# mips_fetch_unit_flat

**config.mk**
```make
export PLATFORM = sky130hd
export DESIGN_NAME = mips_fetch_unit_flat
export DESIGN_NICKNAME = d
export VERILOG_FILES = /design/src/rtl/mips_fetch_unit_if.sv /design/src/rtl/mips_fetch_unit.sv /design/src/flat_wrapper.sv
export SDC_FILE = /design/constraint.sdc
export NUM_CORES = 1
export LEC_CHECK = 0
export CORE_ASPECT_RATIO = 0.5
export CORE_MARGIN = 3
export CORE_UTILIZATION = 58
export DETAILED_ROUTE_END_ITERATION = 6
export GPL_ROUTABILITY_DRIVEN = 0
export PLACE_DENSITY_LB_ADDON = 0.2
export REMOVE_ABC_BUFFERS = 1
export SLEW_MARGIN = 20
export SYNTH_ARGS = -nofsm -noshare
export SYNTH_HDL_FRONTEND = slang
export SYNTH_SLANG_ARGS = --single-unit
```
**constraint.sdc**
```tcl
create_clock -name clock -period 29.8 [get_ports clock]
set_clock_uncertainty 0.05 [all_clocks]
set_input_delay 4.47 -clock clock [delete_from_list [all_inputs] [get_ports clock]]
set_output_delay 4.47 -clock clock [all_outputs]
set_load 0.005 [all_outputs]
```
**src/rtl/mips_fetch_unit_if.sv**
```systemverilog
// Fetch-unit bundle: instruction-memory request/response channel, redirect/stall
// control from the pipeline, the ID-stage output, and a debug view of internal state.
interface mips_fetch_unit_if #(
  parameter int PC_WIDTH = 64,
  parameter int DEPTH    = 2
);
  localparam int CW = $clog2(DEPTH) + 1;

  // Handshakes: a request transfers on a rising edge where imem_req_valid && imem_req_ready.
  // Once raised, valid and addr hold until that transfer unless a redirect intervenes.
  // imem_resp_valid has no backpressure. An ID entry is consumed on an edge where
  // id_valid && !stall.
  logic                imem_req_valid;
  logic                imem_req_ready;
  logic [PC_WIDTH-1:0] imem_req_addr;
  logic                imem_resp_valid;
  logic [31:0]         imem_resp_data;
  logic                redirect_valid;
  logic [PC_WIDTH-1:0] redirect_pc;
  logic                stall;
  logic                id_valid;
  logic [31:0]         id_inst;
  logic [PC_WIDTH-1:0] id_pc;
  logic [PC_WIDTH-1:0] id_pc4;
  logic                id_addr_err;

  logic                dbg_err_state;
  logic [CW-1:0]       dbg_outstanding;
  logic [CW-1:0]       dbg_discard;
  logic [CW-1:0]       dbg_count;

  modport master (
    output imem_req_valid, imem_req_addr,
    input  imem_req_ready, imem_resp_valid, imem_resp_data,
    input  redirect_valid, redirect_pc, stall,
    output id_valid, id_inst, id_pc, id_pc4, id_addr_err,
    output dbg_err_state, dbg_outstanding, dbg_discard, dbg_count
  );

  modport slave (
    input  imem_req_valid, imem_req_addr,
    output imem_req_ready, imem_resp_valid, imem_resp_data,
    output redirect_valid, redirect_pc, stall,
    input  id_valid, id_inst, id_pc, id_pc4, id_addr_err,
    input  dbg_err_state, dbg_outstanding, dbg_discard, dbg_count
  );
endinterface

```
**src/rtl/mips_fetch_unit.sv**
```systemverilog
// MIPS instruction-fetch stage: in-order word requests to instruction memory, a
// small response FIFO feeding ID, redirect with stale-response discard, and AdEL markers.
module mips_fetch_unit #(
  parameter int                  PC_WIDTH = 64,
  parameter logic [PC_WIDTH-1:0] RESET_PC = '0,
  parameter int                  DEPTH    = 2
) (
  input logic             clock,
  input logic             reset,
  mips_fetch_unit_if.master bus
);
  localparam int AW = $clog2(DEPTH);
  localparam int CW = AW + 1;
  localparam logic [CW:0]         DEPTH_W = (CW+1)'(DEPTH);
  localparam logic [PC_WIDTH-1:0] FOUR    = PC_WIDTH'(4);

  typedef enum logic {ST_FETCH, ST_ERR} state_t;

  state_t              state;
  logic                err_pending;
  logic [PC_WIDTH-1:0] fetch_pc;
  logic [PC_WIDTH-1:0] resp_pc;
  logic [PC_WIDTH-1:0] err_pc;
  logic [CW-1:0]       outstanding;
  logic [CW-1:0]       discard;
  logic [CW-1:0]       count;
  logic [AW-1:0]       rd_ptr;
  logic [AW-1:0]       wr_ptr;

  logic [31:0]         fifo_inst [DEPTH];
  logic [PC_WIDTH-1:0] fifo_pc   [DEPTH];
  logic                fifo_err  [DEPTH];

  logic [CW:0]         occupancy;
  logic                req_fire;
  logic                resp_fire;
  logic                live_push;
  logic                err_push;
  logic                push;
  logic                pop;
  logic                misaligned;
  logic [31:0]         push_inst;
  logic [PC_WIDTH-1:0] push_pc;
  logic [PC_WIDTH-1:0] redirect_aligned;

  always_comb begin
    occupancy          = {1'b0, outstanding} + {1'b0, count};
    bus.imem_req_valid = !reset && (state == ST_FETCH) && (occupancy < DEPTH_W);
    bus.imem_req_addr  = fetch_pc;
    req_fire           = bus.imem_req_valid && bus.imem_req_ready;
    // Responses with nothing outstanding are leftovers from before reset.
    resp_fire          = !reset && bus.imem_resp_valid && (outstanding != '0);
    live_push          = resp_fire && (discard == '0) && !bus.redirect_valid;
    // The AdEL marker waits until every pre-redirect response has drained.
    err_push           = err_pending && (discard == '0) && (count == '0) && !bus.redirect_valid;
    push               = live_push || err_push;
    push_inst          = live_push ? bus.imem_resp_data : 32'h0;
    push_pc            = live_push ? resp_pc : err_pc;
    misaligned         = bus.redirect_pc[1:0] != 2'b00;
    redirect_aligned   = {bus.redirect_pc[PC_WIDTH-1:2], 2'b00};

    bus.id_valid    = !reset && (count != '0);
    pop             = bus.id_valid && !bus.stall;
    bus.id_inst     = bus.id_valid ? fifo_inst[rd_ptr] : 32'h0;
    bus.id_pc       = bus.id_valid ? fifo_pc[rd_ptr] : '0;
    bus.id_pc4      = bus.id_valid ? fifo_pc[rd_ptr] + FOUR : '0;
    bus.id_addr_err = bus.id_valid && fifo_err[rd_ptr];

    bus.dbg_err_state   = (state == ST_ERR);
    bus.dbg_outstanding = outstanding;
    bus.dbg_discard     = discard;
    bus.dbg_count       = count;
  end

  always_ff @(posedge clock) begin
    if (reset) begin
      state       <= ST_FETCH;
      err_pending <= 1'b0;
      fetch_pc    <= RESET_PC;
      resp_pc     <= RESET_PC;
      err_pc      <= '0;
      outstanding <= '0;
      discard     <= '0;
      count       <= '0;
      rd_ptr      <= '0;
      wr_ptr      <= '0;
    end else begin
      outstanding <= outstanding + CW'(req_fire) - CW'(resp_fire);
      if (bus.redirect_valid) begin
        // Every request still in flight after this edge belongs to the old stream.
        discard     <= outstanding + CW'(req_fire) - CW'(resp_fire);
        fetch_pc    <= redirect_aligned;
        resp_pc     <= redirect_aligned;
        err_pc      <= bus.redirect_pc;
        state       <= misaligned ? ST_ERR : ST_FETCH;
        err_pending <= misaligned;
        count       <= '0;
        rd_ptr      <= '0;
        wr_ptr      <= '0;
      end else begin
        if (req_fire)
          fetch_pc <= fetch_pc + FOUR;
        if (resp_fire && (discard != '0))
          discard <= discard - CW'(1);
        if (live_push)
          resp_pc <= resp_pc + FOUR;
        if (err_push)
          err_pending <= 1'b0;
        if (push) begin
          fifo_inst[wr_ptr] <= push_inst;
          fifo_pc[wr_ptr]   <= push_pc;
          fifo_err[wr_ptr]  <= !live_push;
          wr_ptr            <= wr_ptr + AW'(1);
        end
        if (pop)
          rd_ptr <= rd_ptr + AW'(1);
        count <= count + CW'(push) - CW'(pop);
      end
    end
  end

  // The request throttle keeps outstanding + buffered within DEPTH, so a full FIFO never sees a push.
  assert property (@(posedge clock) disable iff (reset) !(push && (count == CW'(DEPTH))));

endmodule

```
**src/flat_wrapper.sv**
```systemverilog
// flat-port wrapper written by rule: the top's interface ports become plain ports
module mips_fetch_unit_flat 
#(
  parameter int                  PC_WIDTH = 64,
  parameter logic [PC_WIDTH-1:0] RESET_PC = '0,
  parameter int                  DEPTH    = 2
)
  (clock, reset, bus_imem_req_valid, bus_imem_req_addr, bus_imem_req_ready, bus_imem_resp_valid, bus_imem_resp_data, bus_redirect_valid, bus_redirect_pc, bus_stall, bus_id_valid, bus_id_inst, bus_id_pc, bus_id_pc4, bus_id_addr_err, bus_dbg_err_state, bus_dbg_outstanding, bus_dbg_discard, bus_dbg_count);
  mips_fetch_unit_if #(.PC_WIDTH(PC_WIDTH), .DEPTH(DEPTH)) bus_i ();
  input logic clock;
  input logic reset;
  output wire logic [$bits(bus_i.imem_req_valid)-1:0] bus_imem_req_valid;
  output wire logic [$bits(bus_i.imem_req_addr)-1:0] bus_imem_req_addr;
  input wire logic [$bits(bus_i.imem_req_ready)-1:0] bus_imem_req_ready;
  input wire logic [$bits(bus_i.imem_resp_valid)-1:0] bus_imem_resp_valid;
  input wire logic [$bits(bus_i.imem_resp_data)-1:0] bus_imem_resp_data;
  input wire logic [$bits(bus_i.redirect_valid)-1:0] bus_redirect_valid;
  input wire logic [$bits(bus_i.redirect_pc)-1:0] bus_redirect_pc;
  input wire logic [$bits(bus_i.stall)-1:0] bus_stall;
  output wire logic [$bits(bus_i.id_valid)-1:0] bus_id_valid;
  output wire logic [$bits(bus_i.id_inst)-1:0] bus_id_inst;
  output wire logic [$bits(bus_i.id_pc)-1:0] bus_id_pc;
  output wire logic [$bits(bus_i.id_pc4)-1:0] bus_id_pc4;
  output wire logic [$bits(bus_i.id_addr_err)-1:0] bus_id_addr_err;
  output wire logic [$bits(bus_i.dbg_err_state)-1:0] bus_dbg_err_state;
  output wire logic [$bits(bus_i.dbg_outstanding)-1:0] bus_dbg_outstanding;
  output wire logic [$bits(bus_i.dbg_discard)-1:0] bus_dbg_discard;
  output wire logic [$bits(bus_i.dbg_count)-1:0] bus_dbg_count;
  assign bus_imem_req_valid = bus_i.imem_req_valid;
  assign bus_imem_req_addr = bus_i.imem_req_addr;
  assign bus_i.imem_req_ready = bus_imem_req_ready;
  assign bus_i.imem_resp_valid = bus_imem_resp_valid;
  assign bus_i.imem_resp_data = bus_imem_resp_data;
  assign bus_i.redirect_valid = bus_redirect_valid;
  assign bus_i.redirect_pc = bus_redirect_pc;
  assign bus_i.stall = bus_stall;
  assign bus_id_valid = bus_i.id_valid;
  assign bus_id_inst = bus_i.id_inst;
  assign bus_id_pc = bus_i.id_pc;
  assign bus_id_pc4 = bus_i.id_pc4;
  assign bus_id_addr_err = bus_i.id_addr_err;
  assign bus_dbg_err_state = bus_i.dbg_err_state;
  assign bus_dbg_outstanding = bus_i.dbg_outstanding;
  assign bus_dbg_discard = bus_i.dbg_discard;
  assign bus_dbg_count = bus_i.dbg_count;
  mips_fetch_unit #(.PC_WIDTH(PC_WIDTH), .RESET_PC(RESET_PC), .DEPTH(DEPTH)) u_core (.clock(clock), .reset(reset), .bus(bus_i));
endmodule
```
# usbf_sync_filter_flat

[config.mk]
export PLATFORM = sky130hd
export DESIGN_NAME = usbf_sync_filter_flat
export DESIGN_NICKNAME = d
export VERILOG_FILES = /design/src/rtl/usbf_sync_filter_pkg.sv /design/src/rtl/usbf_sync_filter_if.sv /design/src/rtl/usbf_sync_filter_bit.sv /design/src/rtl/usbf_sync_filter.sv /design/src/flat_wrapper.sv
export SDC_FILE = /design/constraint.sdc
export NUM_CORES = 1
export LEC_CHECK = 0
export CAP_MARGIN = 20
export CORE_AREA = 2 2 39 41
export DETAILED_ROUTE_END_ITERATION = 6
export DIE_AREA = 0 0 41 43
export MAX_ROUTING_LAYER = met4
export PLACE_DENSITY = 0.44
export SETUP_SLACK_MARGIN = 0.1
export SLEW_MARGIN = 10
export SYNTH_ARGS = -nofsm -noshare
export SYNTH_HDL_FRONTEND = slang
export SYNTH_SLANG_ARGS = --single-unit
export TNS_END_PERCENT = 20
[constraint.sdc]
create_clock -name clk_d -period 2.7 [get_ports clk_d]
set_input_delay 0.54 -clock clk_d [delete_from_list [all_inputs] [get_ports clk_d]]
set_output_delay 0.54 -clock clk_d [all_outputs]
set_load 0.1 [all_outputs]
[src/rtl/usbf_sync_filter_pkg.sv]
// Shared constants and elaboration-time helpers for the sync/filter block.
package usbf_sync_filter_pkg;

  // Smallest legal synchronizer depth; shallower chains give no metastability margin.
  localparam int unsigned MIN_STAGE = 2;

  // Filter counter width: clog2(filt_cyc+1), never less than one bit.
  function automatic int unsigned cnt_width(input int unsigned filt_cyc);
    int unsigned w;
    w = $clog2(filt_cyc + 1);
    return (w < 1) ? 1 : w;
  endfunction

  // Parameter sanity: a chain shallower than MIN_STAGE is raised to MIN_STAGE.
  function automatic int unsigned stage_depth(input int unsigned stage);
    return (stage < MIN_STAGE) ? MIN_STAGE : stage;
  endfunction

  // Filter terminal count; FILT_CYC of 0 or 1 both mean "follow on the first differing cycle".
  function automatic int unsigned filt_last(input int unsigned filt_cyc);
    return (filt_cyc <= 1) ? 0 : filt_cyc - 1;
  endfunction

endpackage

[src/rtl/usbf_sync_filter_if.sv]
// Level inputs, freeze control and conditioned outputs of the sync filter.
interface usbf_sync_filter_if
  import usbf_sync_filter_pkg::*;
#(
  parameter int unsigned DW = 1
) ();

  logic [DW-1:0] din;
  logic          hold;
  logic [DW-1:0] dout;
  logic [DW-1:0] rise;
  logic [DW-1:0] fall;
  logic          chg;

  modport master (output din, hold, input dout, rise, fall, chg);
  modport slave  (input din, hold, output dout, rise, fall, chg);

endinterface

[src/rtl/usbf_sync_filter_bit.sv]
// One channel: level synchronizer, stability filter and rise/fall pulse flops.
module usbf_sync_filter_bit
  import usbf_sync_filter_pkg::*;
#(
  parameter int unsigned STAGE    = 2,
  parameter int unsigned FILT_CYC = 4,
  parameter logic        RST_VAL  = 1'b0
) (
  input  logic clk_d,
  input  logic rst,
  input  logic din,
  input  logic hold,
  output logic dout,
  output logic rise,
  output logic fall,
  output logic evt_c
);

  localparam int unsigned SD   = stage_depth(STAGE);
  localparam int unsigned CW   = cnt_width(FILT_CYC);
  localparam int unsigned LAST = filt_last(FILT_CYC);

  logic [SD-1:0] sync_q;
  logic [CW-1:0] cnt_q;
  logic          s;

  // Synchronizer chain; free-running, unaffected by hold.
  always_ff @(posedge clk_d or posedge rst) begin
    if (rst) begin
      sync_q <= {SD{RST_VAL}};
    end else begin
      sync_q <= {sync_q[SD-2:0], din};
    end
  end

  assign s = sync_q[SD-1];

  // The new value has persisted long enough: dout follows on this edge.
  assign evt_c = !hold && (s != dout) && (cnt_q == CW'(LAST));

  // Stability counter, filtered level and one-cycle event pulses.
  always_ff @(posedge clk_d or posedge rst) begin
    if (rst) begin
      dout  <= RST_VAL;
      cnt_q <= '0;
      rise  <= 1'b0;
      fall  <= 1'b0;
    end else begin
      rise <= 1'b0;
      fall <= 1'b0;
      if (!hold) begin
        if (s == dout) begin
          cnt_q <= '0;
        end else if (evt_c) begin
          dout  <= s;
          cnt_q <= '0;
          rise  <= s;
          fall  <= !s;
        end else begin
          cnt_q <= cnt_q + CW'(1);
        end
      end
    end
  end

endmodule

[src/rtl/usbf_sync_filter.sv]
// Multi-channel input conditioner: per-bit sync + glitch filter + edge events.
module usbf_sync_filter
  import usbf_sync_filter_pkg::*;
#(
  parameter int unsigned   DW       = 1,
  parameter int unsigned   STAGE    = 2,
  parameter int unsigned   FILT_CYC = 4,
  parameter logic [DW-1:0] RST_VAL  = '0
) (
  input  logic               clk_d,
  input  logic               rst,
  usbf_sync_filter_if.slave  bus
);

  logic [DW-1:0] dout_w;
  logic [DW-1:0] rise_w;
  logic [DW-1:0] fall_w;
  logic [DW-1:0] evt_w;
  logic          chg_q;

  // One independent conditioner per channel.
  for (genvar i = 0; i < int'(DW); i++) begin : g_ch
    usbf_sync_filter_bit #(
      .STAGE    (STAGE),
      .FILT_CYC (FILT_CYC),
      .RST_VAL  (RST_VAL[i])
    ) u_bit (
      .clk_d (clk_d),
      .rst   (rst),
      .din   (bus.din[i]),
      .hold  (bus.hold),
      .dout  (dout_w[i]),
      .rise  (rise_w[i]),
      .fall  (fall_w[i]),
      .evt_c (evt_w[i])
    );
  end

  // Any-channel change flag, registered in step with the rise/fall flops.
  always_ff @(posedge clk_d or posedge rst) begin
    if (rst) begin
      chg_q <= 1'b0;
    end else begin
      chg_q <= |evt_w;
    end
  end

  assign bus.dout = dout_w;
  assign bus.rise = rise_w;
  assign bus.fall = fall_w;
  assign bus.chg  = chg_q;

endmodule

[src/flat_wrapper.sv]
// flat-port wrapper written by rule: the top's interface ports become plain ports
module usbf_sync_filter_flat import usbf_sync_filter_pkg::*;
#(
  parameter int unsigned   DW       = 1,
  parameter int unsigned   STAGE    = 2,
  parameter int unsigned   FILT_CYC = 4,
  parameter logic [DW-1:0] RST_VAL  = '0
)
  (clk_d, rst, bus_din, bus_hold, bus_dout, bus_rise, bus_fall, bus_chg);
  usbf_sync_filter_if #(.DW(DW)) bus_i ();
  input  logic clk_d;
  input  logic rst;
  input wire logic [$bits(bus_i.din)-1:0] bus_din;
  input wire logic [$bits(bus_i.hold)-1:0] bus_hold;
  output wire logic [$bits(bus_i.dout)-1:0] bus_dout;
  output wire logic [$bits(bus_i.rise)-1:0] bus_rise;
  output wire logic [$bits(bus_i.fall)-1:0] bus_fall;
  output wire logic [$bits(bus_i.chg)-1:0] bus_chg;
  assign bus_i.din = bus_din;
  assign bus_i.hold = bus_hold;
  assign bus_dout = bus_i.dout;
  assign bus_rise = bus_i.rise;
  assign bus_fall = bus_i.fall;
  assign bus_chg = bus_i.chg;
  usbf_sync_filter #(.DW(DW), .STAGE(STAGE), .FILT_CYC(FILT_CYC), .RST_VAL(RST_VAL)) u_core (.clk_d(clk_d), .rst(rst), .bus(bus_i));
endmodule
# nes_poll_scheduler

## config.mk

```make
export PLATFORM = sky130hd
export DESIGN_NAME = nes_poll_scheduler
export DESIGN_NICKNAME = d
export VERILOG_FILES = /design/src/rtl/nes_pkg.sv /design/src/rtl/nes_sync2.sv /design/src/rtl/nes_poll_scheduler.sv
export SDC_FILE = /design/constraint.sdc
export NUM_CORES = 1
export LEC_CHECK = 0
export CAP_MARGIN = 20
export CORE_ASPECT_RATIO = 2
export CORE_UTILIZATION = 56
export CTS_BUF_LIST = sky130_fd_sc_hd__clkbuf_16
export CTS_CLUSTER_DIAMETER = 200
export CTS_CLUSTER_SIZE = 25
export DETAILED_ROUTE_END_ITERATION = 10
export PLACE_DENSITY = 0.78
export SETUP_SLACK_MARGIN = 0.02
export SLEW_MARGIN = 20
export SYNTH_ARGS = -nofsm -noshare
export SYNTH_HDL_FRONTEND = slang
export SYNTH_SLANG_ARGS = --single-unit
```

## constraint.sdc

```tcl
create_clock -name clk -period 2.7 [get_ports clk]
set_clock_uncertainty 0.1 [all_clocks]
set_input_delay 0.54 -clock clk [delete_from_list [all_inputs] [get_ports clk]]
set_output_delay 0.54 -clock clk [all_outputs]
set_load 0.05 [all_outputs]
```

## src/rtl/nes_pkg.sv

```systemverilog
// Shared definitions for the NES controller poller: FSM states, button
// bit positions (also used by the paddle logic) and a small bit-insert helper.
package nes_pkg;

    typedef enum logic [2:0] {
        IDLE,
        LATCH,
        LOW,
        HIGH,
        DONE
    } state_t;

    localparam int BTN_A      = 0;
    localparam int BTN_B      = 1;
    localparam int BTN_SELECT = 2;
    localparam int BTN_START  = 3;
    localparam int BTN_UP     = 4;
    localparam int BTN_DOWN   = 5;
    localparam int BTN_LEFT   = 6;
    localparam int BTN_RIGHT  = 7;

    // Returns word with bit idx replaced by value.
    function automatic logic [7:0] insertBit(input logic [7:0] word,
                                             input logic [2:0] idx,
                                             input logic       value);
        logic [7:0] result;
        result      = word;
        result[idx] = value;
        return result;
    endfunction

endpackage

```

## src/rtl/nes_sync2.sv

```systemverilog
// Two-flop synchronizer for one raw controller data pin.
module nes_sync2 (
    input  logic clk,
    input  logic reset_n,
    input  logic d_i,
    output logic q_o
);

    logic meta_q;
    logic sync_q;

    // Shift the asynchronous pin through two flops before anyone looks at it.
    always_ff @(posedge clk or negedge reset_n) begin
        if (!reset_n) begin
            meta_q <= 1'b0;
            sync_q <= 1'b0;
        end else begin
            meta_q <= d_i;
            sync_q <= meta_q;
        end
    end

    assign q_o = sync_q;

endmodule

```

## src/rtl/nes_poll_scheduler.sv

```systemverilog
// Polls both NES controllers over a shared latch/clock pair once per
// frame_tick and publishes one 8-bit button word per player.
// Optional build macro NES_DEBOUNCE_EN: a player's buttons only update when
// two consecutive polls returned the same raw word.
module nes_poll_scheduler
    import nes_pkg::*;
#(
    parameter int HALF_PERIOD_CYCLES = 150
) (
    input  logic       clk,
    input  logic       reset_n,
    input  logic       frame_tick,
    input  logic       nes_data_p1,
    input  logic       nes_data_p2,
    output logic       nes_latch,
    output logic       nes_clk,
    output logic [7:0] p1_buttons,
    output logic [7:0] p2_buttons,
    output logic       buttons_valid,
    output logic       poll_overrun,
    output logic       busy
);

    localparam int TW = $clog2(2 * HALF_PERIOD_CYCLES);
    localparam logic [TW-1:0] HALF_LAST  = TW'(HALF_PERIOD_CYCLES - 1);
    localparam logic [TW-1:0] LATCH_LAST = TW'(2 * HALF_PERIOD_CYCLES - 1);

    logic       syncP1;
    logic       syncP2;
    state_t     state_q;
    logic [TW-1:0] timer_q;
    logic [2:0] bitCnt_q;
    logic [7:0] shadowP1_q;
    logic [7:0] shadowP2_q;
    logic [7:0] shadowP1_d;
    logic [7:0] shadowP2_d;
    logic [7:0] p1Buttons_q;
    logic [7:0] p2Buttons_q;
    logic       latch_q;
    logic       nesClk_q;
    logic       valid_q;
    logic       busy_q;
`ifdef NES_DEBOUNCE_EN
    logic [7:0] prevP1_q;
    logic [7:0] prevP2_q;
`endif

    nes_sync2 u_sync_p1 (
        .clk     (clk),
        .reset_n (reset_n),
        .d_i     (nes_data_p1),
        .q_o     (syncP1)
    );

    nes_sync2 u_sync_p2 (
        .clk     (clk),
        .reset_n (reset_n),
        .d_i     (nes_data_p2),
        .q_o     (syncP2)
    );

    // Shadow words with the current slot's (inverted, active-low) sample merged in.
    always_comb begin
        shadowP1_d = insertBit(shadowP1_q, bitCnt_q, ~syncP1);
        shadowP2_d = insertBit(shadowP2_q, bitCnt_q, ~syncP2);
    end

    // Poll sequencer; the final sample and the button update share the LOW->DONE
    // edge so the new words are already visible while buttons_valid is high.
    always_ff @(posedge clk or negedge reset_n) begin
        if (!reset_n) begin
            state_q     <= IDLE;
            timer_q     <= '0;
            bitCnt_q    <= 3'd0;
            shadowP1_q  <= 8'h00;
            shadowP2_q  <= 8'h00;
            p1Buttons_q <= 8'h00;
            p2Buttons_q <= 8'h00;
            latch_q     <= 1'b0;
            nesClk_q    <= 1'b0;
            valid_q     <= 1'b0;
            busy_q      <= 1'b0;
`ifdef NES_DEBOUNCE_EN
            prevP1_q    <= 8'h00;
            prevP2_q    <= 8'h00;
`endif
        end else begin
            valid_q <= 1'b0;
            case (state_q)
                IDLE: begin
                    if (frame_tick) begin
                        state_q  <= LATCH;
                        timer_q  <= '0;
                        bitCnt_q <= 3'd0;
                        latch_q  <= 1'b1;
                        busy_q   <= 1'b1;
                    end
                end
                LATCH: begin
                    if (timer_q == LATCH_LAST) begin
                        state_q <= LOW;
                        timer_q <= '0;
                        latch_q <= 1'b0;
                    end else begin
                        timer_q <= timer_q + TW'(1);
                    end
                end
                LOW: begin
                    if (timer_q == HALF_LAST) begin
                        timer_q    <= '0;
                        shadowP1_q <= shadowP1_d;
                        shadowP2_q <= shadowP2_d;
                        if (bitCnt_q == 3'd7) begin
                            state_q <= DONE;
                            valid_q <= 1'b1;
`ifdef NES_DEBOUNCE_EN
                            if (shadowP1_d == prevP1_q) begin
                                p1Buttons_q <= shadowP1_d;
                            end
                            if (shadowP2_d == prevP2_q) begin
                                p2Buttons_q <= shadowP2_d;
                            end
                            prevP1_q <= shadowP1_d;
                            prevP2_q <= shadowP2_d;
`else
                            p1Buttons_q <= shadowP1_d;
                            p2Buttons_q <= shadowP2_d;
`endif
                        end else begin
                            state_q  <= HIGH;
                            nesClk_q <= 1'b1;
                        end
                    end else begin
                        timer_q <= timer_q + TW'(1);
                    end
                end
                HIGH: begin
                    if (timer_q == HALF_LAST) begin
                        state_q  <= LOW;
                        timer_q  <= '0;
                        bitCnt_q <= bitCnt_q + 3'd1;
                        nesClk_q <= 1'b0;
                    end else begin
                        timer_q <= timer_q + TW'(1);
                    end
                end
                DONE: begin
                    state_q <= IDLE;
                    timer_q <= '0;
                    busy_q  <= 1'b0;
                end
                default: begin
                    state_q  <= IDLE;
                    timer_q  <= '0;
                    latch_q  <= 1'b0;
                    nesClk_q <= 1'b0;
                    busy_q   <= 1'b0;
                end
            endcase
        end
    end

    assign nes_latch     = latch_q;
    assign nes_clk       = nesClk_q;
    assign p1_buttons    = p1Buttons_q;
    assign p2_buttons    = p2Buttons_q;
    assign buttons_valid = valid_q;
    assign busy          = busy_q;
    // Overrun must flag the dropped tick in its own cycle, so it is not registered.
    assign poll_overrun  = frame_tick && (state_q != IDLE);

endmodule

```

# rgb_hue_sequencer_flat

==> src/rtl/rgb_hue_sequencer_if.sv <==
// Host control port of rgb_hue_sequencer: run/pause level plus the speed
// write strobe and its one-cycle acknowledge.
interface rgb_hue_sequencer_if;
    logic       EN;
    logic       SPEED_WE;
    logic [7:0] SPEED;
    logic       SPEED_ACK;

    modport master (
        output EN,
        output SPEED_WE,
        output SPEED,
        input  SPEED_ACK
    );

    modport slave (
        input  EN,
        input  SPEED_WE,
        input  SPEED,
        output SPEED_ACK
    );
endinterface

==> src/rtl/rgb_hue_sequencer.sv <==
// Walks an active-low RGB LED around the hue wheel using one shared PWM counter.
// Define RAINBOW_GAMMA_EN for square-law gamma on the ramp-derived duty terms.
module rgb_hue_sequencer #(
    parameter int unsigned CLK_DIV      = 1,
    parameter int unsigned PWM_BITS     = 8,
    parameter int unsigned STEP_PERIODS = 4
) (
    input  logic               CLK,
    input  logic               RST,
    rgb_hue_sequencer_if.slave host,
    output logic [2:0]         LED,
    output logic [2:0]         PHASE,
    output logic               WRAP
);
    localparam int unsigned           PRESC_W    = (CLK_DIV > 1) ? $clog2(CLK_DIV) : 1;
    localparam logic [PRESC_W-1:0]    PRESC_LAST = PRESC_W'(CLK_DIV - 1);
    localparam logic [PWM_BITS-1:0]   MAXV       = '1;

    typedef enum logic [1:0] {
        ST_IDLE,
        ST_RUN,
        ST_PAUSE
    } state_t;

    state_t              state;
    logic [PRESC_W-1:0]  presc;
    logic [PWM_BITS-1:0] pwm_cnt;
    logic [PWM_BITS-1:0] ramp;
    logic [7:0]          step_cnt;
    logic [7:0]          speed_reg;
    logic [2:0]          phase;
    logic                speed_ack;

    logic [PWM_BITS-1:0] rterm;
    logic [PWM_BITS-1:0] duty_calc [3];
    logic [PWM_BITS-1:0] duty_src  [3];
    logic [PWM_BITS-1:0] duty_live [3];

    logic tick;
    logic boundary;
    logic step_ev;

    always_comb begin
        tick     = (state != ST_IDLE) && (presc == PRESC_LAST);
        boundary = tick && (pwm_cnt == MAXV);
        step_ev  = boundary && (state == ST_RUN) && ((step_cnt + 8'd1) == speed_reg);
    end

`ifdef RAINBOW_GAMMA_EN
    logic [2*PWM_BITS-1:0] ramp_sq;

    always_comb begin
        ramp_sq = {{PWM_BITS{1'b0}}, ramp} * {{PWM_BITS{1'b0}}, ramp};
        rterm   = ramp_sq[2*PWM_BITS-1:PWM_BITS];
    end
`else
    always_comb rterm = ramp;
`endif

    // Index 0 = R, 1 = G, 2 = B.
    always_comb begin
        duty_calc[0] = '0;
        duty_calc[1] = '0;
        duty_calc[2] = '0;
        case (phase)
            3'd0: begin
                duty_calc[0] = MAXV;
                duty_calc[1] = rterm;
            end
            3'd1: begin
                duty_calc[0] = MAXV - rterm;
                duty_calc[1] = MAXV;
            end
            3'd2: begin
                duty_calc[1] = MAXV;
                duty_calc[2] = rterm;
            end
            3'd3: begin
                duty_calc[1] = MAXV - rterm;
                duty_calc[2] = MAXV;
            end
            3'd4: begin
                duty_calc[0] = rterm;
                duty_calc[2] = MAXV;
            end
            3'd5: begin
                duty_calc[0] = MAXV;
                duty_calc[2] = MAXV - rterm;
            end
            default: ;
        endcase
    end

`ifdef RAINBOW_GAMMA_EN
    // Phase/ramp only move at period boundaries, so the extra stage never
    // changes which duty gets latched.
    logic [PWM_BITS-1:0] duty_pipe [3];

    always_ff @(posedge CLK or posedge RST) begin
        if (RST) begin
            duty_pipe[0] <= '0;
            duty_pipe[1] <= '0;
            duty_pipe[2] <= '0;
        end else begin
            duty_pipe[0] <= duty_calc[0];
            duty_pipe[1] <= duty_calc[1];
            duty_pipe[2] <= duty_calc[2];
        end
    end

    always_comb begin
        duty_src[0] = duty_pipe[0];
        duty_src[1] = duty_pipe[1];
        duty_src[2] = duty_pipe[2];
    end
`else
    always_comb begin
        duty_src[0] = duty_calc[0];
        duty_src[1] = duty_calc[1];
        duty_src[2] = duty_calc[2];
    end
`endif

    always_ff @(posedge CLK or posedge RST) begin
        if (RST) begin
            state        <= ST_IDLE;
            presc        <= '0;
            pwm_cnt      <= '0;
            ramp         <= '0;
            step_cnt     <= '0;
            speed_reg    <= 8'(STEP_PERIODS);
            phase        <= '0;
            speed_ack    <= 1'b0;
            WRAP         <= 1'b0;
            LED          <= '1;
            duty_live[0] <= '0;
            duty_live[1] <= '0;
            duty_live[2] <= '0;
        end else begin
            speed_ack <= host.SPEED_WE;
            WRAP      <= 1'b0;

            case (state)
                ST_IDLE:  if (host.EN)  state <= ST_RUN;
                ST_RUN:   if (!host.EN) state <= ST_PAUSE;
                ST_PAUSE: if (host.EN)  state <= ST_RUN;
                default:  state <= ST_IDLE;
            endcase

            if (state != ST_IDLE) begin
                presc <= (presc == PRESC_LAST) ? '0 : presc + 1'b1;
                if (tick)
                    pwm_cnt <= pwm_cnt + 1'b1;
                if (boundary) begin
                    duty_live[0] <= duty_src[0];
                    duty_live[1] <= duty_src[1];
                    duty_live[2] <= duty_src[2];
                end
                LED <= {~(pwm_cnt < duty_live[2]),
                        ~(pwm_cnt < duty_live[1]),
                        ~(pwm_cnt < duty_live[0])};
            end else begin
                LED <= '1;
            end

            if (step_ev) begin
                if (ramp == MAXV) begin
                    ramp  <= '0;
                    phase <= (phase == 3'd5) ? 3'd0 : phase + 3'd1;
                    WRAP  <= (phase == 3'd5);
                end else begin
                    ramp <= ramp + 1'b1;
                end
            end

            // A write coincident with a step event still lets the step use the old speed.
            if (host.SPEED_WE) begin
                speed_reg <= (host.SPEED == 8'd0) ? 8'd1 : host.SPEED;
                step_cnt  <= '0;
            end else if (step_ev) begin
                step_cnt <= '0;
            end else if (boundary && (state == ST_RUN)) begin
                step_cnt <= step_cnt + 8'd1;
            end
        end
    end

    assign PHASE          = phase;
    assign host.SPEED_ACK = speed_ack;
endmodule
==> src/flat_wrapper.sv <==
// flat-port wrapper written by rule: the top's interface ports become plain ports
module rgb_hue_sequencer_flat 
#(
    parameter int unsigned CLK_DIV      = 1,
    parameter int unsigned PWM_BITS     = 8,
    parameter int unsigned STEP_PERIODS = 4
)
  (CLK, RST, LED, PHASE, WRAP, host_EN, host_SPEED_WE, host_SPEED, host_SPEED_ACK);
  rgb_hue_sequencer_if host_i ();
  input  logic CLK;
  input  logic RST;
  output logic [2:0] LED;
  output logic [2:0] PHASE;
  output logic WRAP;
  input wire logic [$bits(host_i.EN)-1:0] host_EN;
  input wire logic [$bits(host_i.SPEED_WE)-1:0] host_SPEED_WE;
  input wire logic [$bits(host_i.SPEED)-1:0] host_SPEED;
  output wire logic [$bits(host_i.SPEED_ACK)-1:0] host_SPEED_ACK;
  assign host_i.EN = host_EN;
  assign host_i.SPEED_WE = host_SPEED_WE;
  assign host_i.SPEED = host_SPEED;
  assign host_SPEED_ACK = host_i.SPEED_ACK;
  rgb_hue_sequencer #(.CLK_DIV(CLK_DIV), .PWM_BITS(PWM_BITS), .STEP_PERIODS(STEP_PERIODS)) u_core (.CLK(CLK), .RST(RST), .host(host_i), .LED(LED), .PHASE(PHASE), .WRAP(WRAP));
endmodule
==> config.mk <==
export PLATFORM = sky130hd
export DESIGN_NAME = rgb_hue_sequencer_flat
export DESIGN_NICKNAME = d
export VERILOG_FILES = /design/src/rtl/rgb_hue_sequencer_if.sv /design/src/rtl/rgb_hue_sequencer.sv /design/src/flat_wrapper.sv
export SDC_FILE = /design/constraint.sdc
export NUM_CORES = 1
export LEC_CHECK = 0
export CORE_ASPECT_RATIO = 0.6
export CORE_MARGIN = 10
export CORE_UTILIZATION = 55
export CTS_CLUSTER_SIZE = 10
export DETAILED_ROUTE_END_ITERATION = 12
export DONT_BUFFER_PORTS = 1
export PLACE_DENSITY = 0.7
export SLEW_MARGIN = 40
export SYNTH_ARGS = -nofsm -noshare
export SYNTH_HDL_FRONTEND = slang
export SYNTH_SLANG_ARGS = --single-unit
==> constraint.sdc <==
create_clock -name CLK -period 3.15 [get_ports CLK]
set_input_delay 0.63 -clock CLK [delete_from_list [all_inputs] [get_ports CLK]]
set_output_delay 0.63 -clock CLK [all_outputs]
set_load 0.03 [all_outputs]
mips_fetch_unit_flat/final_congestion.png
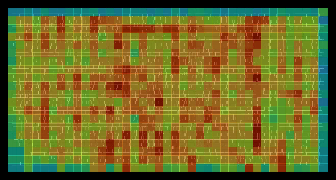
Tot GR Track Use: 0.298
met1 usage: 0.402

==> flow_metrics.env, mips_fetch_unit_flat <==
# physical design summary
export IMPL_final_area_um2=25000
export IMPL_comb_share=0.385
export IMPL_syn_area_per_cell_um2=9.91
export IMPL_mi_logic_area_um2=9640
export IMPL_pg_clk_uw=472
export IMPL_worstPathArrival_ps=7620
export IMPL_min_to="u_core.err_pc[39]"
export IMPL_ctsHtreeMaxLevel=2
export IMPL_crit_chain="buf_4 > or2_4 > buf_4 > buf_4 > nor2_1 > o21ai_0 > o31ai_1 > clkdlybuf4s50_1"
export IMPL_netlist_top_cells_count="nor2_1, dfxtp_1, edfxtp_1"
export IMPL_top_layer="met4"
export IMPL_p_seq_frac=0.505
export IMPL_synth_flops=393
export IMPL_ys_cells=2040
export IMPL_max_cap_violations=0
export IMPL_post_route_util=0.743
export IMPL_tightest_slew_ps=1120
export IMPL_grt_ovfl_total=0
export IMPL_drv_slew=0
export IMPL_p_comb_frac=0.107
export IMPL_area_growth_synth_to_final_pct=23.8
export IMPL_regArea_um2=9810
export IMPL_flops=393
export IMPL_edf_count=194
export IMPL_status="finished clean"
export IMPL_seq_share=0.392
## mips_fetch_unit_flat: cells in the final DEF, fill, tap and decap left out, types with 8 or more instances in the layout
cell | synthesis | layout
edfxtp_1 | 194 | 194
and3_1 | 47 | 47
clkbuf_1 | 72 | 10
a22oi_1 | 8 | 8
inv_1 | 80 | 80
o31a_1 | 15 | 15
dfxtp_1 | 199 | 198
nand2_1 | 128 | 127
mux2i_1 | 155 | 155
ha_1 | 8 | 8
and4_1 | 17 | 17
nand3b_1 | 16 | 16
nor4_1 | 49 | 47
xnor2_1 | 99 | 99
buf_4 | 6 | 22
a21oi_1 | 74 | 74
clkbuf_16 | 0 | 41
nor2_1 | 255 | 255
mux2_2 | 54 | 54
a21boi_0 | 81 | 81
xor2_1 | 51 | 51
a211oi_1 | 15 | 15
o21a_1 | 16 | 16
nor3_1 | 57 | 56
o21ai_0 | 38 | 38
nand3_1 | 88 | 88
clkdlybuf4s50_1 | 0 | 331
nand4_1 | 64 | 64
clkinv_2 | 0 | 8
and2_1 | 15 | 15
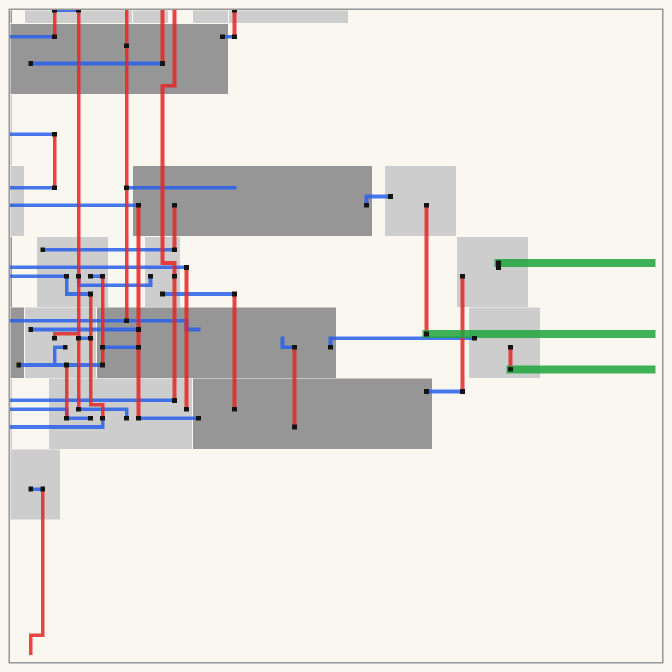
usbf_sync_filter_flat/zoom.png
Region (16, 0) to (41, 25) um. Cells in gray, sequential cells in the stronger gray; small squares are vias.
red -> met2
blue -> met1
green -> met3
sequential cells in the window = 4
most frequent = buf_4 (4), dfrtp_1 (4), nor3b_1 (2)
cells with their middle in the window = 12

==> flow_metrics.env, usbf_sync_filter_flat <==
# physical design summary
export IMPL_status="finished clean"
export IMPL_comb_share=0.257
export IMPL_routed_wl_um=533
export IMPL_pin_count=8
export IMPL_buf_share=0.131
export IMPL_seq_share=0.492
export IMPL_cts_sinks=9
export IMPL_cts_repair_resized=0
export IMPL_slowest_stage="clkdlybuf4s50_1"
export IMPL_antenna_found_initial=0
export IMPL_fin_crit_sh=0.617
export IMPL_regMostFlops="u_core.g_ch.u_bit.cnt_q"
export IMPL_p_sw_frac=0.399
export IMPL_async_reset_ff_frac=1.00
export IMPL_floorplan_nets=32
export IMPL_final_area_um2=458
export IMPL_cp_num_buf_inv=1
export IMPL_ys_types=15
export IMPL_edf_count=0
export IMPL_wl_met2_um=235
export IMPL_p_comb_frac=0.370
export IMPL_fin_ws_ps=1030
export IMPL_max_cap_violations=0
export IMPL_p_int_uw=284
export IMPL_final_cells=54
export IMPL_relSlewSlack=0.747
export IMPL_top_usage_layer="met1"
export IMPL_regArea_um2=225
export IMPL_avgViaCountPerCell=4.07
export IMPL_port_buffers=7
export IMPL_reg_top3="u_core.g_ch.u_bit.cnt_q: 3 flops, u_core.g_ch.u_bit.sync_q: 2 flops"
export IMPL_ys_seq_frac=0.643
export IMPL_post_cts_buffers=0
export IMPL_yosys_top_cells_area="dfrtp_1, mux2_4, nor3b_1"
usbf_sync_filter_flat: power by group through the flow:
stage	logic [mW]	clock network, mW	registers, mW
finish	0.175	0.101	0.197
CTS	0.176	0.105	0.197
floorplan	0.0730	0	0.261
global placement	0.169	0	0.197
global route	0.189	0.113	0.202
detailed placement	0.176	0	0.199
usbf_sync_filter_flat: final timing paths:
path                                                     start                        endpoint  slack [ps]  cells after the start
worst max-delay path                                  bus_hold       u_core.g_ch[0].u_bit.dout        1030                      3
worst min-delay path            u_core.g_ch[0].u_bit.sync_q[0]  u_core.g_ch[0].u_bit.sync_q[1]         350                      0
worst max register to register   u_core.g_ch[0].u_bit.cnt_q[0]       u_core.g_ch[0].u_bit.dout        1310                      3
worst min register to register  u_core.g_ch[0].u_bit.sync_q[0]  u_core.g_ch[0].u_bit.sync_q[1]         350                      0
max in group asynchronous                                  rst   u_core.g_ch[0].u_bit.cnt_q[1]        1910                      2
min in group asynchronous                                  rst       u_core.g_ch[0].u_bit.rise         540                      2
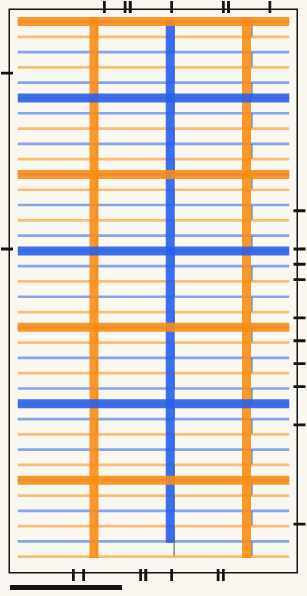
nes_poll_scheduler/pdn.png
The bar under the picture is 20 um long. Pins as bars on the die edge. Tap cells in gray.
orange -> VSS
blue -> VDD
met1 rails = 36
rows = 35
tap cells = 55
Die Wd: 51.0 um
Die Height: 100 um
maximum VDD drop: 736 uV

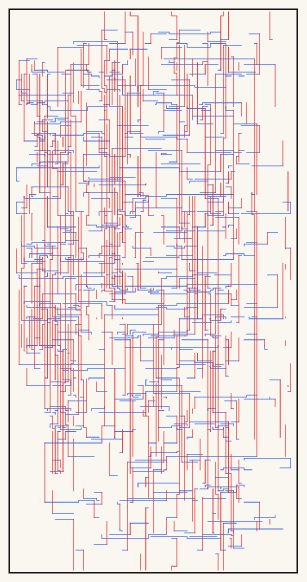
nes_poll_scheduler/metal_stack.png
Only two layers are drawn.
blue -> met1  # wire length 1900 um
red -> met2  # wire length 2980 um

==> flow_metrics.env, nes_poll_scheduler <==
# physical design summary
export IMPL_status="finished clean"
export IMPL_ys_types=41
export IMPL_drv_slew=0
export IMPL_antenna_found_initial=0
export IMPL_p_seq_frac=0.468
export IMPL_cp_num_buf_inv=0
export IMPL_core_area_um2=4600
export IMPL_clkPwrFrac=0.312
export IMPL_buf_share=0.0899
export IMPL_post_cts_buffers=0
export IMPL_crit_fanout=11
export IMPL_finalSetupTns_ps=0
export IMPL_buffers=29
export IMPL_fmax_mhz=463
export IMPL_postCtsHoldBufs=0
export IMPL_port_buffers=25
export IMPL_finalSetupViolations=0
export IMPL_use_met2=0.431
export IMPL_ys_sh_simple=0.163
export IMPL_mux_share=0.143
export IMPL_cts_repair_resized=0
export IMPL_ff2ff_setup_slack_ps=540
export IMPL_use_met1=0.225
export IMPL_crit_chain="or3b_1 > nor3_4 > mux2_2"
export IMPL_top_usage_layer="met2"
export IMPL_syn_area_per_cell_um2=10.6
export IMPL_flops=55
export IMPL_critPathRequiredTime_ps=2770
export IMPL_ctsHtreeMaxLevel=2
export IMPL_crit_type="register to register"
export IMPL_dp_cells=330
export IMPL_final_area_um2=3170
export IMPL_worstPathArrival_ps=2230
export IMPL_fin_ws_ps=542
export IMPL_biggestCellCategory="sequential cells"
export IMPL_comb_share=0.371
export IMPL_fin_worst_hold_slack_ps=251
export IMPL_final_cells=338
export IMPL_cp_depth=3
nes_poll_scheduler: flip-flops by register name, indices dropped and copies added, names as in the netlist:
| signal | count |
|---|---|
| u_sync_p2.meta_q | 1 |
| timer_q | 9 |
| p2_buttons | 8 |
| nes_latch | 1 |
| buttons_valid | 1 |
| busy | 1 |
| shadowP2_q | 8 |
| nes_clk | 1 |
| shadowP1_q | 8 |
| state_q | 3 |
| u_sync_p1.meta_q | 1 |
| u_sync_p2.q_o | 1 |
| p1_buttons | 8 |
| u_sync_p1.q_o | 1 |
| bitCnt_q | 3 |
nes_poll_scheduler: how the worst min path moves through the flow:
stage,to,slack [ps],depth (start not counted)
after CTS,u_sync_p2.q_o,250,0
after floorplan,bitCnt_q[0],140,0
after global routing,u_sync_p1.q_o,270,0
final,u_sync_p1.q_o,250,0
after detailed placement,u_sync_p1.q_o,240,0
after global placement,u_sync_p2.q_o,230,0
nes_poll_scheduler: cell usage in the layout (no fill, tap or decap), types with 5 or more instances in the layout:
master	n
dfrtp_1	55
nand2_1	30
inv_1	26
o21ai_0	25
clkdlybuf4s50_1	23
mux2i_1	17
mux2_2	16
nor2_1	8
nand2b_2	7
clkbuf_16	5
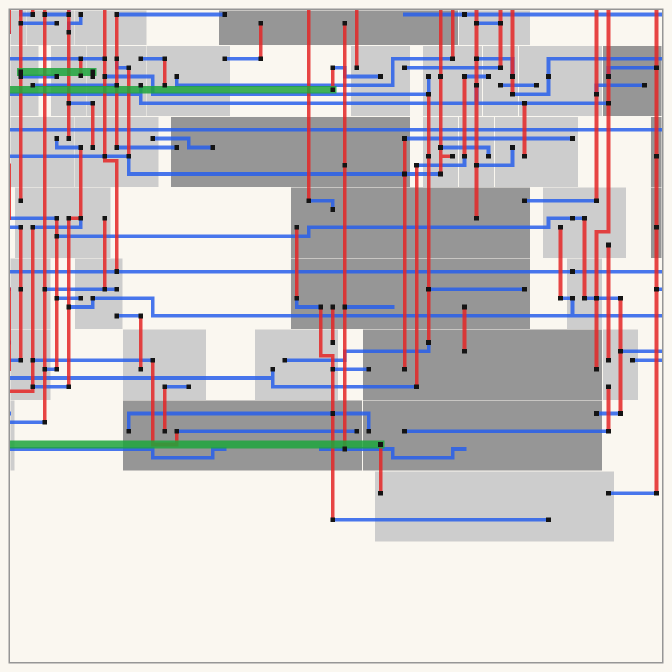
rgb_hue_sequencer_flat/zoom.png
Region (84, 9) to (109, 34) um. Cells in gray, sequential cells in the stronger gray; small squares are vias.
blue -> met1
red -> met2
green -> met3
sequential cells in the window = 6
netlist names of flops here include = u_core.pwm_cnt (4)
most frequent = dfrtp_1 (6), xnor2_1 (5), nor2_1 (4)
cells with their middle in the window = 26

==> flow_metrics.env, rgb_hue_sequencer_flat <==
# physical design summary
export IMPL_ir_drop_uv=436
export IMPL_fp_util=0.573
export IMPL_critPathRequiredTime_ps=3370
export IMPL_finalSetupTns_ps=0
export IMPL_comb_cells=303
export IMPL_flops=66
export IMPL_synth_top_cell_area_share=0.400
export IMPL_p_sw_frac=0.300
export IMPL_ys_seq_frac=0.427
export IMPL_p_comb_frac=0.183
export IMPL_cts_sinks=66
export IMPL_ys_area_um2=3880
export IMPL_regArea_um2=1660
export IMPL_buf_share=0.00904
export IMPL_crit_fanout=10
export IMPL_drc_errors=0
export IMPL_comb_share=0.483
export IMPL_cts_repair_resized=0
export IMPL_max_cap_violations=0
export IMPL_clkPwrFrac=0.360
export IMPL_area_growth_synth_to_final_pct=7.07
export IMPL_hold_violations=0
export IMPL_buffers=5
export IMPL_first_iter_violations=288
export IMPL_cp_end_kind="register"
export IMPL_syn_inst=417
export IMPL_fmax_mhz=410
export IMPL_r2r_end="u_core.PHASE[2]"
export IMPL_floorplan_nets=454
export IMPL_clk_pin_slew_ps=50
export IMPL_dpl_instance_area_um2=3900
export IMPL_status="finished clean"
export IMPL_clockRootBuffer="clkbuf_16"
export IMPL_seq_share=0.399
export IMPL_skew_ps=5.03
export IMPL_cts_buffers=9
export IMPL_regMostFlops="u_core.duty_live"
export IMPL_synth_flops=66
export IMPL_edf_count=0
export IMPL_first_global_vias=2708
export IMPL_ff2ff_setup_slack_ps=710
export IMPL_relSlewSlack=0.472
export IMPL_lay_top_cells="dfrtp_1, nand2_1, nor2_1"
rgb_hue_sequencer_flat: cell families after synthesis:
| family | synth area share |
|---|---|
| buffers and inverters | 0.0561 |
| multiplexers | 0.0290 |
| AND-OR/OR-AND | 0.169 |
| AND/OR/NAND/NOR | 0.188 |
| XOR/XNOR | 0.0497 |
| adder cells (fa/ha/maj) | 0.0807 |
| flip-flops | 0.427 |
rgb_hue_sequencer_flat: worst reg2reg max path, stage by stage (launching register included):
cell,delay [ps]
dfrtp_1,430
ha_1,350
nand3_4,130
nor4_2,260
a31oi_1,120
nor4_2,350
buf_4,240
nand3_2,110
mux2_1,320
rgb_hue_sequencer_flat: through the flow:
stage | worst slack (ps) | hold WS [ps] | utilization | total power [mW] | cells
finish | 713 | 114 | 0.614 | 2.43 | 500
global route | 556 | 124 | 0.614 | 2.58 | 500
CTS | 698 | 115 | 0.614 | 2.44 | 500
detailed placement | 712 | 475 | 0.576 | 1.56 | 485
global placement | 772 | 464 | 0.576 | 1.54 | 485
floorplan | 872 | 449 | - | 1.44 | 417
rgb_hue_sequencer_flat: routing by layer:
layer  GRT usage  share of wire
met5           0              0
met4      0.0580          0.010
met3      0.0528          0.076
met2       0.213           0.40
met1       0.257           0.51

# relu_sparse_queue

<file path="config.mk">
export PLATFORM = sky130hd
export DESIGN_NAME = relu_sparse_queue
export DESIGN_NICKNAME = d
export VERILOG_FILES = /design/src/rtl/relu_sparse_queue.sv
export SDC_FILE = /design/constraint.sdc
export NUM_CORES = 1
export LEC_CHECK = 0
export ABC_AREA = 1
export CAP_MARGIN = 30
export CORE_MARGIN = 2
export CORE_UTILIZATION = 45
export CTS_CLUSTER_DIAMETER = 100
export CTS_CLUSTER_SIZE = 20
export DETAILED_ROUTE_END_ITERATION = 10
export DONT_BUFFER_PORTS = 1
export GPL_ROUTABILITY_DRIVEN = 0
export PLACE_DENSITY_LB_ADDON = 0.25
export RECOVER_POWER = 100
export SYNTH_ARGS = -nofsm -noshare
export SYNTH_HDL_FRONTEND = slang
export SYNTH_SLANG_ARGS = --single-unit
</file>
<file path="constraint.sdc">
create_clock -name clk -period 1.9 [get_ports clk]
set_input_delay 0.285 -clock clk [delete_from_list [all_inputs] [get_ports clk]]
set_output_delay 0.285 -clock clk [all_outputs]
set_load 0.03 [all_outputs]
</file>
<file path="src/rtl/relu_sparse_queue.sv">
// Double-buffered ReLU activation queue: captures a packed vector in one cycle
// and streams its nonzero (or all) elements out as (index, value) pairs.
module relu_sparse_queue #(
  parameter int unsigned NODES       = 3,
  parameter int unsigned VALUE_WIDTH = 4,
  parameter int unsigned INDEX_WIDTH = (NODES > 1) ? $clog2(NODES) : 1,
  parameter bit          SKIP_ZEROS  = 1'b1
) (
  input  logic                         clk,
  input  logic                         reset,
  input  logic [NODES*VALUE_WIDTH-1:0] node_values,
  input  logic                         write_enable,
  output logic                         load_ready,
  output logic                         out_valid,
  input  logic                         out_ready,
  output logic [INDEX_WIDTH-1:0]       index_out,
  output logic [VALUE_WIDTH-1:0]       value_out,
  output logic                         last_out,
  output logic                         queue_empty,
  output logic [INDEX_WIDTH:0]         pending_count,
  output logic                         overflow
);

  localparam int unsigned CNT_WIDTH = INDEX_WIDTH + 1;

  logic [VALUE_WIDTH-1:0] a_val_q [NODES];
  logic [VALUE_WIDTH-1:0] a_val_d [NODES];
  logic [VALUE_WIDTH-1:0] s_val_q [NODES];
  logic [VALUE_WIDTH-1:0] s_val_d [NODES];
  logic [VALUE_WIDTH-1:0] load_val [NODES];
  logic [NODES-1:0]       a_mask_q, a_mask_d, s_mask_q, s_mask_d;
  logic [NODES-1:0]       load_mask, sel_oh, a_mask_pop;
  logic                   overflow_q, overflow_d;
  logic                   a_full, s_full, pop, accept;
  logic [INDEX_WIDTH-1:0] sel_idx;
  logic [VALUE_WIDTH-1:0] sel_val;
  logic [CNT_WIDTH-1:0]   cnt;

  // Unpack the load vector (node 0 in the MSBs) and build its pending mask.
  always_comb begin
    for (int i = 0; i < NODES; i++) begin
      load_val[i]  = node_values[(NODES-i)*VALUE_WIDTH-1 -: VALUE_WIDTH];
      load_mask[i] = SKIP_ZEROS ? (load_val[i] != '0) : 1'b1;
    end
  end

  // Fixed-priority selection of the lowest pending node in the active bank.
  always_comb begin
    sel_idx = '0;
    sel_val = '0;
    cnt     = '0;
    for (int i = NODES - 1; i >= 0; i--) begin
      if (a_mask_q[i]) begin
        sel_idx = INDEX_WIDTH'(i);
        sel_val = a_val_q[i];
      end
    end
    for (int i = 0; i < NODES; i++) begin
      cnt = cnt + CNT_WIDTH'(a_mask_q[i]);
    end
  end

  assign sel_oh = a_mask_q & (~a_mask_q + NODES'(1));
  assign a_full = |a_mask_q;
  assign s_full = |s_mask_q;

  assign load_ready    = !s_full;
  assign out_valid     = a_full;
  assign queue_empty   = !a_full;
  assign pending_count = cnt;
  assign index_out     = a_full ? sel_idx : '0;
  assign value_out     = a_full ? sel_val : '0;
  assign last_out      = a_full && (cnt == CNT_WIDTH'(1));
  assign overflow      = overflow_q;

  assign pop        = a_full && out_ready;
  assign accept     = write_enable && load_ready;
  assign a_mask_pop = pop ? (a_mask_q & ~sel_oh) : a_mask_q;

  // Bank update: pop, shadow-to-active swap, then load placement.
  always_comb begin
    a_mask_d   = a_mask_pop;
    s_mask_d   = s_mask_q;
    a_val_d    = a_val_q;
    s_val_d    = s_val_q;
    overflow_d = overflow_q;
    if ((a_mask_pop == '0) && s_full) begin
      a_mask_d = s_mask_q;
      a_val_d  = s_val_q;
      s_mask_d = '0;
      for (int i = 0; i < NODES; i++) s_val_d[i] = '0;
    end
    if (accept && (load_mask != '0)) begin
      if (a_mask_pop == '0) begin
        a_mask_d = load_mask;
        a_val_d  = load_val;
      end else begin
        s_mask_d = load_mask;
        s_val_d  = load_val;
      end
    end
    if (write_enable && !load_ready) overflow_d = 1'b1;
  end

  always_ff @(posedge clk or negedge reset) begin
    if (!reset) begin
      a_mask_q   <= '0;
      s_mask_q   <= '0;
      overflow_q <= 1'b0;
      for (int i = 0; i < NODES; i++) begin
        a_val_q[i] <= '0;
        s_val_q[i] <= '0;
      end
    end else begin
      a_mask_q   <= a_mask_d;
      s_mask_q   <= s_mask_d;
      overflow_q <= overflow_d;
      a_val_q    <= a_val_d;
      s_val_q    <= s_val_d;
    end
  end

endmodule

</file>
# rr_output_arbiter

File: src/rtl/rr_pkg.sv
// Shared types and constants for the round-robin output arbiter.
// The arbiter consumes the one-hot priority vector produced by rr_register.
package rr_pkg;

    localparam int RR_NUM_PORTS = 4;

    typedef enum logic {
        RR_IDLE = 1'b0,
        RR_BUSY = 1'b1
    } rr_state_t;

    typedef logic [RR_NUM_PORTS-1:0] rr_vec_t;

    // Odd parity over a port vector, used to guard the registered grant.
    function automatic logic rr_parity(input logic [RR_NUM_PORTS-1:0] vec);
        rr_parity = ^vec;
    endfunction

endpackage

File: src/rtl/rr_pick.sv
// Combinational rotate-scan winner selection.
// Scans from the priority position upward with wrap-around and returns the first valid request.
module rr_pick
    import rr_pkg::*;
#(
    parameter int NUM_PORTS = RR_NUM_PORTS
) (
    input  logic [NUM_PORTS-1:0] priority_vec,
    input  logic [NUM_PORTS-1:0] request_vec,
    output logic [NUM_PORTS-1:0] winner,
    output logic                 any_valid
);

    localparam int IDX_W = (NUM_PORTS > 1) ? $clog2(NUM_PORTS) : 1;
    localparam logic [IDX_W:0] PORTS_L = (IDX_W+1)'(NUM_PORTS);

    logic [IDX_W-1:0]     start_s;
    logic [IDX_W:0]       sum_s;
    logic [IDX_W-1:0]     idx_s;
    logic                 hit_s;
    logic                 found_s;
    logic [NUM_PORTS-1:0] winner_s;

    // Start index: lowest set priority bit (covers one-hot and malformed vectors), 0 when empty.
    always_comb begin
        start_s = {IDX_W{1'b0}};
        for (int i = NUM_PORTS - 1; i >= 0; i--) begin
            start_s = priority_vec[i] ? IDX_W'(i) : start_s;
        end
    end

    // Walk the ports starting at start_s; the first valid request wins.
    always_comb begin
        sum_s    = {(IDX_W+1){1'b0}};
        idx_s    = {IDX_W{1'b0}};
        hit_s    = 1'b0;
        found_s  = 1'b0;
        winner_s = {NUM_PORTS{1'b0}};
        for (int k = 0; k < NUM_PORTS; k++) begin
            sum_s = {1'b0, start_s} + (IDX_W+1)'(k);
            sum_s = (sum_s >= PORTS_L) ? (sum_s - PORTS_L) : sum_s;
            idx_s = sum_s[IDX_W-1:0];
            hit_s = ~found_s & request_vec[idx_s];
            winner_s[idx_s] = winner_s[idx_s] | hit_s;
            found_s = found_s | hit_s;
        end
    end

    assign winner    = winner_s;
    assign any_valid = |request_vec;

endmodule

File: src/rtl/rr_output_arbiter.sv
// Wormhole output arbiter: grants one input port per packet and forwards its flits.
// Pulses change_order_o on each tail transfer so the upstream priority register rotates.
module rr_output_arbiter
    import rr_pkg::*;
#(
    parameter int NUM_PORTS  = RR_NUM_PORTS,
    parameter int DATA_WIDTH = 32
) (
    input  logic                            clk,
    input  logic                            reset,
    input  logic [NUM_PORTS-1:0]            priority_order_i,
    input  logic [NUM_PORTS-1:0]            req_valid_i,
    input  logic [NUM_PORTS-1:0]            req_tail_i,
    input  logic [NUM_PORTS*DATA_WIDTH-1:0] req_data_i,
    output logic [NUM_PORTS-1:0]            req_ready_o,
    output logic                            out_valid_o,
    output logic [DATA_WIDTH-1:0]           out_data_o,
    output logic                            out_tail_o,
    input  logic                            out_ready_i,
    output logic [NUM_PORTS-1:0]            grant_o,
    output logic                            change_order_o
);

    rr_state_t            state_r;
    logic [NUM_PORTS-1:0] grant_r;

    logic [NUM_PORTS-1:0]  winner_s;
    logic                  any_valid_s;
    logic                  busy_s;
    logic                  valid_sel_s;
    logic                  tail_sel_s;
    logic [DATA_WIDTH-1:0] data_sel_s;
    logic                  out_valid_s;
    logic                  transfer_s;
    logic                  tail_xfer_s;
    logic [NUM_PORTS-1:0]  ready_s;
    logic [DATA_WIDTH-1:0] out_data_s;
    logic                  out_tail_s;

    rr_pick #(
        .NUM_PORTS (NUM_PORTS)
    ) u_pick (
        .priority_vec (priority_order_i),
        .request_vec  (req_valid_i),
        .winner       (winner_s),
        .any_valid    (any_valid_s)
    );

    // AND-OR mux of the granted port; grant_r is one-hot or zero.
    always_comb begin
        valid_sel_s = 1'b0;
        tail_sel_s  = 1'b0;
        data_sel_s  = {DATA_WIDTH{1'b0}};
        for (int k = 0; k < NUM_PORTS; k++) begin
            valid_sel_s = valid_sel_s | (grant_r[k] & req_valid_i[k]);
            tail_sel_s  = tail_sel_s  | (grant_r[k] & req_tail_i[k]);
            data_sel_s  = data_sel_s  |
                          (req_data_i[k*DATA_WIDTH +: DATA_WIDTH] & {DATA_WIDTH{grant_r[k]}});
        end
    end

    // Handshake decode; everything is forced to zero outside BUSY, including during reset.
    always_comb begin
        busy_s      = (state_r == RR_BUSY);
        out_valid_s = busy_s & valid_sel_s;
        out_tail_s  = busy_s & tail_sel_s;
        out_data_s  = out_valid_s ? data_sel_s : {DATA_WIDTH{1'b0}};
        ready_s     = busy_s ? (grant_r & {NUM_PORTS{out_ready_i}}) : {NUM_PORTS{1'b0}};
        transfer_s  = out_valid_s & out_ready_i;
        tail_xfer_s = transfer_s & out_tail_s;
    end

    // Arbitration FSM: one cycle to pick in IDLE, grant held until the tail leaves.
    always_ff @(posedge clk or negedge reset) begin
        if (!reset) begin
            state_r <= RR_IDLE;
            grant_r <= {NUM_PORTS{1'b0}};
        end else begin
            case (state_r)
                RR_IDLE: begin
                    if (any_valid_s) begin
                        state_r <= RR_BUSY;
                        grant_r <= winner_s;
                    end else begin
                        state_r <= RR_IDLE;
                        grant_r <= {NUM_PORTS{1'b0}};
                    end
                end
                RR_BUSY: begin
                    if (tail_xfer_s) begin
                        state_r <= RR_IDLE;
                        grant_r <= {NUM_PORTS{1'b0}};
                    end else begin
                        state_r <= RR_BUSY;
                        grant_r <= grant_r;
                    end
                end
                default: begin
                    state_r <= RR_IDLE;
                    grant_r <= {NUM_PORTS{1'b0}};
                end
            endcase
        end
    end

    assign grant_o        = grant_r;
    assign req_ready_o    = ready_s;
    assign out_valid_o    = out_valid_s;
    assign out_data_o     = out_data_s;
    assign out_tail_o     = out_tail_s;
    assign change_order_o = tail_xfer_s;

endmodule

File: config.mk
export PLATFORM = sky130hd
export DESIGN_NAME = rr_output_arbiter
export DESIGN_NICKNAME = d
export VERILOG_FILES = /design/src/rtl/rr_pkg.sv /design/src/rtl/rr_pick.sv /design/src/rtl/rr_output_arbiter.sv
export SDC_FILE = /design/constraint.sdc
export NUM_CORES = 1
export LEC_CHECK = 0
export ABC_AREA = 1
export CORE_UTILIZATION = 28
export CTS_BUF_LIST = sky130_fd_sc_hd__clkbuf_16
export DETAILED_ROUTE_END_ITERATION = 8
export HOLD_SLACK_MARGIN = 0.03
export PLACE_DENSITY_LB_ADDON = 0.08
export SLEW_MARGIN = 15
export SYNTH_ARGS = -nofsm -noshare
export SYNTH_HDL_FRONTEND = slang
export SYNTH_SLANG_ARGS = --single-unit
export TNS_END_PERCENT = 100
File: constraint.sdc
create_clock -name clk -period 1.95 [get_ports clk]
set_input_delay 0.4875 -clock clk [delete_from_list [all_inputs] [get_ports clk]]
set_output_delay 0.4875 -clock clk [all_outputs]
set_load 0.02 [all_outputs]

==> layout pictures side by side <==
Zoomed window.
(a)
Region (47, 7) to (72, 32) um. Cells in gray, sequential cells in the stronger gray; small squares are vias.
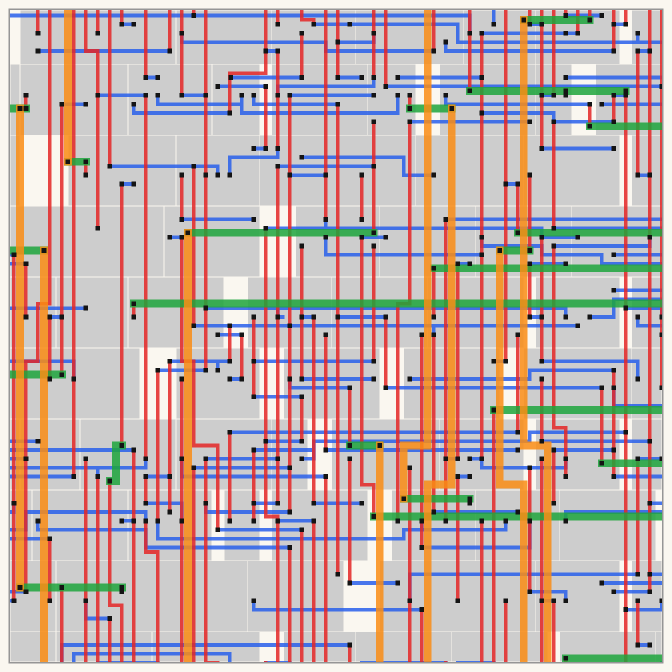
(b)
Region (40, 5) to (65, 30) um. Cells in gray, sequential cells in the stronger gray; small squares are vias.
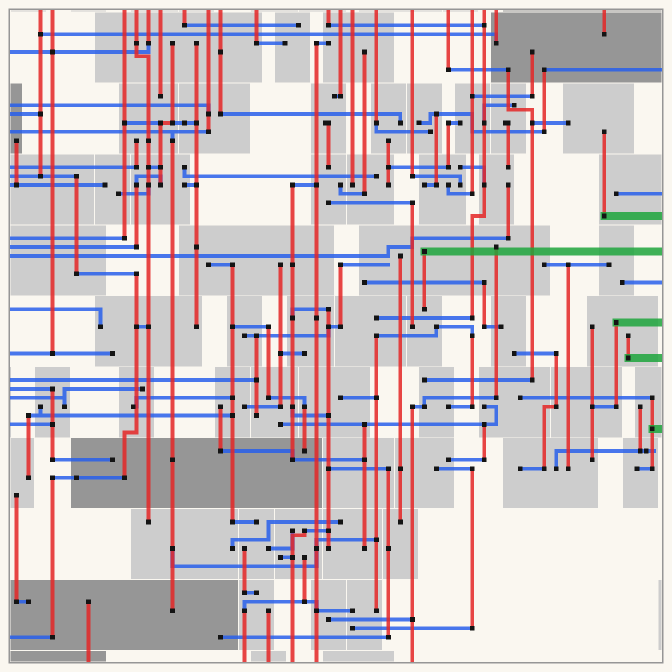
relu_sparse_queue is (b).
rr_output_arbiter is (a).

relu_sparse_queue/pdn.png
The bar under the picture is 20 um long. Pins as bars on the die edge. Tap cells in gray.
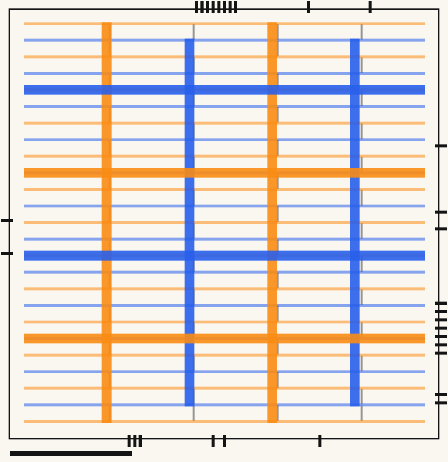
blue -> VDD
orange -> VSS
signal pins = 30
rows = 24
met1 rails = 25
Die Height: 70.2 um
maximum VDD drop: 745 uV
Die Wd: 70.2 um
Core Region: 4290 um^2

==> flow_metrics.env, relu_sparse_queue <==
# physical design summary
export IMPL_finalSetupTns_ps=0
export IMPL_dp_cells=326
export IMPL_drt_pass1_iter_count=4
export IMPL_drc_errors=0
export IMPL_flops=31
export IMPL_hold_violations=0
export IMPL_cts_max_path_buffers=2
export IMPL_crit_chain="buf_4 > nor2_1 > nand2_2 > buf_4 > inv_1 > nor3_2 > buf_4"
export IMPL_ff2ff_setup_slack_ps=140
export IMPL_max_cap_violations=0
export IMPL_power_mw=4.67
export IMPL_rows=24
export IMPL_drv_slew=0
export IMPL_fin_crit_sh=0.963
export IMPL_pin_count=30
export IMPL_async_reset_ff_frac=1.00
export IMPL_holdPathStages=2
export IMPL_cpMostUsedCell="buf_4"
export IMPL_first_global_vias=1640
export IMPL_fin_worst_hold_slack_ps=115
export IMPL_status="finished clean"
export IMPL_clockRootBuffer="clkbuf_8"
export IMPL_clk_pin_slew_ps=70
export IMPL_crit_fanout=5
export IMPL_tap_cells=52
export IMPL_avgViaCountPerCell=5.20
export IMPL_warnings=28
export IMPL_start_kind="register"
export IMPL_fin_ws_ps=70.7
export IMPL_edf_count=0
export IMPL_synth_warning_count=0
export IMPL_postCtsHoldBufs=2
export IMPL_tightest_slew_ps=811
export IMPL_final_cells=339
export IMPL_crit_start="a_mask_q[0]"
export IMPL_fin_nets=304
export IMPL_comb_share=0.397
export IMPL_p_leak_nw=1.19
export IMPL_biggestCellCategory="logic gates"
export IMPL_cp_num_buf_inv=4
export IMPL_synth_flops=31
export IMPL_ctsHtreeMaxLevel=2
export IMPL_post_route_min_period_ps=1830
export IMPL_antenna_found_initial=0
==> relu_sparse_queue: kinds of logic (layout without fill, tap and decap cells) <==
family                   Yosys count  in the layout  synth area share
AND/OR/NAND/NOR                  137            137             0.338
buffers and inverters             75             90             0.174
flip-flops                        31             31             0.393
AND-OR/OR-AND                     27             27            0.0830
adder cells (fa/ha/maj)            1              1            0.0101
other                              1              1           0.00190
==> relu_sparse_queue: cells in the final DEF, fill, tap and decap left out, drive strengths merged, types with 4 or more instances in the layout <==
master / n
nand2: 62
inv: 61
nand3: 52
dfrtp: 31
buf: 19
o21ai: 18
nand4: 13
nor2: 9
clkbuf: 8
a21oi: 4
o221ai: 4
==> relu_sparse_queue: report_power, final <==
part,switching (mW),internal [mW]
combinational,1.99,0.997
clock,0.253,0.284
sequential,0.170,0.973
==> relu_sparse_queue: sequential cells by signal, summed over array words and instances, names as in the netlist <==
name      cells
a_val_q      12
overflow      1
s_mask_q      3
s_val_q      12
a_mask_q      3
==> relu_sparse_queue: metal layers <==
layer / global-route usage / vias to the layer above / routed length (um)
met4: 0.0748 / 0 / 108
met1: 0.297 / 823 / 2250
met2: 0.322 / 41 / 2260
li1: - / 887 / -
met5: 0 / - / 0
met3: 0.0390 / 11 / 201
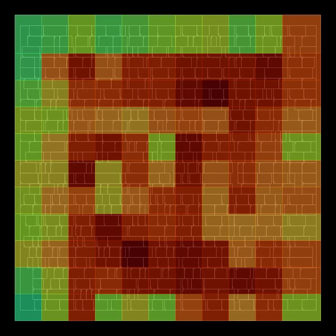
rr_output_arbiter/final_congestion.png
met1 usage: 0.340
met3 Use GR: 0.0862
GR peak layer: met2

==> flow_metrics.env, rr_output_arbiter <==
# physical design summary
export IMPL_fin_ws_ps=-398
export IMPL_fin_worst_hold_slack_ps=484
export IMPL_p_per_area_nw_per_um2=231
export IMPL_port_buffers=185
export IMPL_ys_sh_simple=0.348
export IMPL_r2r_end="grant_o[3]"
export IMPL_edf_count=0
export IMPL_ys_sh_xor=0
export IMPL_post_route_util=0.897
export IMPL_post_cts_buffers=11
export IMPL_synth_warning_count=0
export IMPL_cts_tree="done"
export IMPL_dp_hpwl_um=7570
export IMPL_dr_total_vias=3515
export IMPL_routed_wl_um=13400
export IMPL_drc_errors=0
export IMPL_ant_nets=0
export IMPL_hold_violations=0
export IMPL_top_layer="met4"
export IMPL_ir_drop_uv=596
export IMPL_postCtsHoldBufs=0
export IMPL_endpoint="grant_o[2]"
export IMPL_p_seq_frac=0.090
export IMPL_p_comb_frac=0.617
export IMPL_finalSetupViolations=39
export IMPL_warnings=32
export IMPL_violations="setup timing"
export IMPL_ys_cells=288
export IMPL_p_leak_nw=1.98
export IMPL_wl_per_cell_um=22.3
export IMPL_rsz0062_at_grt="true"
export IMPL_fin_nets=674
export IMPL_final_layout_size_suffix_gt1_frac=0.489
export IMPL_inverters=21
export IMPL_routed_wl_met3_um=1130
export IMPL_drt_pass1_iter_count=4
export IMPL_status="complete, but fails checks"
export IMPL_cts_max_path_buffers=2
export IMPL_logic_family="AND-OR/OR-AND gates"
export IMPL_pg_clk_uw=341
export IMPL_die_w_um=78.9
## rr_output_arbiter: worst max-delay path, cell delays in order
cell	delay, ps
buf_12	120
inv_12	40
nand2_4	40
nand2_4	100
nand2_8	90
buf_4	150
buf_4	150
nand3_1	100
nand3_2	90
nand2_2	90
nand3_2	80
nand2_2	80
nand2_2	60
nand3_4	120
nand3_2	90
nand3_2	90
nand3_2	100
nand2_4	100
nand3_2	70
nand2_1	110
nand2_1	80
## rr_output_arbiter: synth_stat cells (2+ instances only)
master / number / area [um^2]
o21ai_0: 4 / 20.0
nand3_1: 25 / 125
clkbuf_1: 19 / 71.3
inv_2: 2 / 7.51
a21oi_1: 67 / 335
nand3_2: 5 / 50.1
ha_1: 4 / 50.1
nand2_1: 69 / 259
dfrtp_1: 5 / 125
nand2_4: 3 / 33.8
o22ai_1: 2 / 12.5
nor2_1: 13 / 48.8
inv_1: 18 / 67.6
a22o_1: 32 / 280
nand2_2: 4 / 25.0
o21ai_2: 3 / 26.3
## rr_output_arbiter: flip-flops by register name (all words and copies together) (netlist names)
name     count
busy_s       1
grant_o      4

# fp_mul_seq

fp_mul_seq/met4.png
Cells faint in the background.
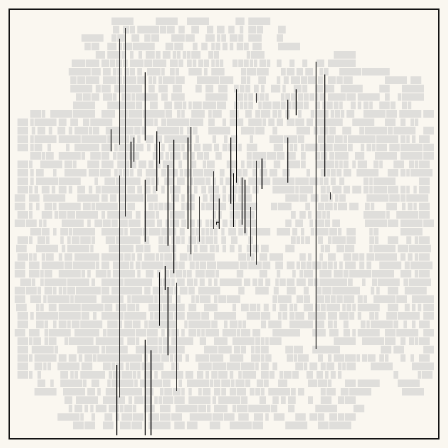

--- config.mk ---
export PLATFORM = sky130hd
export DESIGN_NAME = fp_mul_seq
export DESIGN_NICKNAME = d
export VERILOG_FILES = /design/src/rtl/fp_mul_seq.sv
export SDC_FILE = /design/constraint.sdc
export NUM_CORES = 1
export LEC_CHECK = 0
export CORE_UTILIZATION = 59
export DETAILED_ROUTE_END_ITERATION = 10
export PLACE_DENSITY = 0.87
export RECOVER_POWER = 100
export SLEW_MARGIN = 20
export SYNTH_ARGS = -nofsm -noshare
export SYNTH_HDL_FRONTEND = slang
export SYNTH_SLANG_ARGS = --single-unit
--- constraint.sdc ---
create_clock -name clk -period 13 [get_ports clk]
set_clock_uncertainty 0.1 [all_clocks]
set_input_delay 1.95 -clock clk [delete_from_list [all_inputs] [get_ports clk]]
set_output_delay 1.95 -clock clk [all_outputs]
set_load 0.01 [all_outputs]
--- src/rtl/fp_mul_seq.sv ---
// fp_mul_seq: sequential shift-add IEEE-754-style multiplier with start/done/serv handshake.
// Build option: define FP_MUL_RNE_EN for round-to-nearest-even; otherwise results truncate.
module fp_mul_seq #(
   parameter int EXP_W = 8,
   parameter int MAN_W = 23
) (
   input  logic                   clk,
   input  logic                   n_rst,
   input  logic                   mul_start,
   input  logic                   mul_serv,
   input  logic [EXP_W+MAN_W:0]   op1,
   input  logic [EXP_W+MAN_W:0]   op2,
   output logic [EXP_W+MAN_W:0]   mul_result,
   output logic                   mul_done,
   output logic                   mul_busy,
   output logic                   mul_ovf,
   output logic                   mul_unf
);
   localparam int W    = 1 + EXP_W + MAN_W;
   localparam int M    = MAN_W + 1;
   localparam int AW   = 2 * M;
   localparam int EW   = EXP_W + 2;
   localparam int CW   = $clog2(M);
   localparam int BIAS = 2 ** (EXP_W - 1) - 1;

   typedef enum logic [1:0] {IDLE, MULT, NORM, DONE} state_t;

   state_t              state;
   logic [W-1:0]        a, b;
   logic [AW-1:0]       acc;
   logic [CW-1:0]       cnt;
   logic [M-1:0]        m1, m2;
   logic                hi, zin, ovf_n, unf_n;
   logic [MAN_W-1:0]    frac_t, frac_f;
   logic signed [EW-1:0] e_raw, e_fin;
   logic [W-1:0]        res_n;

   assign m1 = (a[W-2:MAN_W] == '0) ? '0 : {1'b1, a[MAN_W-1:0]};
   assign m2 = (b[W-2:MAN_W] == '0) ? '0 : {1'b1, b[MAN_W-1:0]};

   // Normalise, round and classify the accumulated product for the NORM cycle.
   always_comb begin
      hi     = acc[AW-1];
      zin    = (a[W-2:MAN_W] == '0) || (b[W-2:MAN_W] == '0);
      e_raw  = $signed(EW'(a[W-2:MAN_W])) + $signed(EW'(b[W-2:MAN_W]))
               - $signed(EW'(BIAS)) + $signed(EW'(hi));
      frac_t = hi ? acc[AW-2:M] : acc[AW-3:M-1];
`ifdef FP_MUL_RNE_EN
      begin
         logic guard, sticky, rup, cy;
         guard  = hi ? acc[M-1] : acc[M-2];
         sticky = hi ? |acc[M-2:0] : |acc[M-3:0];
         rup    = guard & (sticky | frac_t[0]);
         {cy, frac_f} = {1'b0, frac_t} + (MAN_W+1)'(rup);
         e_fin  = e_raw + $signed(EW'(cy));
      end
`else
      frac_f = frac_t;
      e_fin  = e_raw;
`endif
      ovf_n  = int'(e_fin) >= 2 ** EXP_W - 1;
      unf_n  = int'(e_fin) <= 0;
      res_n  = zin   ? {a[W-1] ^ b[W-1], {(W-1){1'b0}}} :
               ovf_n ? {a[W-1] ^ b[W-1], {EXP_W{1'b1}}, {MAN_W{1'b0}}} :
               unf_n ? {a[W-1] ^ b[W-1], {(W-1){1'b0}}} :
                       {a[W-1] ^ b[W-1], e_fin[EXP_W-1:0], frac_f};
   end

   // Control FSM with the shift-add datapath and registered handshake outputs.
   always_ff @(posedge clk) begin
      if (!n_rst) begin
         state      <= IDLE;
         a          <= '0;
         b          <= '0;
         acc        <= '0;
         cnt        <= '0;
         mul_result <= '0;
         mul_done   <= 1'b0;
         mul_busy   <= 1'b0;
         mul_ovf    <= 1'b0;
         mul_unf    <= 1'b0;
      end else begin
         case (state)
            IDLE: if (mul_start) begin
               a        <= op1;
               b        <= op2;
               acc      <= '0;
               cnt      <= '0;
               mul_busy <= 1'b1;
               state    <= MULT;
            end
            MULT: begin
               if (m2[cnt]) acc <= acc + (AW'(m1) << cnt);
               cnt <= cnt + 1'b1;
               if (cnt == CW'(MAN_W)) state <= NORM;
            end
            NORM: begin
               mul_result <= res_n;
               mul_ovf    <= !zin && ovf_n;
               mul_unf    <= !zin && !ovf_n && unf_n;
               mul_done   <= 1'b1;
               mul_busy   <= 1'b0;
               state      <= DONE;
            end
            DONE: if (mul_serv) begin
               mul_done <= 1'b0;
               mul_ovf  <= 1'b0;
               mul_unf  <= 1'b0;
               state    <= IDLE;
            end
            default: state <= IDLE;
         endcase
      end
   end
endmodule
# traffic_lamp_monitor

**src/rtl/traffic_lamp_monitor.sv**
```systemverilog
// Lamp decoder and safety monitor behind the four-way light FSM.
// Optional LAMP_TEST_EN adds a lamp_test input that lights all lamps outside FAILSAFE.
module traffic_lamp_monitor #(
  parameter int CONFIRM_CYCLES = 2,
  parameter int WDOG_TICKS     = 8,
  parameter int FLASH_TICKS    = 1
) (
  input  logic       clk,
  input  logic       reset,
  input  logic       tick,
  input  logic [1:0] north_in,
  input  logic [1:0] east_in,
  input  logic [1:0] south_in,
  input  logic [1:0] west_in,
  input  logic       fault_clr,
`ifdef LAMP_TEST_EN
  input  logic       lamp_test,
`endif
  output logic [2:0] lamp_n,
  output logic [2:0] lamp_e,
  output logic [2:0] lamp_s,
  output logic [2:0] lamp_w,
  output logic       fault,
  output logic [2:0] fault_code,
  output logic       flash
);

  typedef enum logic [1:0] {
    RUN,
    CONFIRM,
    FAILSAFE
  } state_t;

  state_t          state;
  logic [3:0][1:0] cur;
  logic [3:0][1:0] prev;
  logic [7:0]      wdog;
  logic [7:0]      wdog_nxt;
  logic [3:0]      conf_cnt;
  logic [3:0]      flash_cnt;
  logic            phase;
  logic [2:0]      n_grn;
  logic            v1, v2, v3, v4;
  logic            lvl, chg;
  logic            conf_done;
  logic            go_fail;
  logic            clr_ok;
  logic            flash_wrap;
  logic [2:0]      cause;
  logic            lt_on;
  logic [11:0]     dec_all;

  assign cur = {north_in, east_in, south_in, west_in};

`ifdef LAMP_TEST_EN
  assign lt_on = lamp_test;
`else
  assign lt_on = 1'b0;
`endif

  function automatic logic [2:0] dec(input logic [1:0] c);
    case (c)
      2'b01:   dec = 3'b010;
      2'b10:   dec = 3'b001;
      default: dec = 3'b100;
    endcase
  endfunction

  always_comb begin
    n_grn = '0;
    v2    = 1'b0;
    v3    = 1'b0;
    chg   = 1'b0;
    for (int i = 0; i < 4; i++) begin
      n_grn = n_grn + {2'b00, cur[i] == 2'b10};
      v2    = v2 | (cur[i] == 2'b11);
      v3    = v3 | (prev[i] == 2'b10 &&
                    cur[i] == 2'b00);
      chg   = chg | (cur[i] != prev[i]);
    end
    v1 = n_grn > 3'd1;
  end

  // An input change beats a coincident tick
  always_comb begin
    wdog_nxt = wdog;
    if (chg)
      wdog_nxt = '0;
    else if (tick && wdog != 8'(WDOG_TICKS))
      wdog_nxt = wdog + 8'd1;
  end

  assign v4  = wdog_nxt == 8'(WDOG_TICKS);
  assign lvl = v1 | v2;

  assign conf_done =
    ({1'b0, conf_cnt} + 5'd1) >= 5'(CONFIRM_CYCLES);
  assign flash_wrap =
    ({1'b0, flash_cnt} + 5'd1) >= 5'(FLASH_TICKS);

  assign go_fail = v3 | v4 | (lvl & conf_done);
  assign clr_ok  = fault_clr & ~(v1 | v2 | v3);

  always_comb begin
    if (v3)      cause = 3'b011;
    else if (v1) cause = 3'b001;
    else if (v2) cause = 3'b010;
    else         cause = 3'b100;
  end

  always_comb begin
    dec_all = {dec(cur[3]), dec(cur[2]),
               dec(cur[1]), dec(cur[0])};
    if (lt_on)
      dec_all = '1;
  end

  always_ff @(posedge clk or posedge reset) begin
    if (reset) begin
      state      <= RUN;
      {lamp_n, lamp_e, lamp_s, lamp_w} <= {4{3'b100}};
      fault      <= 1'b0;
      fault_code <= 3'b000;
      flash      <= 1'b0;
      prev       <= '0;
      wdog       <= '0;
      conf_cnt   <= '0;
      flash_cnt  <= '0;
      phase      <= 1'b1;
    end else begin
      prev <= cur;
      wdog <= wdog_nxt;
      case (state)
        RUN, CONFIRM: begin
          if (go_fail) begin
            state      <= FAILSAFE;
            {lamp_n, lamp_e, lamp_s, lamp_w} <= {4{3'b100}};
            fault      <= 1'b1;
            fault_code <= cause;
            flash      <= 1'b1;
            flash_cnt  <= '0;
            phase      <= 1'b1;
            conf_cnt   <= '0;
          end else begin
            {lamp_n, lamp_e, lamp_s, lamp_w} <= dec_all;
            if (lvl) begin
              state    <= CONFIRM;
              conf_cnt <= conf_cnt + 4'd1;
            end else begin
              state    <= RUN;
              conf_cnt <= '0;
            end
          end
        end
        default: begin
          if (clr_ok) begin
            state      <= RUN;
            fault      <= 1'b0;
            fault_code <= 3'b000;
            flash      <= 1'b0;
            wdog       <= '0;
            {lamp_n, lamp_e, lamp_s, lamp_w} <= dec_all;
          end else if (tick) begin
            if (flash_wrap) begin
              flash_cnt <= '0;
              phase     <= ~phase;
              {lamp_n, lamp_e, lamp_s, lamp_w} <=
                {4{~phase, 2'b00}};
            end else begin
              flash_cnt <= flash_cnt + 4'd1;
            end
          end
        end
      endcase
    end
  end

endmodule

```
**config.mk**
```make
export PLATFORM = sky130hd
export DESIGN_NAME = traffic_lamp_monitor
export DESIGN_NICKNAME = d
export VERILOG_FILES = /design/src/rtl/traffic_lamp_monitor.sv
export SDC_FILE = /design/constraint.sdc
export NUM_CORES = 1
export LEC_CHECK = 0
export ABC_AREA = 0
export CAP_MARGIN = 30
export CORE_AREA = 8 8 83 85
export CTS_CLUSTER_DIAMETER = 150
export CTS_CLUSTER_SIZE = 24
export DETAILED_ROUTE_END_ITERATION = 7
export DIE_AREA = 0 0 91 93
export GPL_TIMING_DRIVEN = 0
export PLACE_DENSITY = 0.69
export SYNTH_ARGS = -nofsm -noshare
export SYNTH_HDL_FRONTEND = slang
export SYNTH_SLANG_ARGS = --single-unit
export TNS_END_PERCENT = 10
```
**constraint.sdc**
```tcl
create_clock -name clk -period 2.72 [get_ports clk]
set_input_delay 0.408 -clock clk [delete_from_list [all_inputs] [get_ports clk]]
set_output_delay 0.408 -clock clk [all_outputs]
set_load 0.005 [all_outputs]
```
# vga_stream_ctrl

### src/rtl/vga_pkg.sv
// Shared VGA definitions: mode encodings, 640x480@60 timing defaults and
// helpers that derive the total line/frame lengths.
package vga_pkg;

   typedef enum logic [1:0] {
      MODE_MEM   = 2'b00,
      MODE_BARS  = 2'b01,
      MODE_CHECK = 2'b10,
      MODE_FILL  = 2'b11
   } mode_e;

   // Counter width; matches the 10-bit h_addr/v_addr outputs.
   localparam int CNT_W = 10;

   localparam int VGA640_H_ACTIVE = 640;
   localparam int VGA640_H_FP     = 16;
   localparam int VGA640_H_SYNC   = 96;
   localparam int VGA640_H_BP     = 48;
   localparam int VGA640_V_ACTIVE = 480;
   localparam int VGA640_V_FP     = 10;
   localparam int VGA640_V_SYNC   = 2;
   localparam int VGA640_V_BP     = 33;

   function automatic int h_total(input int active, input int fp, input int sync, input int bp);
      return active + fp + sync + bp;
   endfunction

   function automatic int v_total(input int active, input int fp, input int sync, input int bp);
      return active + fp + sync + bp;
   endfunction

endpackage

### src/rtl/vga_timing.sv
// Horizontal/vertical raster counters with active-area and sync decode.
// Sync flags are active-high here; pin polarity is applied by the user.
module vga_timing
   import vga_pkg::*;
#(
   parameter int H_ACTIVE = VGA640_H_ACTIVE,
   parameter int H_FP     = VGA640_H_FP,
   parameter int H_SYNC   = VGA640_H_SYNC,
   parameter int H_BP     = VGA640_H_BP,
   parameter int V_ACTIVE = VGA640_V_ACTIVE,
   parameter int V_FP     = VGA640_V_FP,
   parameter int V_SYNC   = VGA640_V_SYNC,
   parameter int V_BP     = VGA640_V_BP
) (
   input  logic             clk,
   input  logic             rst,
   output logic [CNT_W-1:0] h_cnt,
   output logic [CNT_W-1:0] v_cnt,
   output logic             h_act,
   output logic             act,
   output logic             hsync_on,
   output logic             vsync_on,
   output logic             line_end,
   output logic             frame_end
);

   localparam int H_TOTAL = h_total(H_ACTIVE, H_FP, H_SYNC, H_BP);
   localparam int V_TOTAL = v_total(V_ACTIVE, V_FP, V_SYNC, V_BP);

   localparam logic [CNT_W-1:0] H_LAST = CNT_W'(H_TOTAL - 1);
   localparam logic [CNT_W-1:0] V_LAST = CNT_W'(V_TOTAL - 1);
   localparam logic [CNT_W-1:0] H_ACT  = CNT_W'(H_ACTIVE);
   localparam logic [CNT_W-1:0] V_ACT  = CNT_W'(V_ACTIVE);
   localparam logic [CNT_W-1:0] HS_BEG = CNT_W'(H_ACTIVE + H_FP);
   localparam logic [CNT_W-1:0] HS_END = CNT_W'(H_ACTIVE + H_FP + H_SYNC);
   localparam logic [CNT_W-1:0] VS_BEG = CNT_W'(V_ACTIVE + V_FP);
   localparam logic [CNT_W-1:0] VS_END = CNT_W'(V_ACTIVE + V_FP + V_SYNC);

   // NOTE: non-blocking assignments so every register samples pre-edge values.
   always_ff @(posedge clk) begin
      if (rst) begin
         h_cnt <= '0;
         v_cnt <= '0;
      end else if (line_end) begin
         h_cnt <= '0;
         v_cnt <= (v_cnt == V_LAST) ? '0 : v_cnt + CNT_W'(1);
      end else begin
         h_cnt <= h_cnt + CNT_W'(1);
      end
   end

   always_comb begin
      line_end  = (h_cnt == H_LAST);
      frame_end = line_end && (v_cnt == V_LAST);
      h_act     = (h_cnt < H_ACT);
      act       = h_act && (v_cnt < V_ACT);
      hsync_on  = (h_cnt >= HS_BEG) && (h_cnt < HS_END);
      vsync_on  = (v_cnt >= VS_BEG) && (v_cnt < VS_END);
   end

endmodule

### src/rtl/vga_stream_ctrl.sv
// Frame-buffer streaming VGA controller: linear read addressing, pattern
// modes, and realignment of sync/blank/colour to the returned memory data.
module vga_stream_ctrl
   import vga_pkg::*;
#(
   parameter int H_ACTIVE   = VGA640_H_ACTIVE,
   parameter int H_FP       = VGA640_H_FP,
   parameter int H_SYNC     = VGA640_H_SYNC,
   parameter int H_BP       = VGA640_H_BP,
   parameter int V_ACTIVE   = VGA640_V_ACTIVE,
   parameter int V_FP       = VGA640_V_FP,
   parameter int V_SYNC     = VGA640_V_SYNC,
   parameter int V_BP       = VGA640_V_BP,
   parameter int HSYNC_POL  = 0,
   parameter int VSYNC_POL  = 0,
   parameter int RD_LAT     = 1,
   parameter int COLOR_W    = 8,
   parameter int ADDR_W     = 19,
   parameter int CHECK_LOG2 = 5
) (
   input  logic                 clk,
   input  logic                 rst,
   input  logic [1:0]           mode,
   input  logic [3*COLOR_W-1:0] fill_rgb,
   output logic                 rd_en,
   output logic [ADDR_W-1:0]    rd_addr,
   input  logic [3*COLOR_W-1:0] rd_data,
   output logic [9:0]           h_addr,
   output logic [9:0]           v_addr,
   output logic                 hsync,
   output logic                 vsync,
   output logic                 valid,
   output logic [COLOR_W-1:0]   vga_r,
   output logic [COLOR_W-1:0]   vga_g,
   output logic [COLOR_W-1:0]   vga_b,
   output logic                 frame_start,
   output logic                 line_start
);

   localparam int   RGB_W  = 3 * COLOR_W;
   localparam int   BAR_W  = H_ACTIVE / 8;
   localparam int   BAR_CW = (BAR_W > 1) ? $clog2(BAR_W) : 1;
   localparam logic HS_ON  = HSYNC_POL[0];
   localparam logic VS_ON  = VSYNC_POL[0];

   typedef struct packed {
      logic             act;
      logic             hs;
      logic             vs;
      logic             is_mem;
      logic [9:0]       h;
      logic [9:0]       v;
      logic [RGB_W-1:0] pat;
   } stage_t;

   logic [CNT_W-1:0]  h_cnt, v_cnt;
   logic              h_act, act, hsync_on, vsync_on, line_end, frame_end;
   mode_e             mode_q;
   logic [RGB_W-1:0]  fill_q;
   logic [BAR_CW-1:0] bar_pix;
   logic [2:0]        bar_idx;
   logic [RGB_W-1:0]  pat_rgb;
   stage_t            fetch_s, late_s;

   vga_timing #(
      .H_ACTIVE(H_ACTIVE), .H_FP(H_FP), .H_SYNC(H_SYNC), .H_BP(H_BP),
      .V_ACTIVE(V_ACTIVE), .V_FP(V_FP), .V_SYNC(V_SYNC), .V_BP(V_BP)
   ) u_timing (
      .clk      (clk),
      .rst      (rst),
      .h_cnt    (h_cnt),
      .v_cnt    (v_cnt),
      .h_act    (h_act),
      .act      (act),
      .hsync_on (hsync_on),
      .vsync_on (vsync_on),
      .line_end (line_end),
      .frame_end(frame_end)
   );

   assign rd_en = act;

   // Address and mode/fill registers all turn over together on the last
   // fetch cycle of the frame, so a frame never mixes two modes.
   always_ff @(posedge clk) begin
      if (rst) begin
         rd_addr <= '0;
         mode_q  <= MODE_MEM;
         fill_q  <= '0;
      end else if (frame_end) begin
         rd_addr <= '0;
         mode_q  <= mode_e'(mode);
         fill_q  <= fill_rgb;
      end else if (act) begin
         rd_addr <= rd_addr + ADDR_W'(1);
      end
   end

   // Bar index follows h_cnt without a divider: count pixels within a bar.
   always_ff @(posedge clk) begin
      if (rst || line_end) begin
         bar_pix <= '0;
         bar_idx <= '0;
      end else if (h_act) begin
         if (bar_pix == BAR_CW'(BAR_W - 1)) begin
            bar_pix <= '0;
            bar_idx <= bar_idx + 3'd1;
         end else begin
            bar_pix <= bar_pix + BAR_CW'(1);
         end
      end
   end

   always_comb begin
      // NOTE: default assigned first so no path leaves pat_rgb unassigned (no latch).
      pat_rgb = '0;
      case (mode_q)
         MODE_BARS:  pat_rgb = {{COLOR_W{~bar_idx[2]}}, {COLOR_W{~bar_idx[1]}}, {COLOR_W{~bar_idx[0]}}};
         MODE_CHECK: pat_rgb = {RGB_W{h_cnt[CHECK_LOG2] ^ v_cnt[CHECK_LOG2]}};
         MODE_FILL:  pat_rgb = fill_q;
         default:    pat_rgb = '0;
      endcase
   end

   always_comb begin
      fetch_s        = '0;
      fetch_s.act    = act;
      fetch_s.hs     = hsync_on;
      fetch_s.vs     = vsync_on;
      fetch_s.is_mem = (mode_q == MODE_MEM);
      fetch_s.h      = h_cnt;
      fetch_s.v      = v_cnt;
      fetch_s.pat    = pat_rgb;
   end

   generate
      if (RD_LAT == 0) begin : g_no_dly
         assign late_s = fetch_s;
      end else begin : g_dly
         stage_t dly [RD_LAT];

         // NOTE: the delay line is reset as well, so no stale pixel is marked valid after reset.
         always_ff @(posedge clk) begin
            if (rst) begin
               for (int i = 0; i < RD_LAT; i++) dly[i] <= '0;
            end else begin
               dly[0] <= fetch_s;
               for (int i = 1; i < RD_LAT; i++) dly[i] <= dly[i-1];
            end
         end

         assign late_s = dly[RD_LAT-1];
      end
   endgenerate

   always_ff @(posedge clk) begin
      if (rst) begin
         hsync                 <= ~HS_ON;
         vsync                 <= ~VS_ON;
         valid                 <= 1'b0;
         {vga_r, vga_g, vga_b} <= '0;
         h_addr                <= '0;
         v_addr                <= '0;
         frame_start           <= 1'b0;
         line_start            <= 1'b0;
      end else begin
         hsync                 <= late_s.hs ? HS_ON : ~HS_ON;
         vsync                 <= late_s.vs ? VS_ON : ~VS_ON;
         valid                 <= late_s.act;
         {vga_r, vga_g, vga_b} <= !late_s.act  ? '0 :
                                  late_s.is_mem ? rd_data : late_s.pat;
         h_addr                <= late_s.h;
         v_addr                <= late_s.v;
         frame_start           <= late_s.act && (late_s.h == '0) && (late_s.v == '0);
         line_start            <= late_s.act && (late_s.h == '0);
      end
   end

endmodule

### config.mk
export PLATFORM = sky130hd
export DESIGN_NAME = vga_stream_ctrl
export DESIGN_NICKNAME = d
export VERILOG_FILES = /design/src/rtl/vga_pkg.sv /design/src/rtl/vga_timing.sv /design/src/rtl/vga_stream_ctrl.sv
export SDC_FILE = /design/constraint.sdc
export NUM_CORES = 1
export LEC_CHECK = 0
export ABC_AREA = 1
export CORE_MARGIN = 1
export CORE_UTILIZATION = 52
export DETAILED_ROUTE_END_ITERATION = 16
export PLACE_DENSITY = 0.8
export SETUP_SLACK_MARGIN = 0.1
export SYNTH_ARGS = -nofsm -noshare
export SYNTH_HDL_FRONTEND = slang
export SYNTH_SLANG_ARGS = --single-unit
### constraint.sdc
create_clock -name clk -period 1.9 [get_ports clk]
set_input_delay 0.38 -clock clk [delete_from_list [all_inputs] [get_ports clk]]
set_output_delay 0.38 -clock clk [all_outputs]
set_load 0.1 [all_outputs]
fp_mul_seq/final_congestion.png
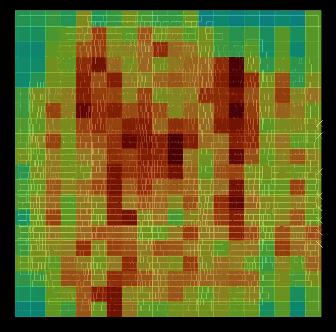
GR Util met2: 0.476
met3 Use GR: 0.0568
Wirelength per Cell: 16.9 um
GR peak layer: met2
fin util: 0.688

About fp_mul_seq/met4.png:
longest straight run = 92.5 um
wire length on this layer = 916 um
main direction = vertical

==> flow_metrics.env, fp_mul_seq <==
# physical design summary
export IMPL_warnings=31
export IMPL_cts_repair_resized=0
export IMPL_cts_buffers=17
export IMPL_dp_hpwl_um=21000
export IMPL_cts_sinks=155
export IMPL_crit_fanout=44
export IMPL_dr_total_vias=10500
export IMPL_ys_area_um2=11000
export IMPL_yosysMostFrequentCell="nand2_1"
export IMPL_drc_errors=16
export IMPL_fin_nets=1594
export IMPL_comb_cells=1134
export IMPL_mi_logic_area_um2=7250
export IMPL_violations="DRC, capacitance limit, slew limit"
export IMPL_first_global_vias=9597
export IMPL_drt_pass1_iter_count=10
export IMPL_pin_count=104
export IMPL_buffers=115
export IMPL_ys_sh_xor=0.0408
export IMPL_p_per_area_nw_per_um2=137
export IMPL_synth_warning_count=0
export IMPL_finalSetupTns_ps=0
export IMPL_cp_depth=15
export IMPL_yosys_top_cells_area="dfxtp_1, nand2_1, ha_1"
export IMPL_cpLargestDelayFamily="AND-OR/OR-AND gates"
export IMPL_ir_drop_uv=94.0
export IMPL_rsz0062_at_grt="false"
export IMPL_seq_share=0.249
export IMPL_holdPathStages=2
export IMPL_core_area_um2=18100
export IMPL_p_seq_uw=570
export IMPL_ff_type="dfxtp_1"
export IMPL_drv_slew=133
export IMPL_max_cap_violations=2
export IMPL_status="complete, but fails checks"
export IMPL_fp_util=0.606
export IMPL_relSlewSlack=-0.951
export IMPL_async_reset_ff_frac=0
export IMPL_clock_latency_ps=440
export IMPL_final_layout_size_suffix_gt1_frac=0.0552
export IMPL_min_to="mul_result[9]"
export IMPL_cp_num_buf_inv=1
==> fp_mul_seq: layout by cell type (no fill, tap or decap), types with 6 or more instances in the layout <==
cell type	instances
nor2b_1	39
o21bai_1	10
nand2_1	275
a21oi_1	84
a31oi_1	6
mux4_2	13
a21boi_0	72
nand3_1	18
nor3_1	21
buf_4	11
o211ai_1	16
dfxtp_1	155
and3_1	10
clkdlybuf4s50_1	66
a21o_1	14
ha_1	69
xnor2_1	31
nand4_1	13
mux2i_1	51
inv_1	30
dlygate4sd3_1	36
nor2_1	99
mux2_2	6
or3_1	6
xor2_1	20
a22oi_1	21
o21ai_0	115
nand2b_1	10
and2_1	9
clkbuf_16	17
a211oi_1	10
a41oi_1	6
o31ai_1	8
==> fp_mul_seq: stage by stage <==
step                      worst slack (ps)  power (mW)  instances  utilization  instance area [um^2]
after floorplan                       8600        1.06       1407            -                 11000
after global placement                8260        1.20       1665        0.660                 11900
after detailed placement              8110        1.21       1665        0.660                 11900
after CTS                             8160        1.70       1696        0.692                 12500
after global routing                  6290        1.81       1696        0.688                 12400
final                                 6810        1.71       1696        0.688                 12400
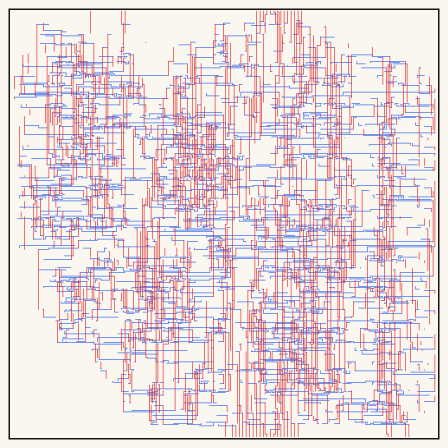
vga_stream_ctrl/metal_stack.png
Only two layers are drawn.
blue -> met1  # wire length 6280 um
red -> met2  # wire length 6870 um
Tot GR Track Use: 0.239
routed vias: 5682

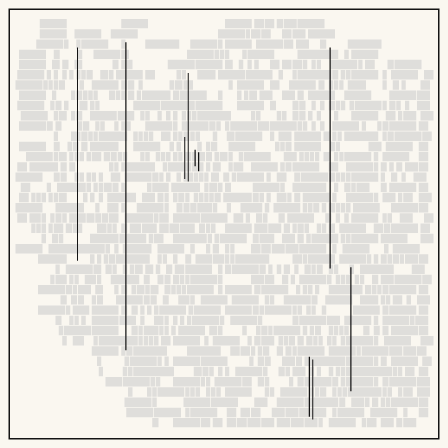
vga_stream_ctrl/met4.png
Cells faint in the background.
wire length on this layer = 309 um
longest straight run = 81.6 um
nets with wire on the layer = 8
share of all routed wire = 2.2%
DRT Wirelength: 14300 um

==> flow_metrics.env, vga_stream_ctrl <==
# physical design summary
export IMPL_dpl_instance_area_um2=7910
export IMPL_ff_type="dfxtp_1"
export IMPL_status="finished clean"
export IMPL_lay_top_cells="nor2_1, nand2_1, dfxtp_1"
export IMPL_p_leak_nw=3.65
export IMPL_postCtsHoldBufs=0
export IMPL_ff2ff_setup_slack_ps=240
export IMPL_power_switching_mw=1.72
export IMPL_skew_ps=9.03
export IMPL_syn_inst=862
export IMPL_pg_clk_mw=3.66
export IMPL_use_met2=0.411
export IMPL_buf_share=0.158
export IMPL_ir_drop_uv=664
export IMPL_wl_met2_um=6870
export IMPL_final_area_um2=8610
export IMPL_p_int_mw=6.12
export IMPL_cpLargestDelayFamily="simple AND/OR/NAND/NOR gates"
export IMPL_clock_latency_ps=430
export IMPL_critPathRequiredTime_ps=1520
export IMPL_rows=40
export IMPL_finalSetupTns_ps=0
export IMPL_crit_type="register to output pin"
export IMPL_ant_nets=0
export IMPL_top_area_cell="dfxtp_1"
export IMPL_min_path_type="input port to register"
export IMPL_mux_share=0
export IMPL_grt_pass1_wl_um=24200
export IMPL_reg2reg_from="u_timing.h_cnt[0]"
export IMPL_slowest_stage="dfxtp_2"
export IMPL_r2r_end="fill_q[19]"
export IMPL_ys_cells=862
export IMPL_worstPathArrival_ps=1340
export IMPL_use_met1=0.282
export IMPL_reg2reg_depth=9
export IMPL_fin_nets=1043
export IMPL_comb_share=0.304
export IMPL_tightest_slew_ps=643
export IMPL_max_stage_delay_ps=350
export IMPL_antenna_found_initial=0
export IMPL_cts_max_path_buffers=2
export IMPL_p_seq_mw=3.67
export IMPL_drc_errors=0
export IMPL_power_mw=7.84
## vga_stream_ctrl: per-stage QoR
step | hold slack, ps | utilization
after floorplan | 352 | -
after global placement | 357 | 0.653
after detailed placement | 364 | 0.653
after CTS | 207 | 0.707
after global routing | 207 | 0.710
final | 212 | 0.711
## vga_stream_ctrl: state kept, by name (all words and copies together), names as in the netlist, 7 cells and up
| signal | count |
|---|---|
| g_dly.dly | 48 |
| vga_g | 8 |
| u_timing.h_cnt | 10 |
| fill_q | 24 |
| u_timing.v_cnt | 10 |
| bar_pix | 7 |
| h_addr | 10 |
| v_addr | 10 |
| rd_addr | 19 |
| vga_r | 8 |
| vga_b | 8 |
## vga_stream_ctrl: cells in the mapped netlist (2+ instances only)
cell / number
ha_1: 7
nor2_2: 2
inv_1: 78
nand3_1: 53
nand2_1: 171
nor4_1: 5
inv_2: 3
nor2_1: 195
buf_2: 12
xor2_1: 5
xnor2_1: 3
buf_6: 2
nor3_1: 13
dfxtp_1: 172
nand4_1: 14
a21oi_1: 54
o21ai_0: 15
o21ai_1: 20
clkbuf_1: 19
nand2_4: 2
nand3b_1: 2
or2_2: 3
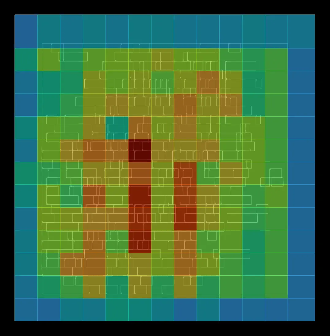
traffic_lamp_monitor/final_congestion.png
fin util: 0.525
Tot GR Track Use: 0.127
GR peak layer: met2
met3 Use GR: 0.0329

==> flow_metrics.env, traffic_lamp_monitor <==
# physical design summary
export IMPL_status="finished clean"
export IMPL_crit_type="input port to register"
export IMPL_final_area_um2=2980
export IMPL_power_mw=1.77
export IMPL_reg2reg_from="wdog[0]"
export IMPL_grt_pass1_wl_um=8830
export IMPL_ff_type="dfrtp_1"
export IMPL_drt_pass1_iter_count=4
export IMPL_first_global_vias=1872
export IMPL_cp_end_kind="register"
export IMPL_syn_inst=238
export IMPL_max_cap_violations=0
export IMPL_p_leak_nw=1.32
export IMPL_dp_cells=342
export IMPL_gp_congestion=0.750
export IMPL_r2r_end="lamp_s[0]"
export IMPL_port_buffers=28
export IMPL_fin_worst_hold_slack_ps=453
export IMPL_tightest_slew_ps=875
export IMPL_crit_fanout=10
export IMPL_top_area_cell="dfrtp_1"
export IMPL_ys_sh_xor=0.0534
export IMPL_comb_cells=166
export IMPL_cts_buffers=5
export IMPL_ant_nets=0
export IMPL_area_growth_synth_to_final_pct=21.2
export IMPL_ff2ff_setup_slack_ps=340
export IMPL_yosys_top_cells_area="dfrtp_1, ha_1, dfstp_2"
export IMPL_fin_nets=313
export IMPL_synth_warning_count=0
export IMPL_ctsHtreeMaxLevel=2
export IMPL_cts_max_path_buffers=2
export IMPL_skew_ps=5.77
export IMPL_comb_share=0.442
export IMPL_async_reset_ff_frac=1.00
export IMPL_ys_cells=238
==> traffic_lamp_monitor: per-layer routing <==
layer / track usage / wire (um)
met2: 0.205 / 2370
met3: 0.0329 / 165
met5: 0 / 0
met1: 0.161 / 2450
met4: 0.0437 / 65
==> traffic_lamp_monitor: flip-flops by register name, summed over array words and instances (netlist names) <==
signal      flops
state           1
lamp_n          3
lamp_s          3
prev            8
fault_code      3
phase           1
flash_cnt       4
lamp_w          3
flash           1
conf_cnt        4
lamp_e          3
wdog            8
==> traffic_lamp_monitor: power by group <==
part           total (mW)  internal, mW  switching, mW
registers           0.802         0.741         0.0614
clock network       0.388         0.183          0.206
logic               0.579         0.308          0.271
==> traffic_lamp_monitor: how the worst max path moves through the flow <==
| stage | endpoint | slack [ps] | cells after the start |
|---|---|---|---|
| global route | lamp_e[2] | -40 | 12 |
| detailed placement | lamp_e[2] | -840 | 12 |
| CTS | fault_code[0] | 50 | 10 |
| floorplan | lamp_e[2] | 200 | 11 |
| finish | lamp_s[2] | 110 | 12 |
| global placement | lamp_n[2] | -750 | 12 |
==> traffic_lamp_monitor: worst min-delay path, delay by kind of cell <==
family / cells / cell delay, ps
buffers and inverters: 3 / 710

# dec_scan_nxm

dec_scan_nxm/zoom.png
Region (17, 0) to (42, 25) um. Cells in gray, sequential cells in the stronger gray; small squares are vias.
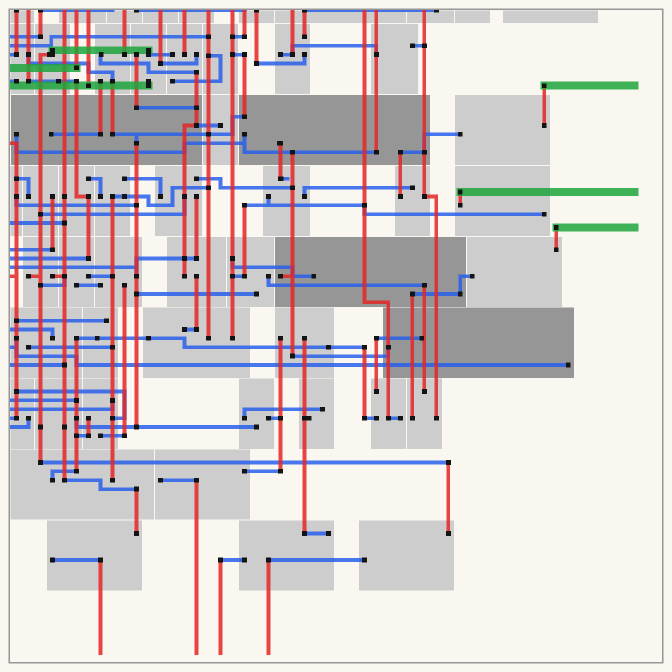

**src/rtl/dec_scan_nxm_pkg.sv**
```systemverilog
// Shared types and helpers for the registered N-line decoder with auto-scan.
package dec_pkg;

    typedef enum logic [1:0] {
        OFF    = 2'd0,
        DIRECT = 2'd1,
        SCAN   = 2'd2
    } decState_t;

    // Widest supported decode is SEL_W = 5; callers truncate to their own N.
    function automatic logic [31:0] onehot(input logic [4:0] sel);
        return 32'd1 << sel;
    endfunction

    function automatic int cntWidth(input int div);
        return (div <= 1) ? 1 : $clog2(div);
    endfunction

endpackage

```
**src/rtl/dec_scan_nxm_scan_tick.sv**
```systemverilog
// Prescaler for the scan mode: tick is high while the count sits at DIV-1.
module scan_tick
    import dec_pkg::*;
#(
    parameter int DIV = 4
) (
    input  logic clk,
    input  logic rst,
    input  logic clr,
    input  logic run,
    output logic tick
);

    localparam int CW = cntWidth(DIV);
    localparam logic [CW-1:0] LAST = CW'(DIV - 1);

    logic [CW-1:0] count;

    always_ff @(posedge clk) begin
        if (rst || clr) begin
            count <= '0;
        end else if (run) begin
            if (count == LAST) begin
                count <= '0;
            end else begin
                count <= count + 1'b1;
            end
        end
    end

    assign tick = (count == LAST);

endmodule

```
**src/rtl/dec_scan_nxm.sv**
```systemverilog
// Registered SEL_W-to-2^SEL_W decoder with an auto-scan mode that walks the
// active line across all outputs every DIV cycles.
//
// state  | meaning
// OFF    | E = 0: all lines inactive, idx held
// DIRECT | E = 1, mode = 0: D decodes A
// SCAN   | E = 1, mode = 1: idx loaded from A on entry, then steps every DIV cycles
module dec_scan_nxm
    import dec_pkg::*;
#(
    parameter int SEL_W      = 2,
    parameter int DIV        = 4,
    parameter bit ACTIVE_LOW = 0
) (
    input  logic                   clk,
    input  logic                   rst,
    input  logic                   E,
    input  logic                   mode,
    input  logic [SEL_W-1:0]       A,
    output logic [(1<<SEL_W)-1:0]  D,
    output logic [SEL_W-1:0]       idx,
    output logic                   wrap
);

    localparam int N = 1 << SEL_W;
    localparam logic [N-1:0] POL = ACTIVE_LOW ? {N{1'b1}} : {N{1'b0}};

    decState_t       stateQ, stateD;
    logic            stayScan;
    logic            tick;
    logic [SEL_W-1:0] idxNext;

    always_comb begin
        stateD = OFF;
        if (E) begin
            stateD = mode ? SCAN : DIRECT;
        end
    end

    assign stayScan = (stateD == SCAN) && (stateQ == SCAN);
    assign idxNext  = idx + 1'b1;

    scan_tick #(.DIV(DIV)) uTick (
        .clk  (clk),
        .rst  (rst),
        .clr  (!stayScan),
        .run  (stayScan),
        .tick (tick)
    );

    always_ff @(posedge clk) begin
        if (rst) begin
            stateQ <= OFF;
            idx    <= '0;
            D      <= POL;
            wrap   <= 1'b0;
        end else begin
            stateQ <= stateD;
            wrap   <= 1'b0;
            case (stateD)
                DIRECT: begin
                    idx <= A;
                    D   <= N'(onehot(5'(A))) ^ POL;
                end
                SCAN: begin
                    if (!stayScan) begin
                        idx <= A;
                        D   <= N'(onehot(5'(A))) ^ POL;
                    end else if (tick) begin
                        idx  <= idxNext;
                        D    <= N'(onehot(5'(idxNext))) ^ POL;
                        wrap <= &idx;
                    end
                end
                default: begin
                    D <= POL;
                end
            endcase
        end
    end

endmodule

```
**config.mk**
```make
export PLATFORM = sky130hd
export DESIGN_NAME = dec_scan_nxm
export DESIGN_NICKNAME = d
export VERILOG_FILES = /design/src/rtl/dec_scan_nxm_pkg.sv /design/src/rtl/dec_scan_nxm_scan_tick.sv /design/src/rtl/dec_scan_nxm.sv
export SDC_FILE = /design/constraint.sdc
export NUM_CORES = 1
export LEC_CHECK = 0
export ABC_AREA = 1
export CAP_MARGIN = 5
export CORE_MARGIN = 2
export CORE_UTILIZATION = 45
export CTS_BUF_LIST = sky130_fd_sc_hd__clkbuf_8 sky130_fd_sc_hd__clkbuf_16
export CTS_CLUSTER_DIAMETER = 150
export CTS_CLUSTER_SIZE = 30
export DETAILED_ROUTE_END_ITERATION = 10
export PLACE_DENSITY = 0.7
export RECOVER_POWER = 25
export SLEW_MARGIN = 15
export SYNTH_ARGS = -nofsm -noshare
export SYNTH_HDL_FRONTEND = slang
export SYNTH_SLANG_ARGS = --single-unit
```
**constraint.sdc**
```tcl
create_clock -name clk -period 2.59 [get_ports clk]
set_clock_uncertainty 0.2 [all_clocks]
set_input_delay 0.259 -clock clk [delete_from_list [all_inputs] [get_ports clk]]
set_output_delay 0.259 -clock clk [all_outputs]
set_load 0.01 [all_outputs]
```
# p2s_serializer_buf_flat

### src/rtl/p2s_serializer_buf_if.sv
// p2s_serializer_buf_if: parallel word handshake plus serial beat handshake
interface p2s_serializer_buf_if #(parameter int N = 8, parameter int W = 1);
  logic [N-1:0] p_data;
  logic         p_valid;
  logic         msb_first;
  logic         p_ready;
  logic [W-1:0] s_data;
  logic         s_valid;
  logic         s_ready;
  logic         s_last;
  logic [1:0]   occupancy;
  modport master (output p_data, p_valid, msb_first, s_ready,
                  input  p_ready, s_data, s_valid, s_last, occupancy);
  modport slave  (input  p_data, p_valid, msb_first, s_ready,
                  output p_ready, s_data, s_valid, s_last, occupancy);
endinterface

### src/rtl/p2s_serializer_buf.sv
// p2s_serializer_buf: N-bit words to W-bit beats with a one-word holding buffer
module p2s_serializer_buf #(
  parameter int N = 8,
  parameter int W = 1
) (
  input logic                clk,
  input logic                rstn,
  p2s_serializer_buf_if.slave bus
);
  localparam int B  = N / W;
  localparam int CW = $clog2(B);
  logic [N-1:0]  shift;
  logic [N-1:0]  hold;
  logic          act_msb;
  logic          hold_msb;
  logic          act_v;
  logic          hold_v;
  logic [CW-1:0] cnt;
  logic          p_fire;
  logic          s_fire;
  logic          done;
  assign bus.p_ready   = !hold_v;
  assign bus.s_valid   = act_v;
  assign bus.s_last    = act_v & (cnt == CW'(B - 1));
  assign bus.s_data    = act_msb ? shift[N-1 -: W] : shift[W-1:0];
  assign bus.occupancy = {1'b0, act_v} + {1'b0, hold_v};
  assign p_fire = bus.p_valid & !hold_v;
  assign s_fire = act_v & bus.s_ready;
  assign done   = s_fire & bus.s_last;
  // Active/hold stage update: refill the active stage on the last beat, otherwise shift and queue
  always_ff @(posedge clk or negedge rstn) begin
    if (!rstn) begin
      shift    <= '0;
      hold     <= '0;
      act_msb  <= 1'b0;
      hold_msb <= 1'b0;
      act_v    <= 1'b0;
      hold_v   <= 1'b0;
      cnt      <= '0;
    end else if (done) begin
      cnt <= '0;
      if (hold_v) begin
        shift   <= hold;
        act_msb <= hold_msb;
        hold_v  <= 1'b0;
      end else if (p_fire) begin
        shift   <= bus.p_data;
        act_msb <= bus.msb_first;
      end else begin
        act_v <= 1'b0;
      end
    end else begin
      if (s_fire) begin
        shift <= act_msb ? shift << W : shift >> W;
        cnt   <= cnt + CW'(1);
      end
      if (p_fire && !act_v) begin
        shift   <= bus.p_data;
        act_msb <= bus.msb_first;
        act_v   <= 1'b1;
        cnt     <= '0;
      end else if (p_fire) begin
        hold     <= bus.p_data;
        hold_msb <= bus.msb_first;
        hold_v   <= 1'b1;
      end
    end
  end
endmodule

### src/flat_wrapper.sv
// flat-port wrapper written by rule: the top's interface ports become plain ports
module p2s_serializer_buf_flat 
#(
  parameter int N = 8,
  parameter int W = 1
)
  (clk, rstn, bus_p_data, bus_p_valid, bus_msb_first, bus_s_ready, bus_p_ready, bus_s_data, bus_s_valid, bus_s_last, bus_occupancy);
  p2s_serializer_buf_if #(.N(N), .W(W)) bus_i ();
  input logic clk;
  input logic rstn;
  input wire logic [$bits(bus_i.p_data)-1:0] bus_p_data;
  input wire logic [$bits(bus_i.p_valid)-1:0] bus_p_valid;
  input wire logic [$bits(bus_i.msb_first)-1:0] bus_msb_first;
  input wire logic [$bits(bus_i.s_ready)-1:0] bus_s_ready;
  output wire logic [$bits(bus_i.p_ready)-1:0] bus_p_ready;
  output wire logic [$bits(bus_i.s_data)-1:0] bus_s_data;
  output wire logic [$bits(bus_i.s_valid)-1:0] bus_s_valid;
  output wire logic [$bits(bus_i.s_last)-1:0] bus_s_last;
  output wire logic [$bits(bus_i.occupancy)-1:0] bus_occupancy;
  assign bus_i.p_data = bus_p_data;
  assign bus_i.p_valid = bus_p_valid;
  assign bus_i.msb_first = bus_msb_first;
  assign bus_i.s_ready = bus_s_ready;
  assign bus_p_ready = bus_i.p_ready;
  assign bus_s_data = bus_i.s_data;
  assign bus_s_valid = bus_i.s_valid;
  assign bus_s_last = bus_i.s_last;
  assign bus_occupancy = bus_i.occupancy;
  p2s_serializer_buf #(.N(N), .W(W)) u_core (.clk(clk), .rstn(rstn), .bus(bus_i));
endmodule
### config.mk
export PLATFORM = sky130hd
export DESIGN_NAME = p2s_serializer_buf_flat
export DESIGN_NICKNAME = d
export VERILOG_FILES = /design/src/rtl/p2s_serializer_buf_if.sv /design/src/rtl/p2s_serializer_buf.sv /design/src/flat_wrapper.sv
export SDC_FILE = /design/constraint.sdc
export NUM_CORES = 1
export LEC_CHECK = 0
export ABC_AREA = 1
export CAP_MARGIN = 20
export CELL_PAD_IN_SITES_DETAIL_PLACEMENT = 0
export CELL_PAD_IN_SITES_GLOBAL_PLACEMENT = 2
export CORE_ASPECT_RATIO = 1.75
export CORE_MARGIN = 3
export CORE_UTILIZATION = 33
export CTS_CLUSTER_DIAMETER = 40
export DETAILED_ROUTE_END_ITERATION = 10
export PLACE_DENSITY = 0.93
export SETUP_SLACK_MARGIN = 0.05
export SKIP_LAST_GASP = 1
export SYNTH_ARGS = -nofsm -noshare
export SYNTH_HDL_FRONTEND = slang
export SYNTH_SLANG_ARGS = --single-unit
### constraint.sdc
create_clock -name clk -period 4.1 [get_ports clk]
set_input_delay 1.23 -clock clk [delete_from_list [all_inputs] [get_ports clk]]
set_output_delay 1.23 -clock clk [all_outputs]
set_load 0.05 [all_outputs]

==> layout pictures side by side <==
Routing congestion.
Plate I
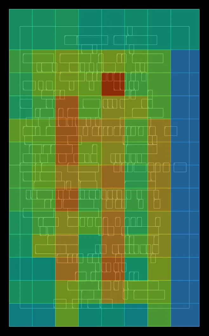
Plate II
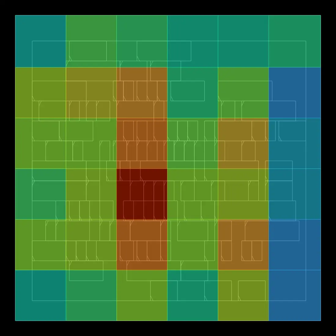
- dec_scan_nxm = Plate II
- p2s_serializer_buf_flat = Plate I

dec_scan_nxm/metal_stack.png
Only two layers are drawn.
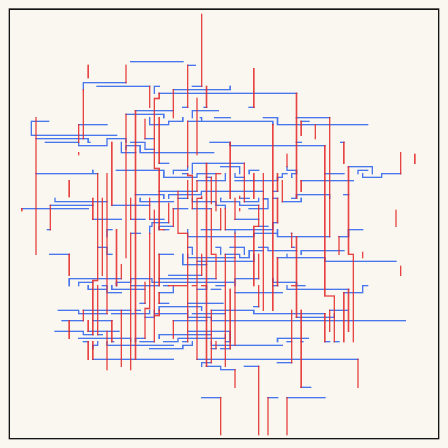
red -> met2  # wire length 560 um
blue -> met1  # wire length 597 um
Wirelength per Cell: 10.2 um
routed vias: 576

## Picture notes: dec_scan_nxm/zoom.png
red -> met2
blue -> met1
green -> met3
netlist names of flops here include = D (2), stateQ (2)
most frequent = nand2_1 (12), clkdlybuf4s50_1 (6)
sequential cells in the window = 4
cells with their middle in the window = 43

==> flow_metrics.env, dec_scan_nxm <==
# physical design summary
export IMPL_status="finished clean"
export IMPL_flops=11
export IMPL_fp_util=0.482
export IMPL_clk_pin_slew_ps=50
export IMPL_ant_nets=0
export IMPL_p_per_area_nw_per_um2=500
export IMPL_yosys_top_cells_area="dfxtp_1, nand2_1, ha_1"
export IMPL_cts_buffers=3
export IMPL_synth_flops=11
export IMPL_start_kind="register"
export IMPL_syn_inst=90
export IMPL_cts_max_path_buffers=2
export IMPL_ys_area_um2=636
export IMPL_crit_fanout=5
export IMPL_max_cap_violations=0
export IMPL_slowest_stage="clkdlybuf4s50_1"
export IMPL_wl_met2_um=559
export IMPL_critPathRequiredTime_ps=2130
export IMPL_post_place_ws_ps=865
export IMPL_ys_types=18
export IMPL_routed_wl_met3_um=80
export IMPL_post_route_min_period_ps=1650
export IMPL_port_buffers=12
==> dec_scan_nxm: synthesized netlist by cell type (2+ instances only) <==
cell	count
a21oi_1	4
ha_1	5
nand3_1	6
nor2_1	11
inv_1	8
nand2_4	2
dfxtp_1	11
o21ai_1	3
o21ai_0	2
nand2_2	2
nand3b_1	2
nand2_1	26
inv_2	3
==> dec_scan_nxm: flip-flops by register name (all words and copies together) (netlist names) <==
register,cells
D,4
idx,2
stateQ,2
uTick.count,2
wrap,1
==> dec_scan_nxm: where the power goes <==
group          total, mW  switching [mW]  leakage, nW  internal (mW)
clock              0.163          0.0598       0.0269          0.104
combinational     0.0635          0.0352        0.278         0.0284
sequential         0.182         0.00604       0.0896          0.176
==> dec_scan_nxm: worst paths after layout <==
kind             startpoint             end  slack (ps)
max                  idx[0]          idx[0]         940
min reg2reg  uTick.count[0]  uTick.count[0]         230
max reg2reg          idx[0]            D[3]        1180
min          uTick.count[0]  uTick.count[0]         230
==> dec_scan_nxm: metrics by stage <==
step	hold WS [ps]	util	instance area [um^2]	instances
after floorplan	128	-	636	90
after global placement	220	0.588	774	117
after detailed placement	229	0.588	774	117
after CTS	236	0.622	820	121
after global routing	257	0.620	817	121
final	235	0.620	817	121
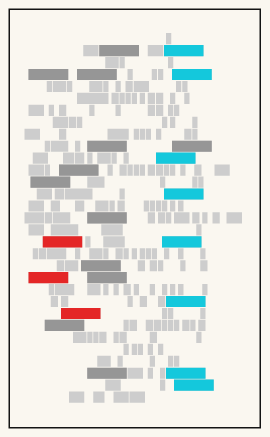
p2s_serializer_buf_flat/registers.png
Other sequential cells in the stronger gray, the rest of the logic in the fainter gray.
cyan -> u_core.shift  # placed flops 8
red -> u_core.cnt  # placed flops 3
Seq power: 442 uW
fin util: 0.403

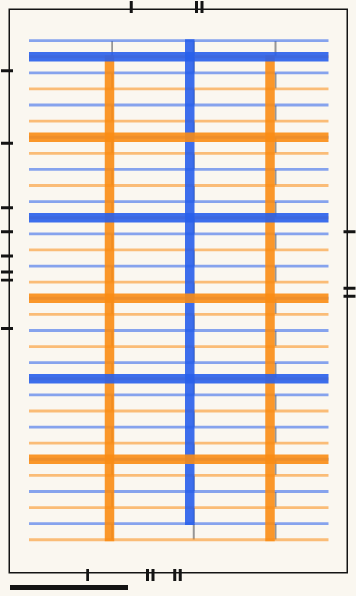
p2s_serializer_buf_flat/pdn.png
The bar under the picture is 20 um long. Pins as bars on the die edge. Tap cells in gray.
blue -> VDD
orange -> VSS
met5 straps = 6
tap cells = 49
Die Height: 94.9 um
Core Region: 4270 um^2
maximum VDD drop: 442 uV
Die Wd: 56.8 um

==> flow_metrics.env, p2s_serializer_buf_flat <==
# physical design summary
export IMPL_status="finished clean"
export IMPL_drv_slew=0
export IMPL_synth_top_cell_area_share=0.386
export IMPL_first_global_vias=1167
export IMPL_fin_worst_hold_slack_ps=487
export IMPL_reg2reg_from="u_core.hold_v"
export IMPL_comb_cells=145
export IMPL_rows=31
export IMPL_cts_buffers=3
export IMPL_tightest_slew_ps=726
export IMPL_syn_inst=202
export IMPL_p_comb_frac=0.475
export IMPL_seq_share=0.335
export IMPL_mi_logic_area_um2=753
export IMPL_dr_total_vias=1245
export IMPL_area_growth_synth_to_final_pct=15.3
export IMPL_reg2reg_depth=7
export IMPL_ys_cells=202
export IMPL_finalSetupViolations=0
export IMPL_ys_seq_frac=0.386
export IMPL_drt_pass1_iter_count=4
export IMPL_crit_type="register to output pin"
export IMPL_synth_warning_count=0
## p2s_serializer_buf_flat: routing by layer
metal,global-route usage,part of all wire,vias up
li1,-,-,661
met5,0,0,-
met3,0.0137,0.018,4
met2,0.236,0.52,17
met4,0.0522,0.017,0
met1,0.155,0.45,563
## p2s_serializer_buf_flat: per-stage QoR
stage | setup slack [ps] | utilization | total power [mW]
2_1_floorplan | 1440 | - | 0.870
3_3_place_gp | 1030 | 0.392 | 0.979
3_5_place_dp | 1020 | 0.392 | 0.986
4_1_cts | 713 | 0.403 | 1.13
5_1_grt | 609 | 0.403 | 1.22
6_report | 715 | 0.403 | 1.12
## p2s_serializer_buf_flat: power by group through the flow
stage	combinational (mW)	clock, mW	sequential (mW)
after detailed placement	0.538	0	0.448
after floorplan	0.482	0	0.388
after global placement	0.536	0	0.443
after global routing	0.607	0.156	0.460
after CTS	0.541	0.150	0.443
final	0.534	0.147	0.442
## p2s_serializer_buf_flat: worst max-delay path, stage by stage (launching register included)
cell,delay [ps]
dfrtp_1,820
ha_1,270
clkdlybuf4s50_1,800


==> layout pictures side by side <==
Power grid.
shot_01.png
The bar under the picture is 20 um long. Pins as bars on the die edge. Tap cells in gray.
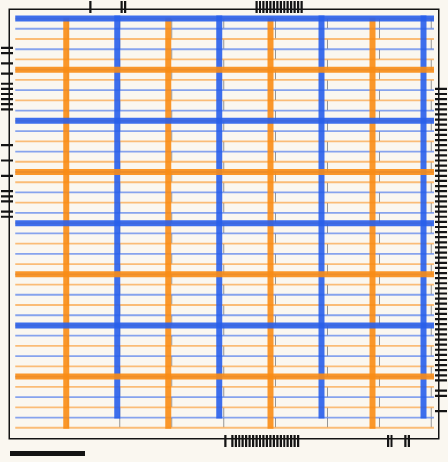
shot_02.png
The bar under the picture is 50 um long. Pins as bars on the die edge. Tap cells in gray.
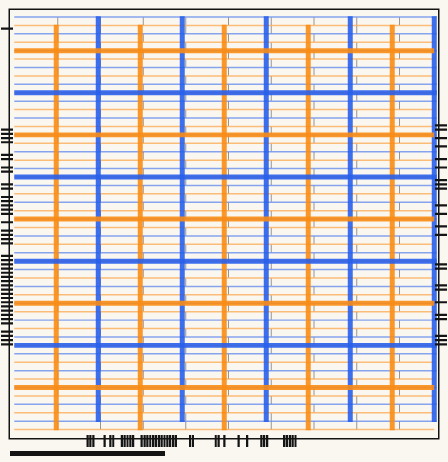
shot_03.png
The bar under the picture is 20 um long. Pins as bars on the die edge. Tap cells in gray.
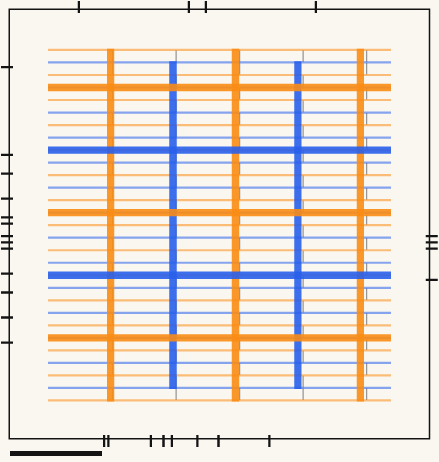
shot_04.png
The bar under the picture is 20 um long. Pins as bars on the die edge. Tap cells in gray.
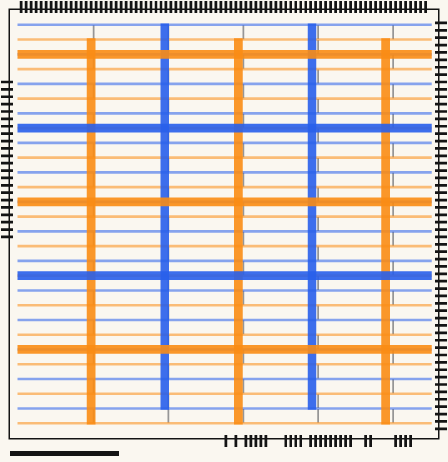
shot_05.png
The bar under the picture is 10 um long. Pins as bars on the die edge. Tap cells in gray.
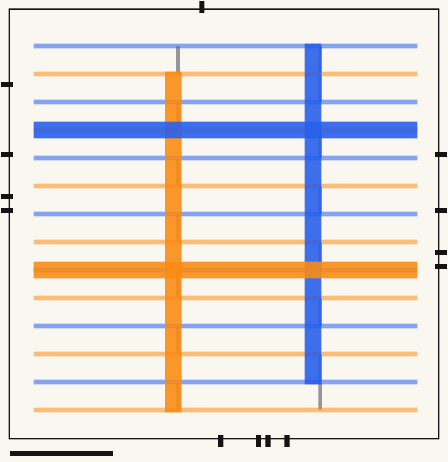
shot_06.png
The bar under the picture is 100 um long. Pins as bars on the die edge. Tap cells in gray.
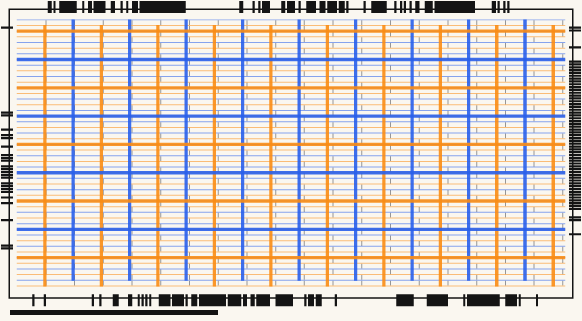
- fewest pins: shot_05.png
vga_stream_ctrl: shot_01.png
mips_fetch_unit_flat: shot_06.png
fp_mul_seq: shot_02.png
rr_output_arbiter: shot_04.png
traffic_lamp_monitor: shot_03.png
dec_scan_nxm: shot_05.png


==> gallery <==
Routed metal, one color a layer.
Only two layers are drawn.
panel A
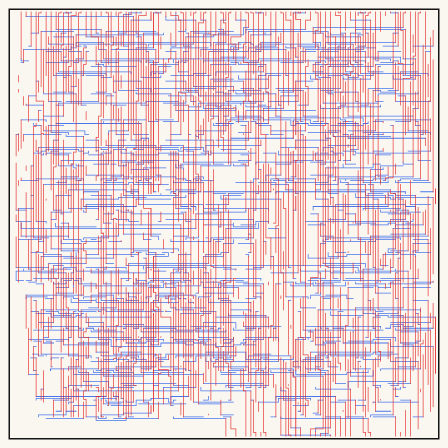
panel B
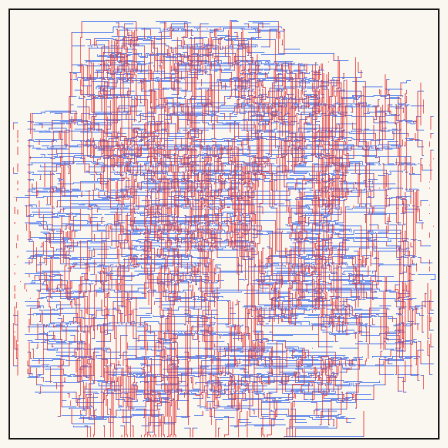
panel C
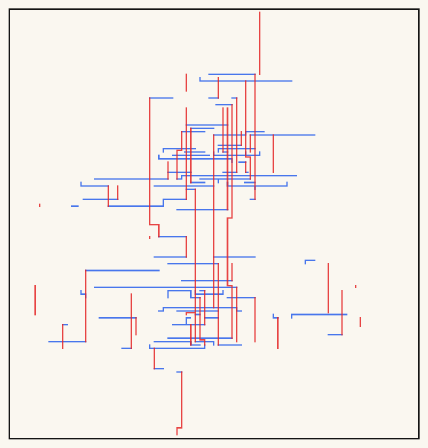
panel D
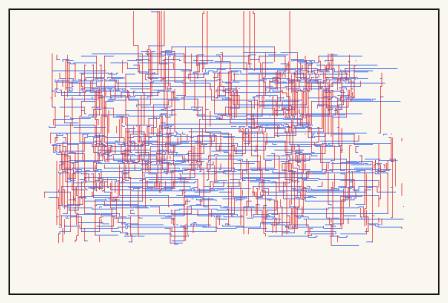
panel E
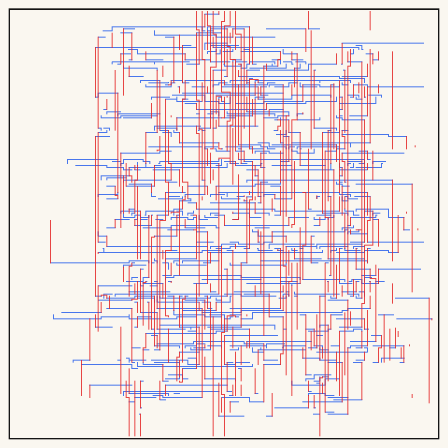
panel F
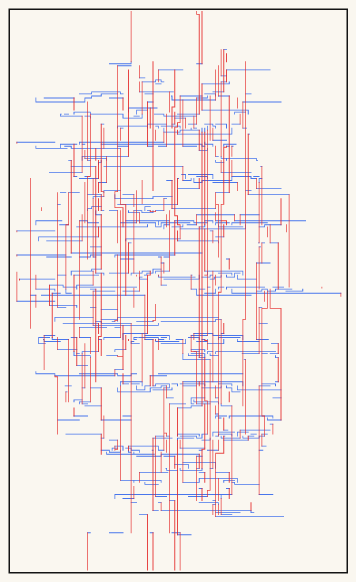
- rr_output_arbiter = panel A
- usbf_sync_filter_flat = panel C
- rgb_hue_sequencer_flat = panel D
- relu_sparse_queue = panel E
- p2s_serializer_buf_flat = panel F
- fp_mul_seq = panel B
- most wire: panel B
- least wire: panel C

Key to panel C:
blue -> met1  # wire length 252 um
red -> met2  # wire length 235 um

Power and IR drop assume default switching activity.
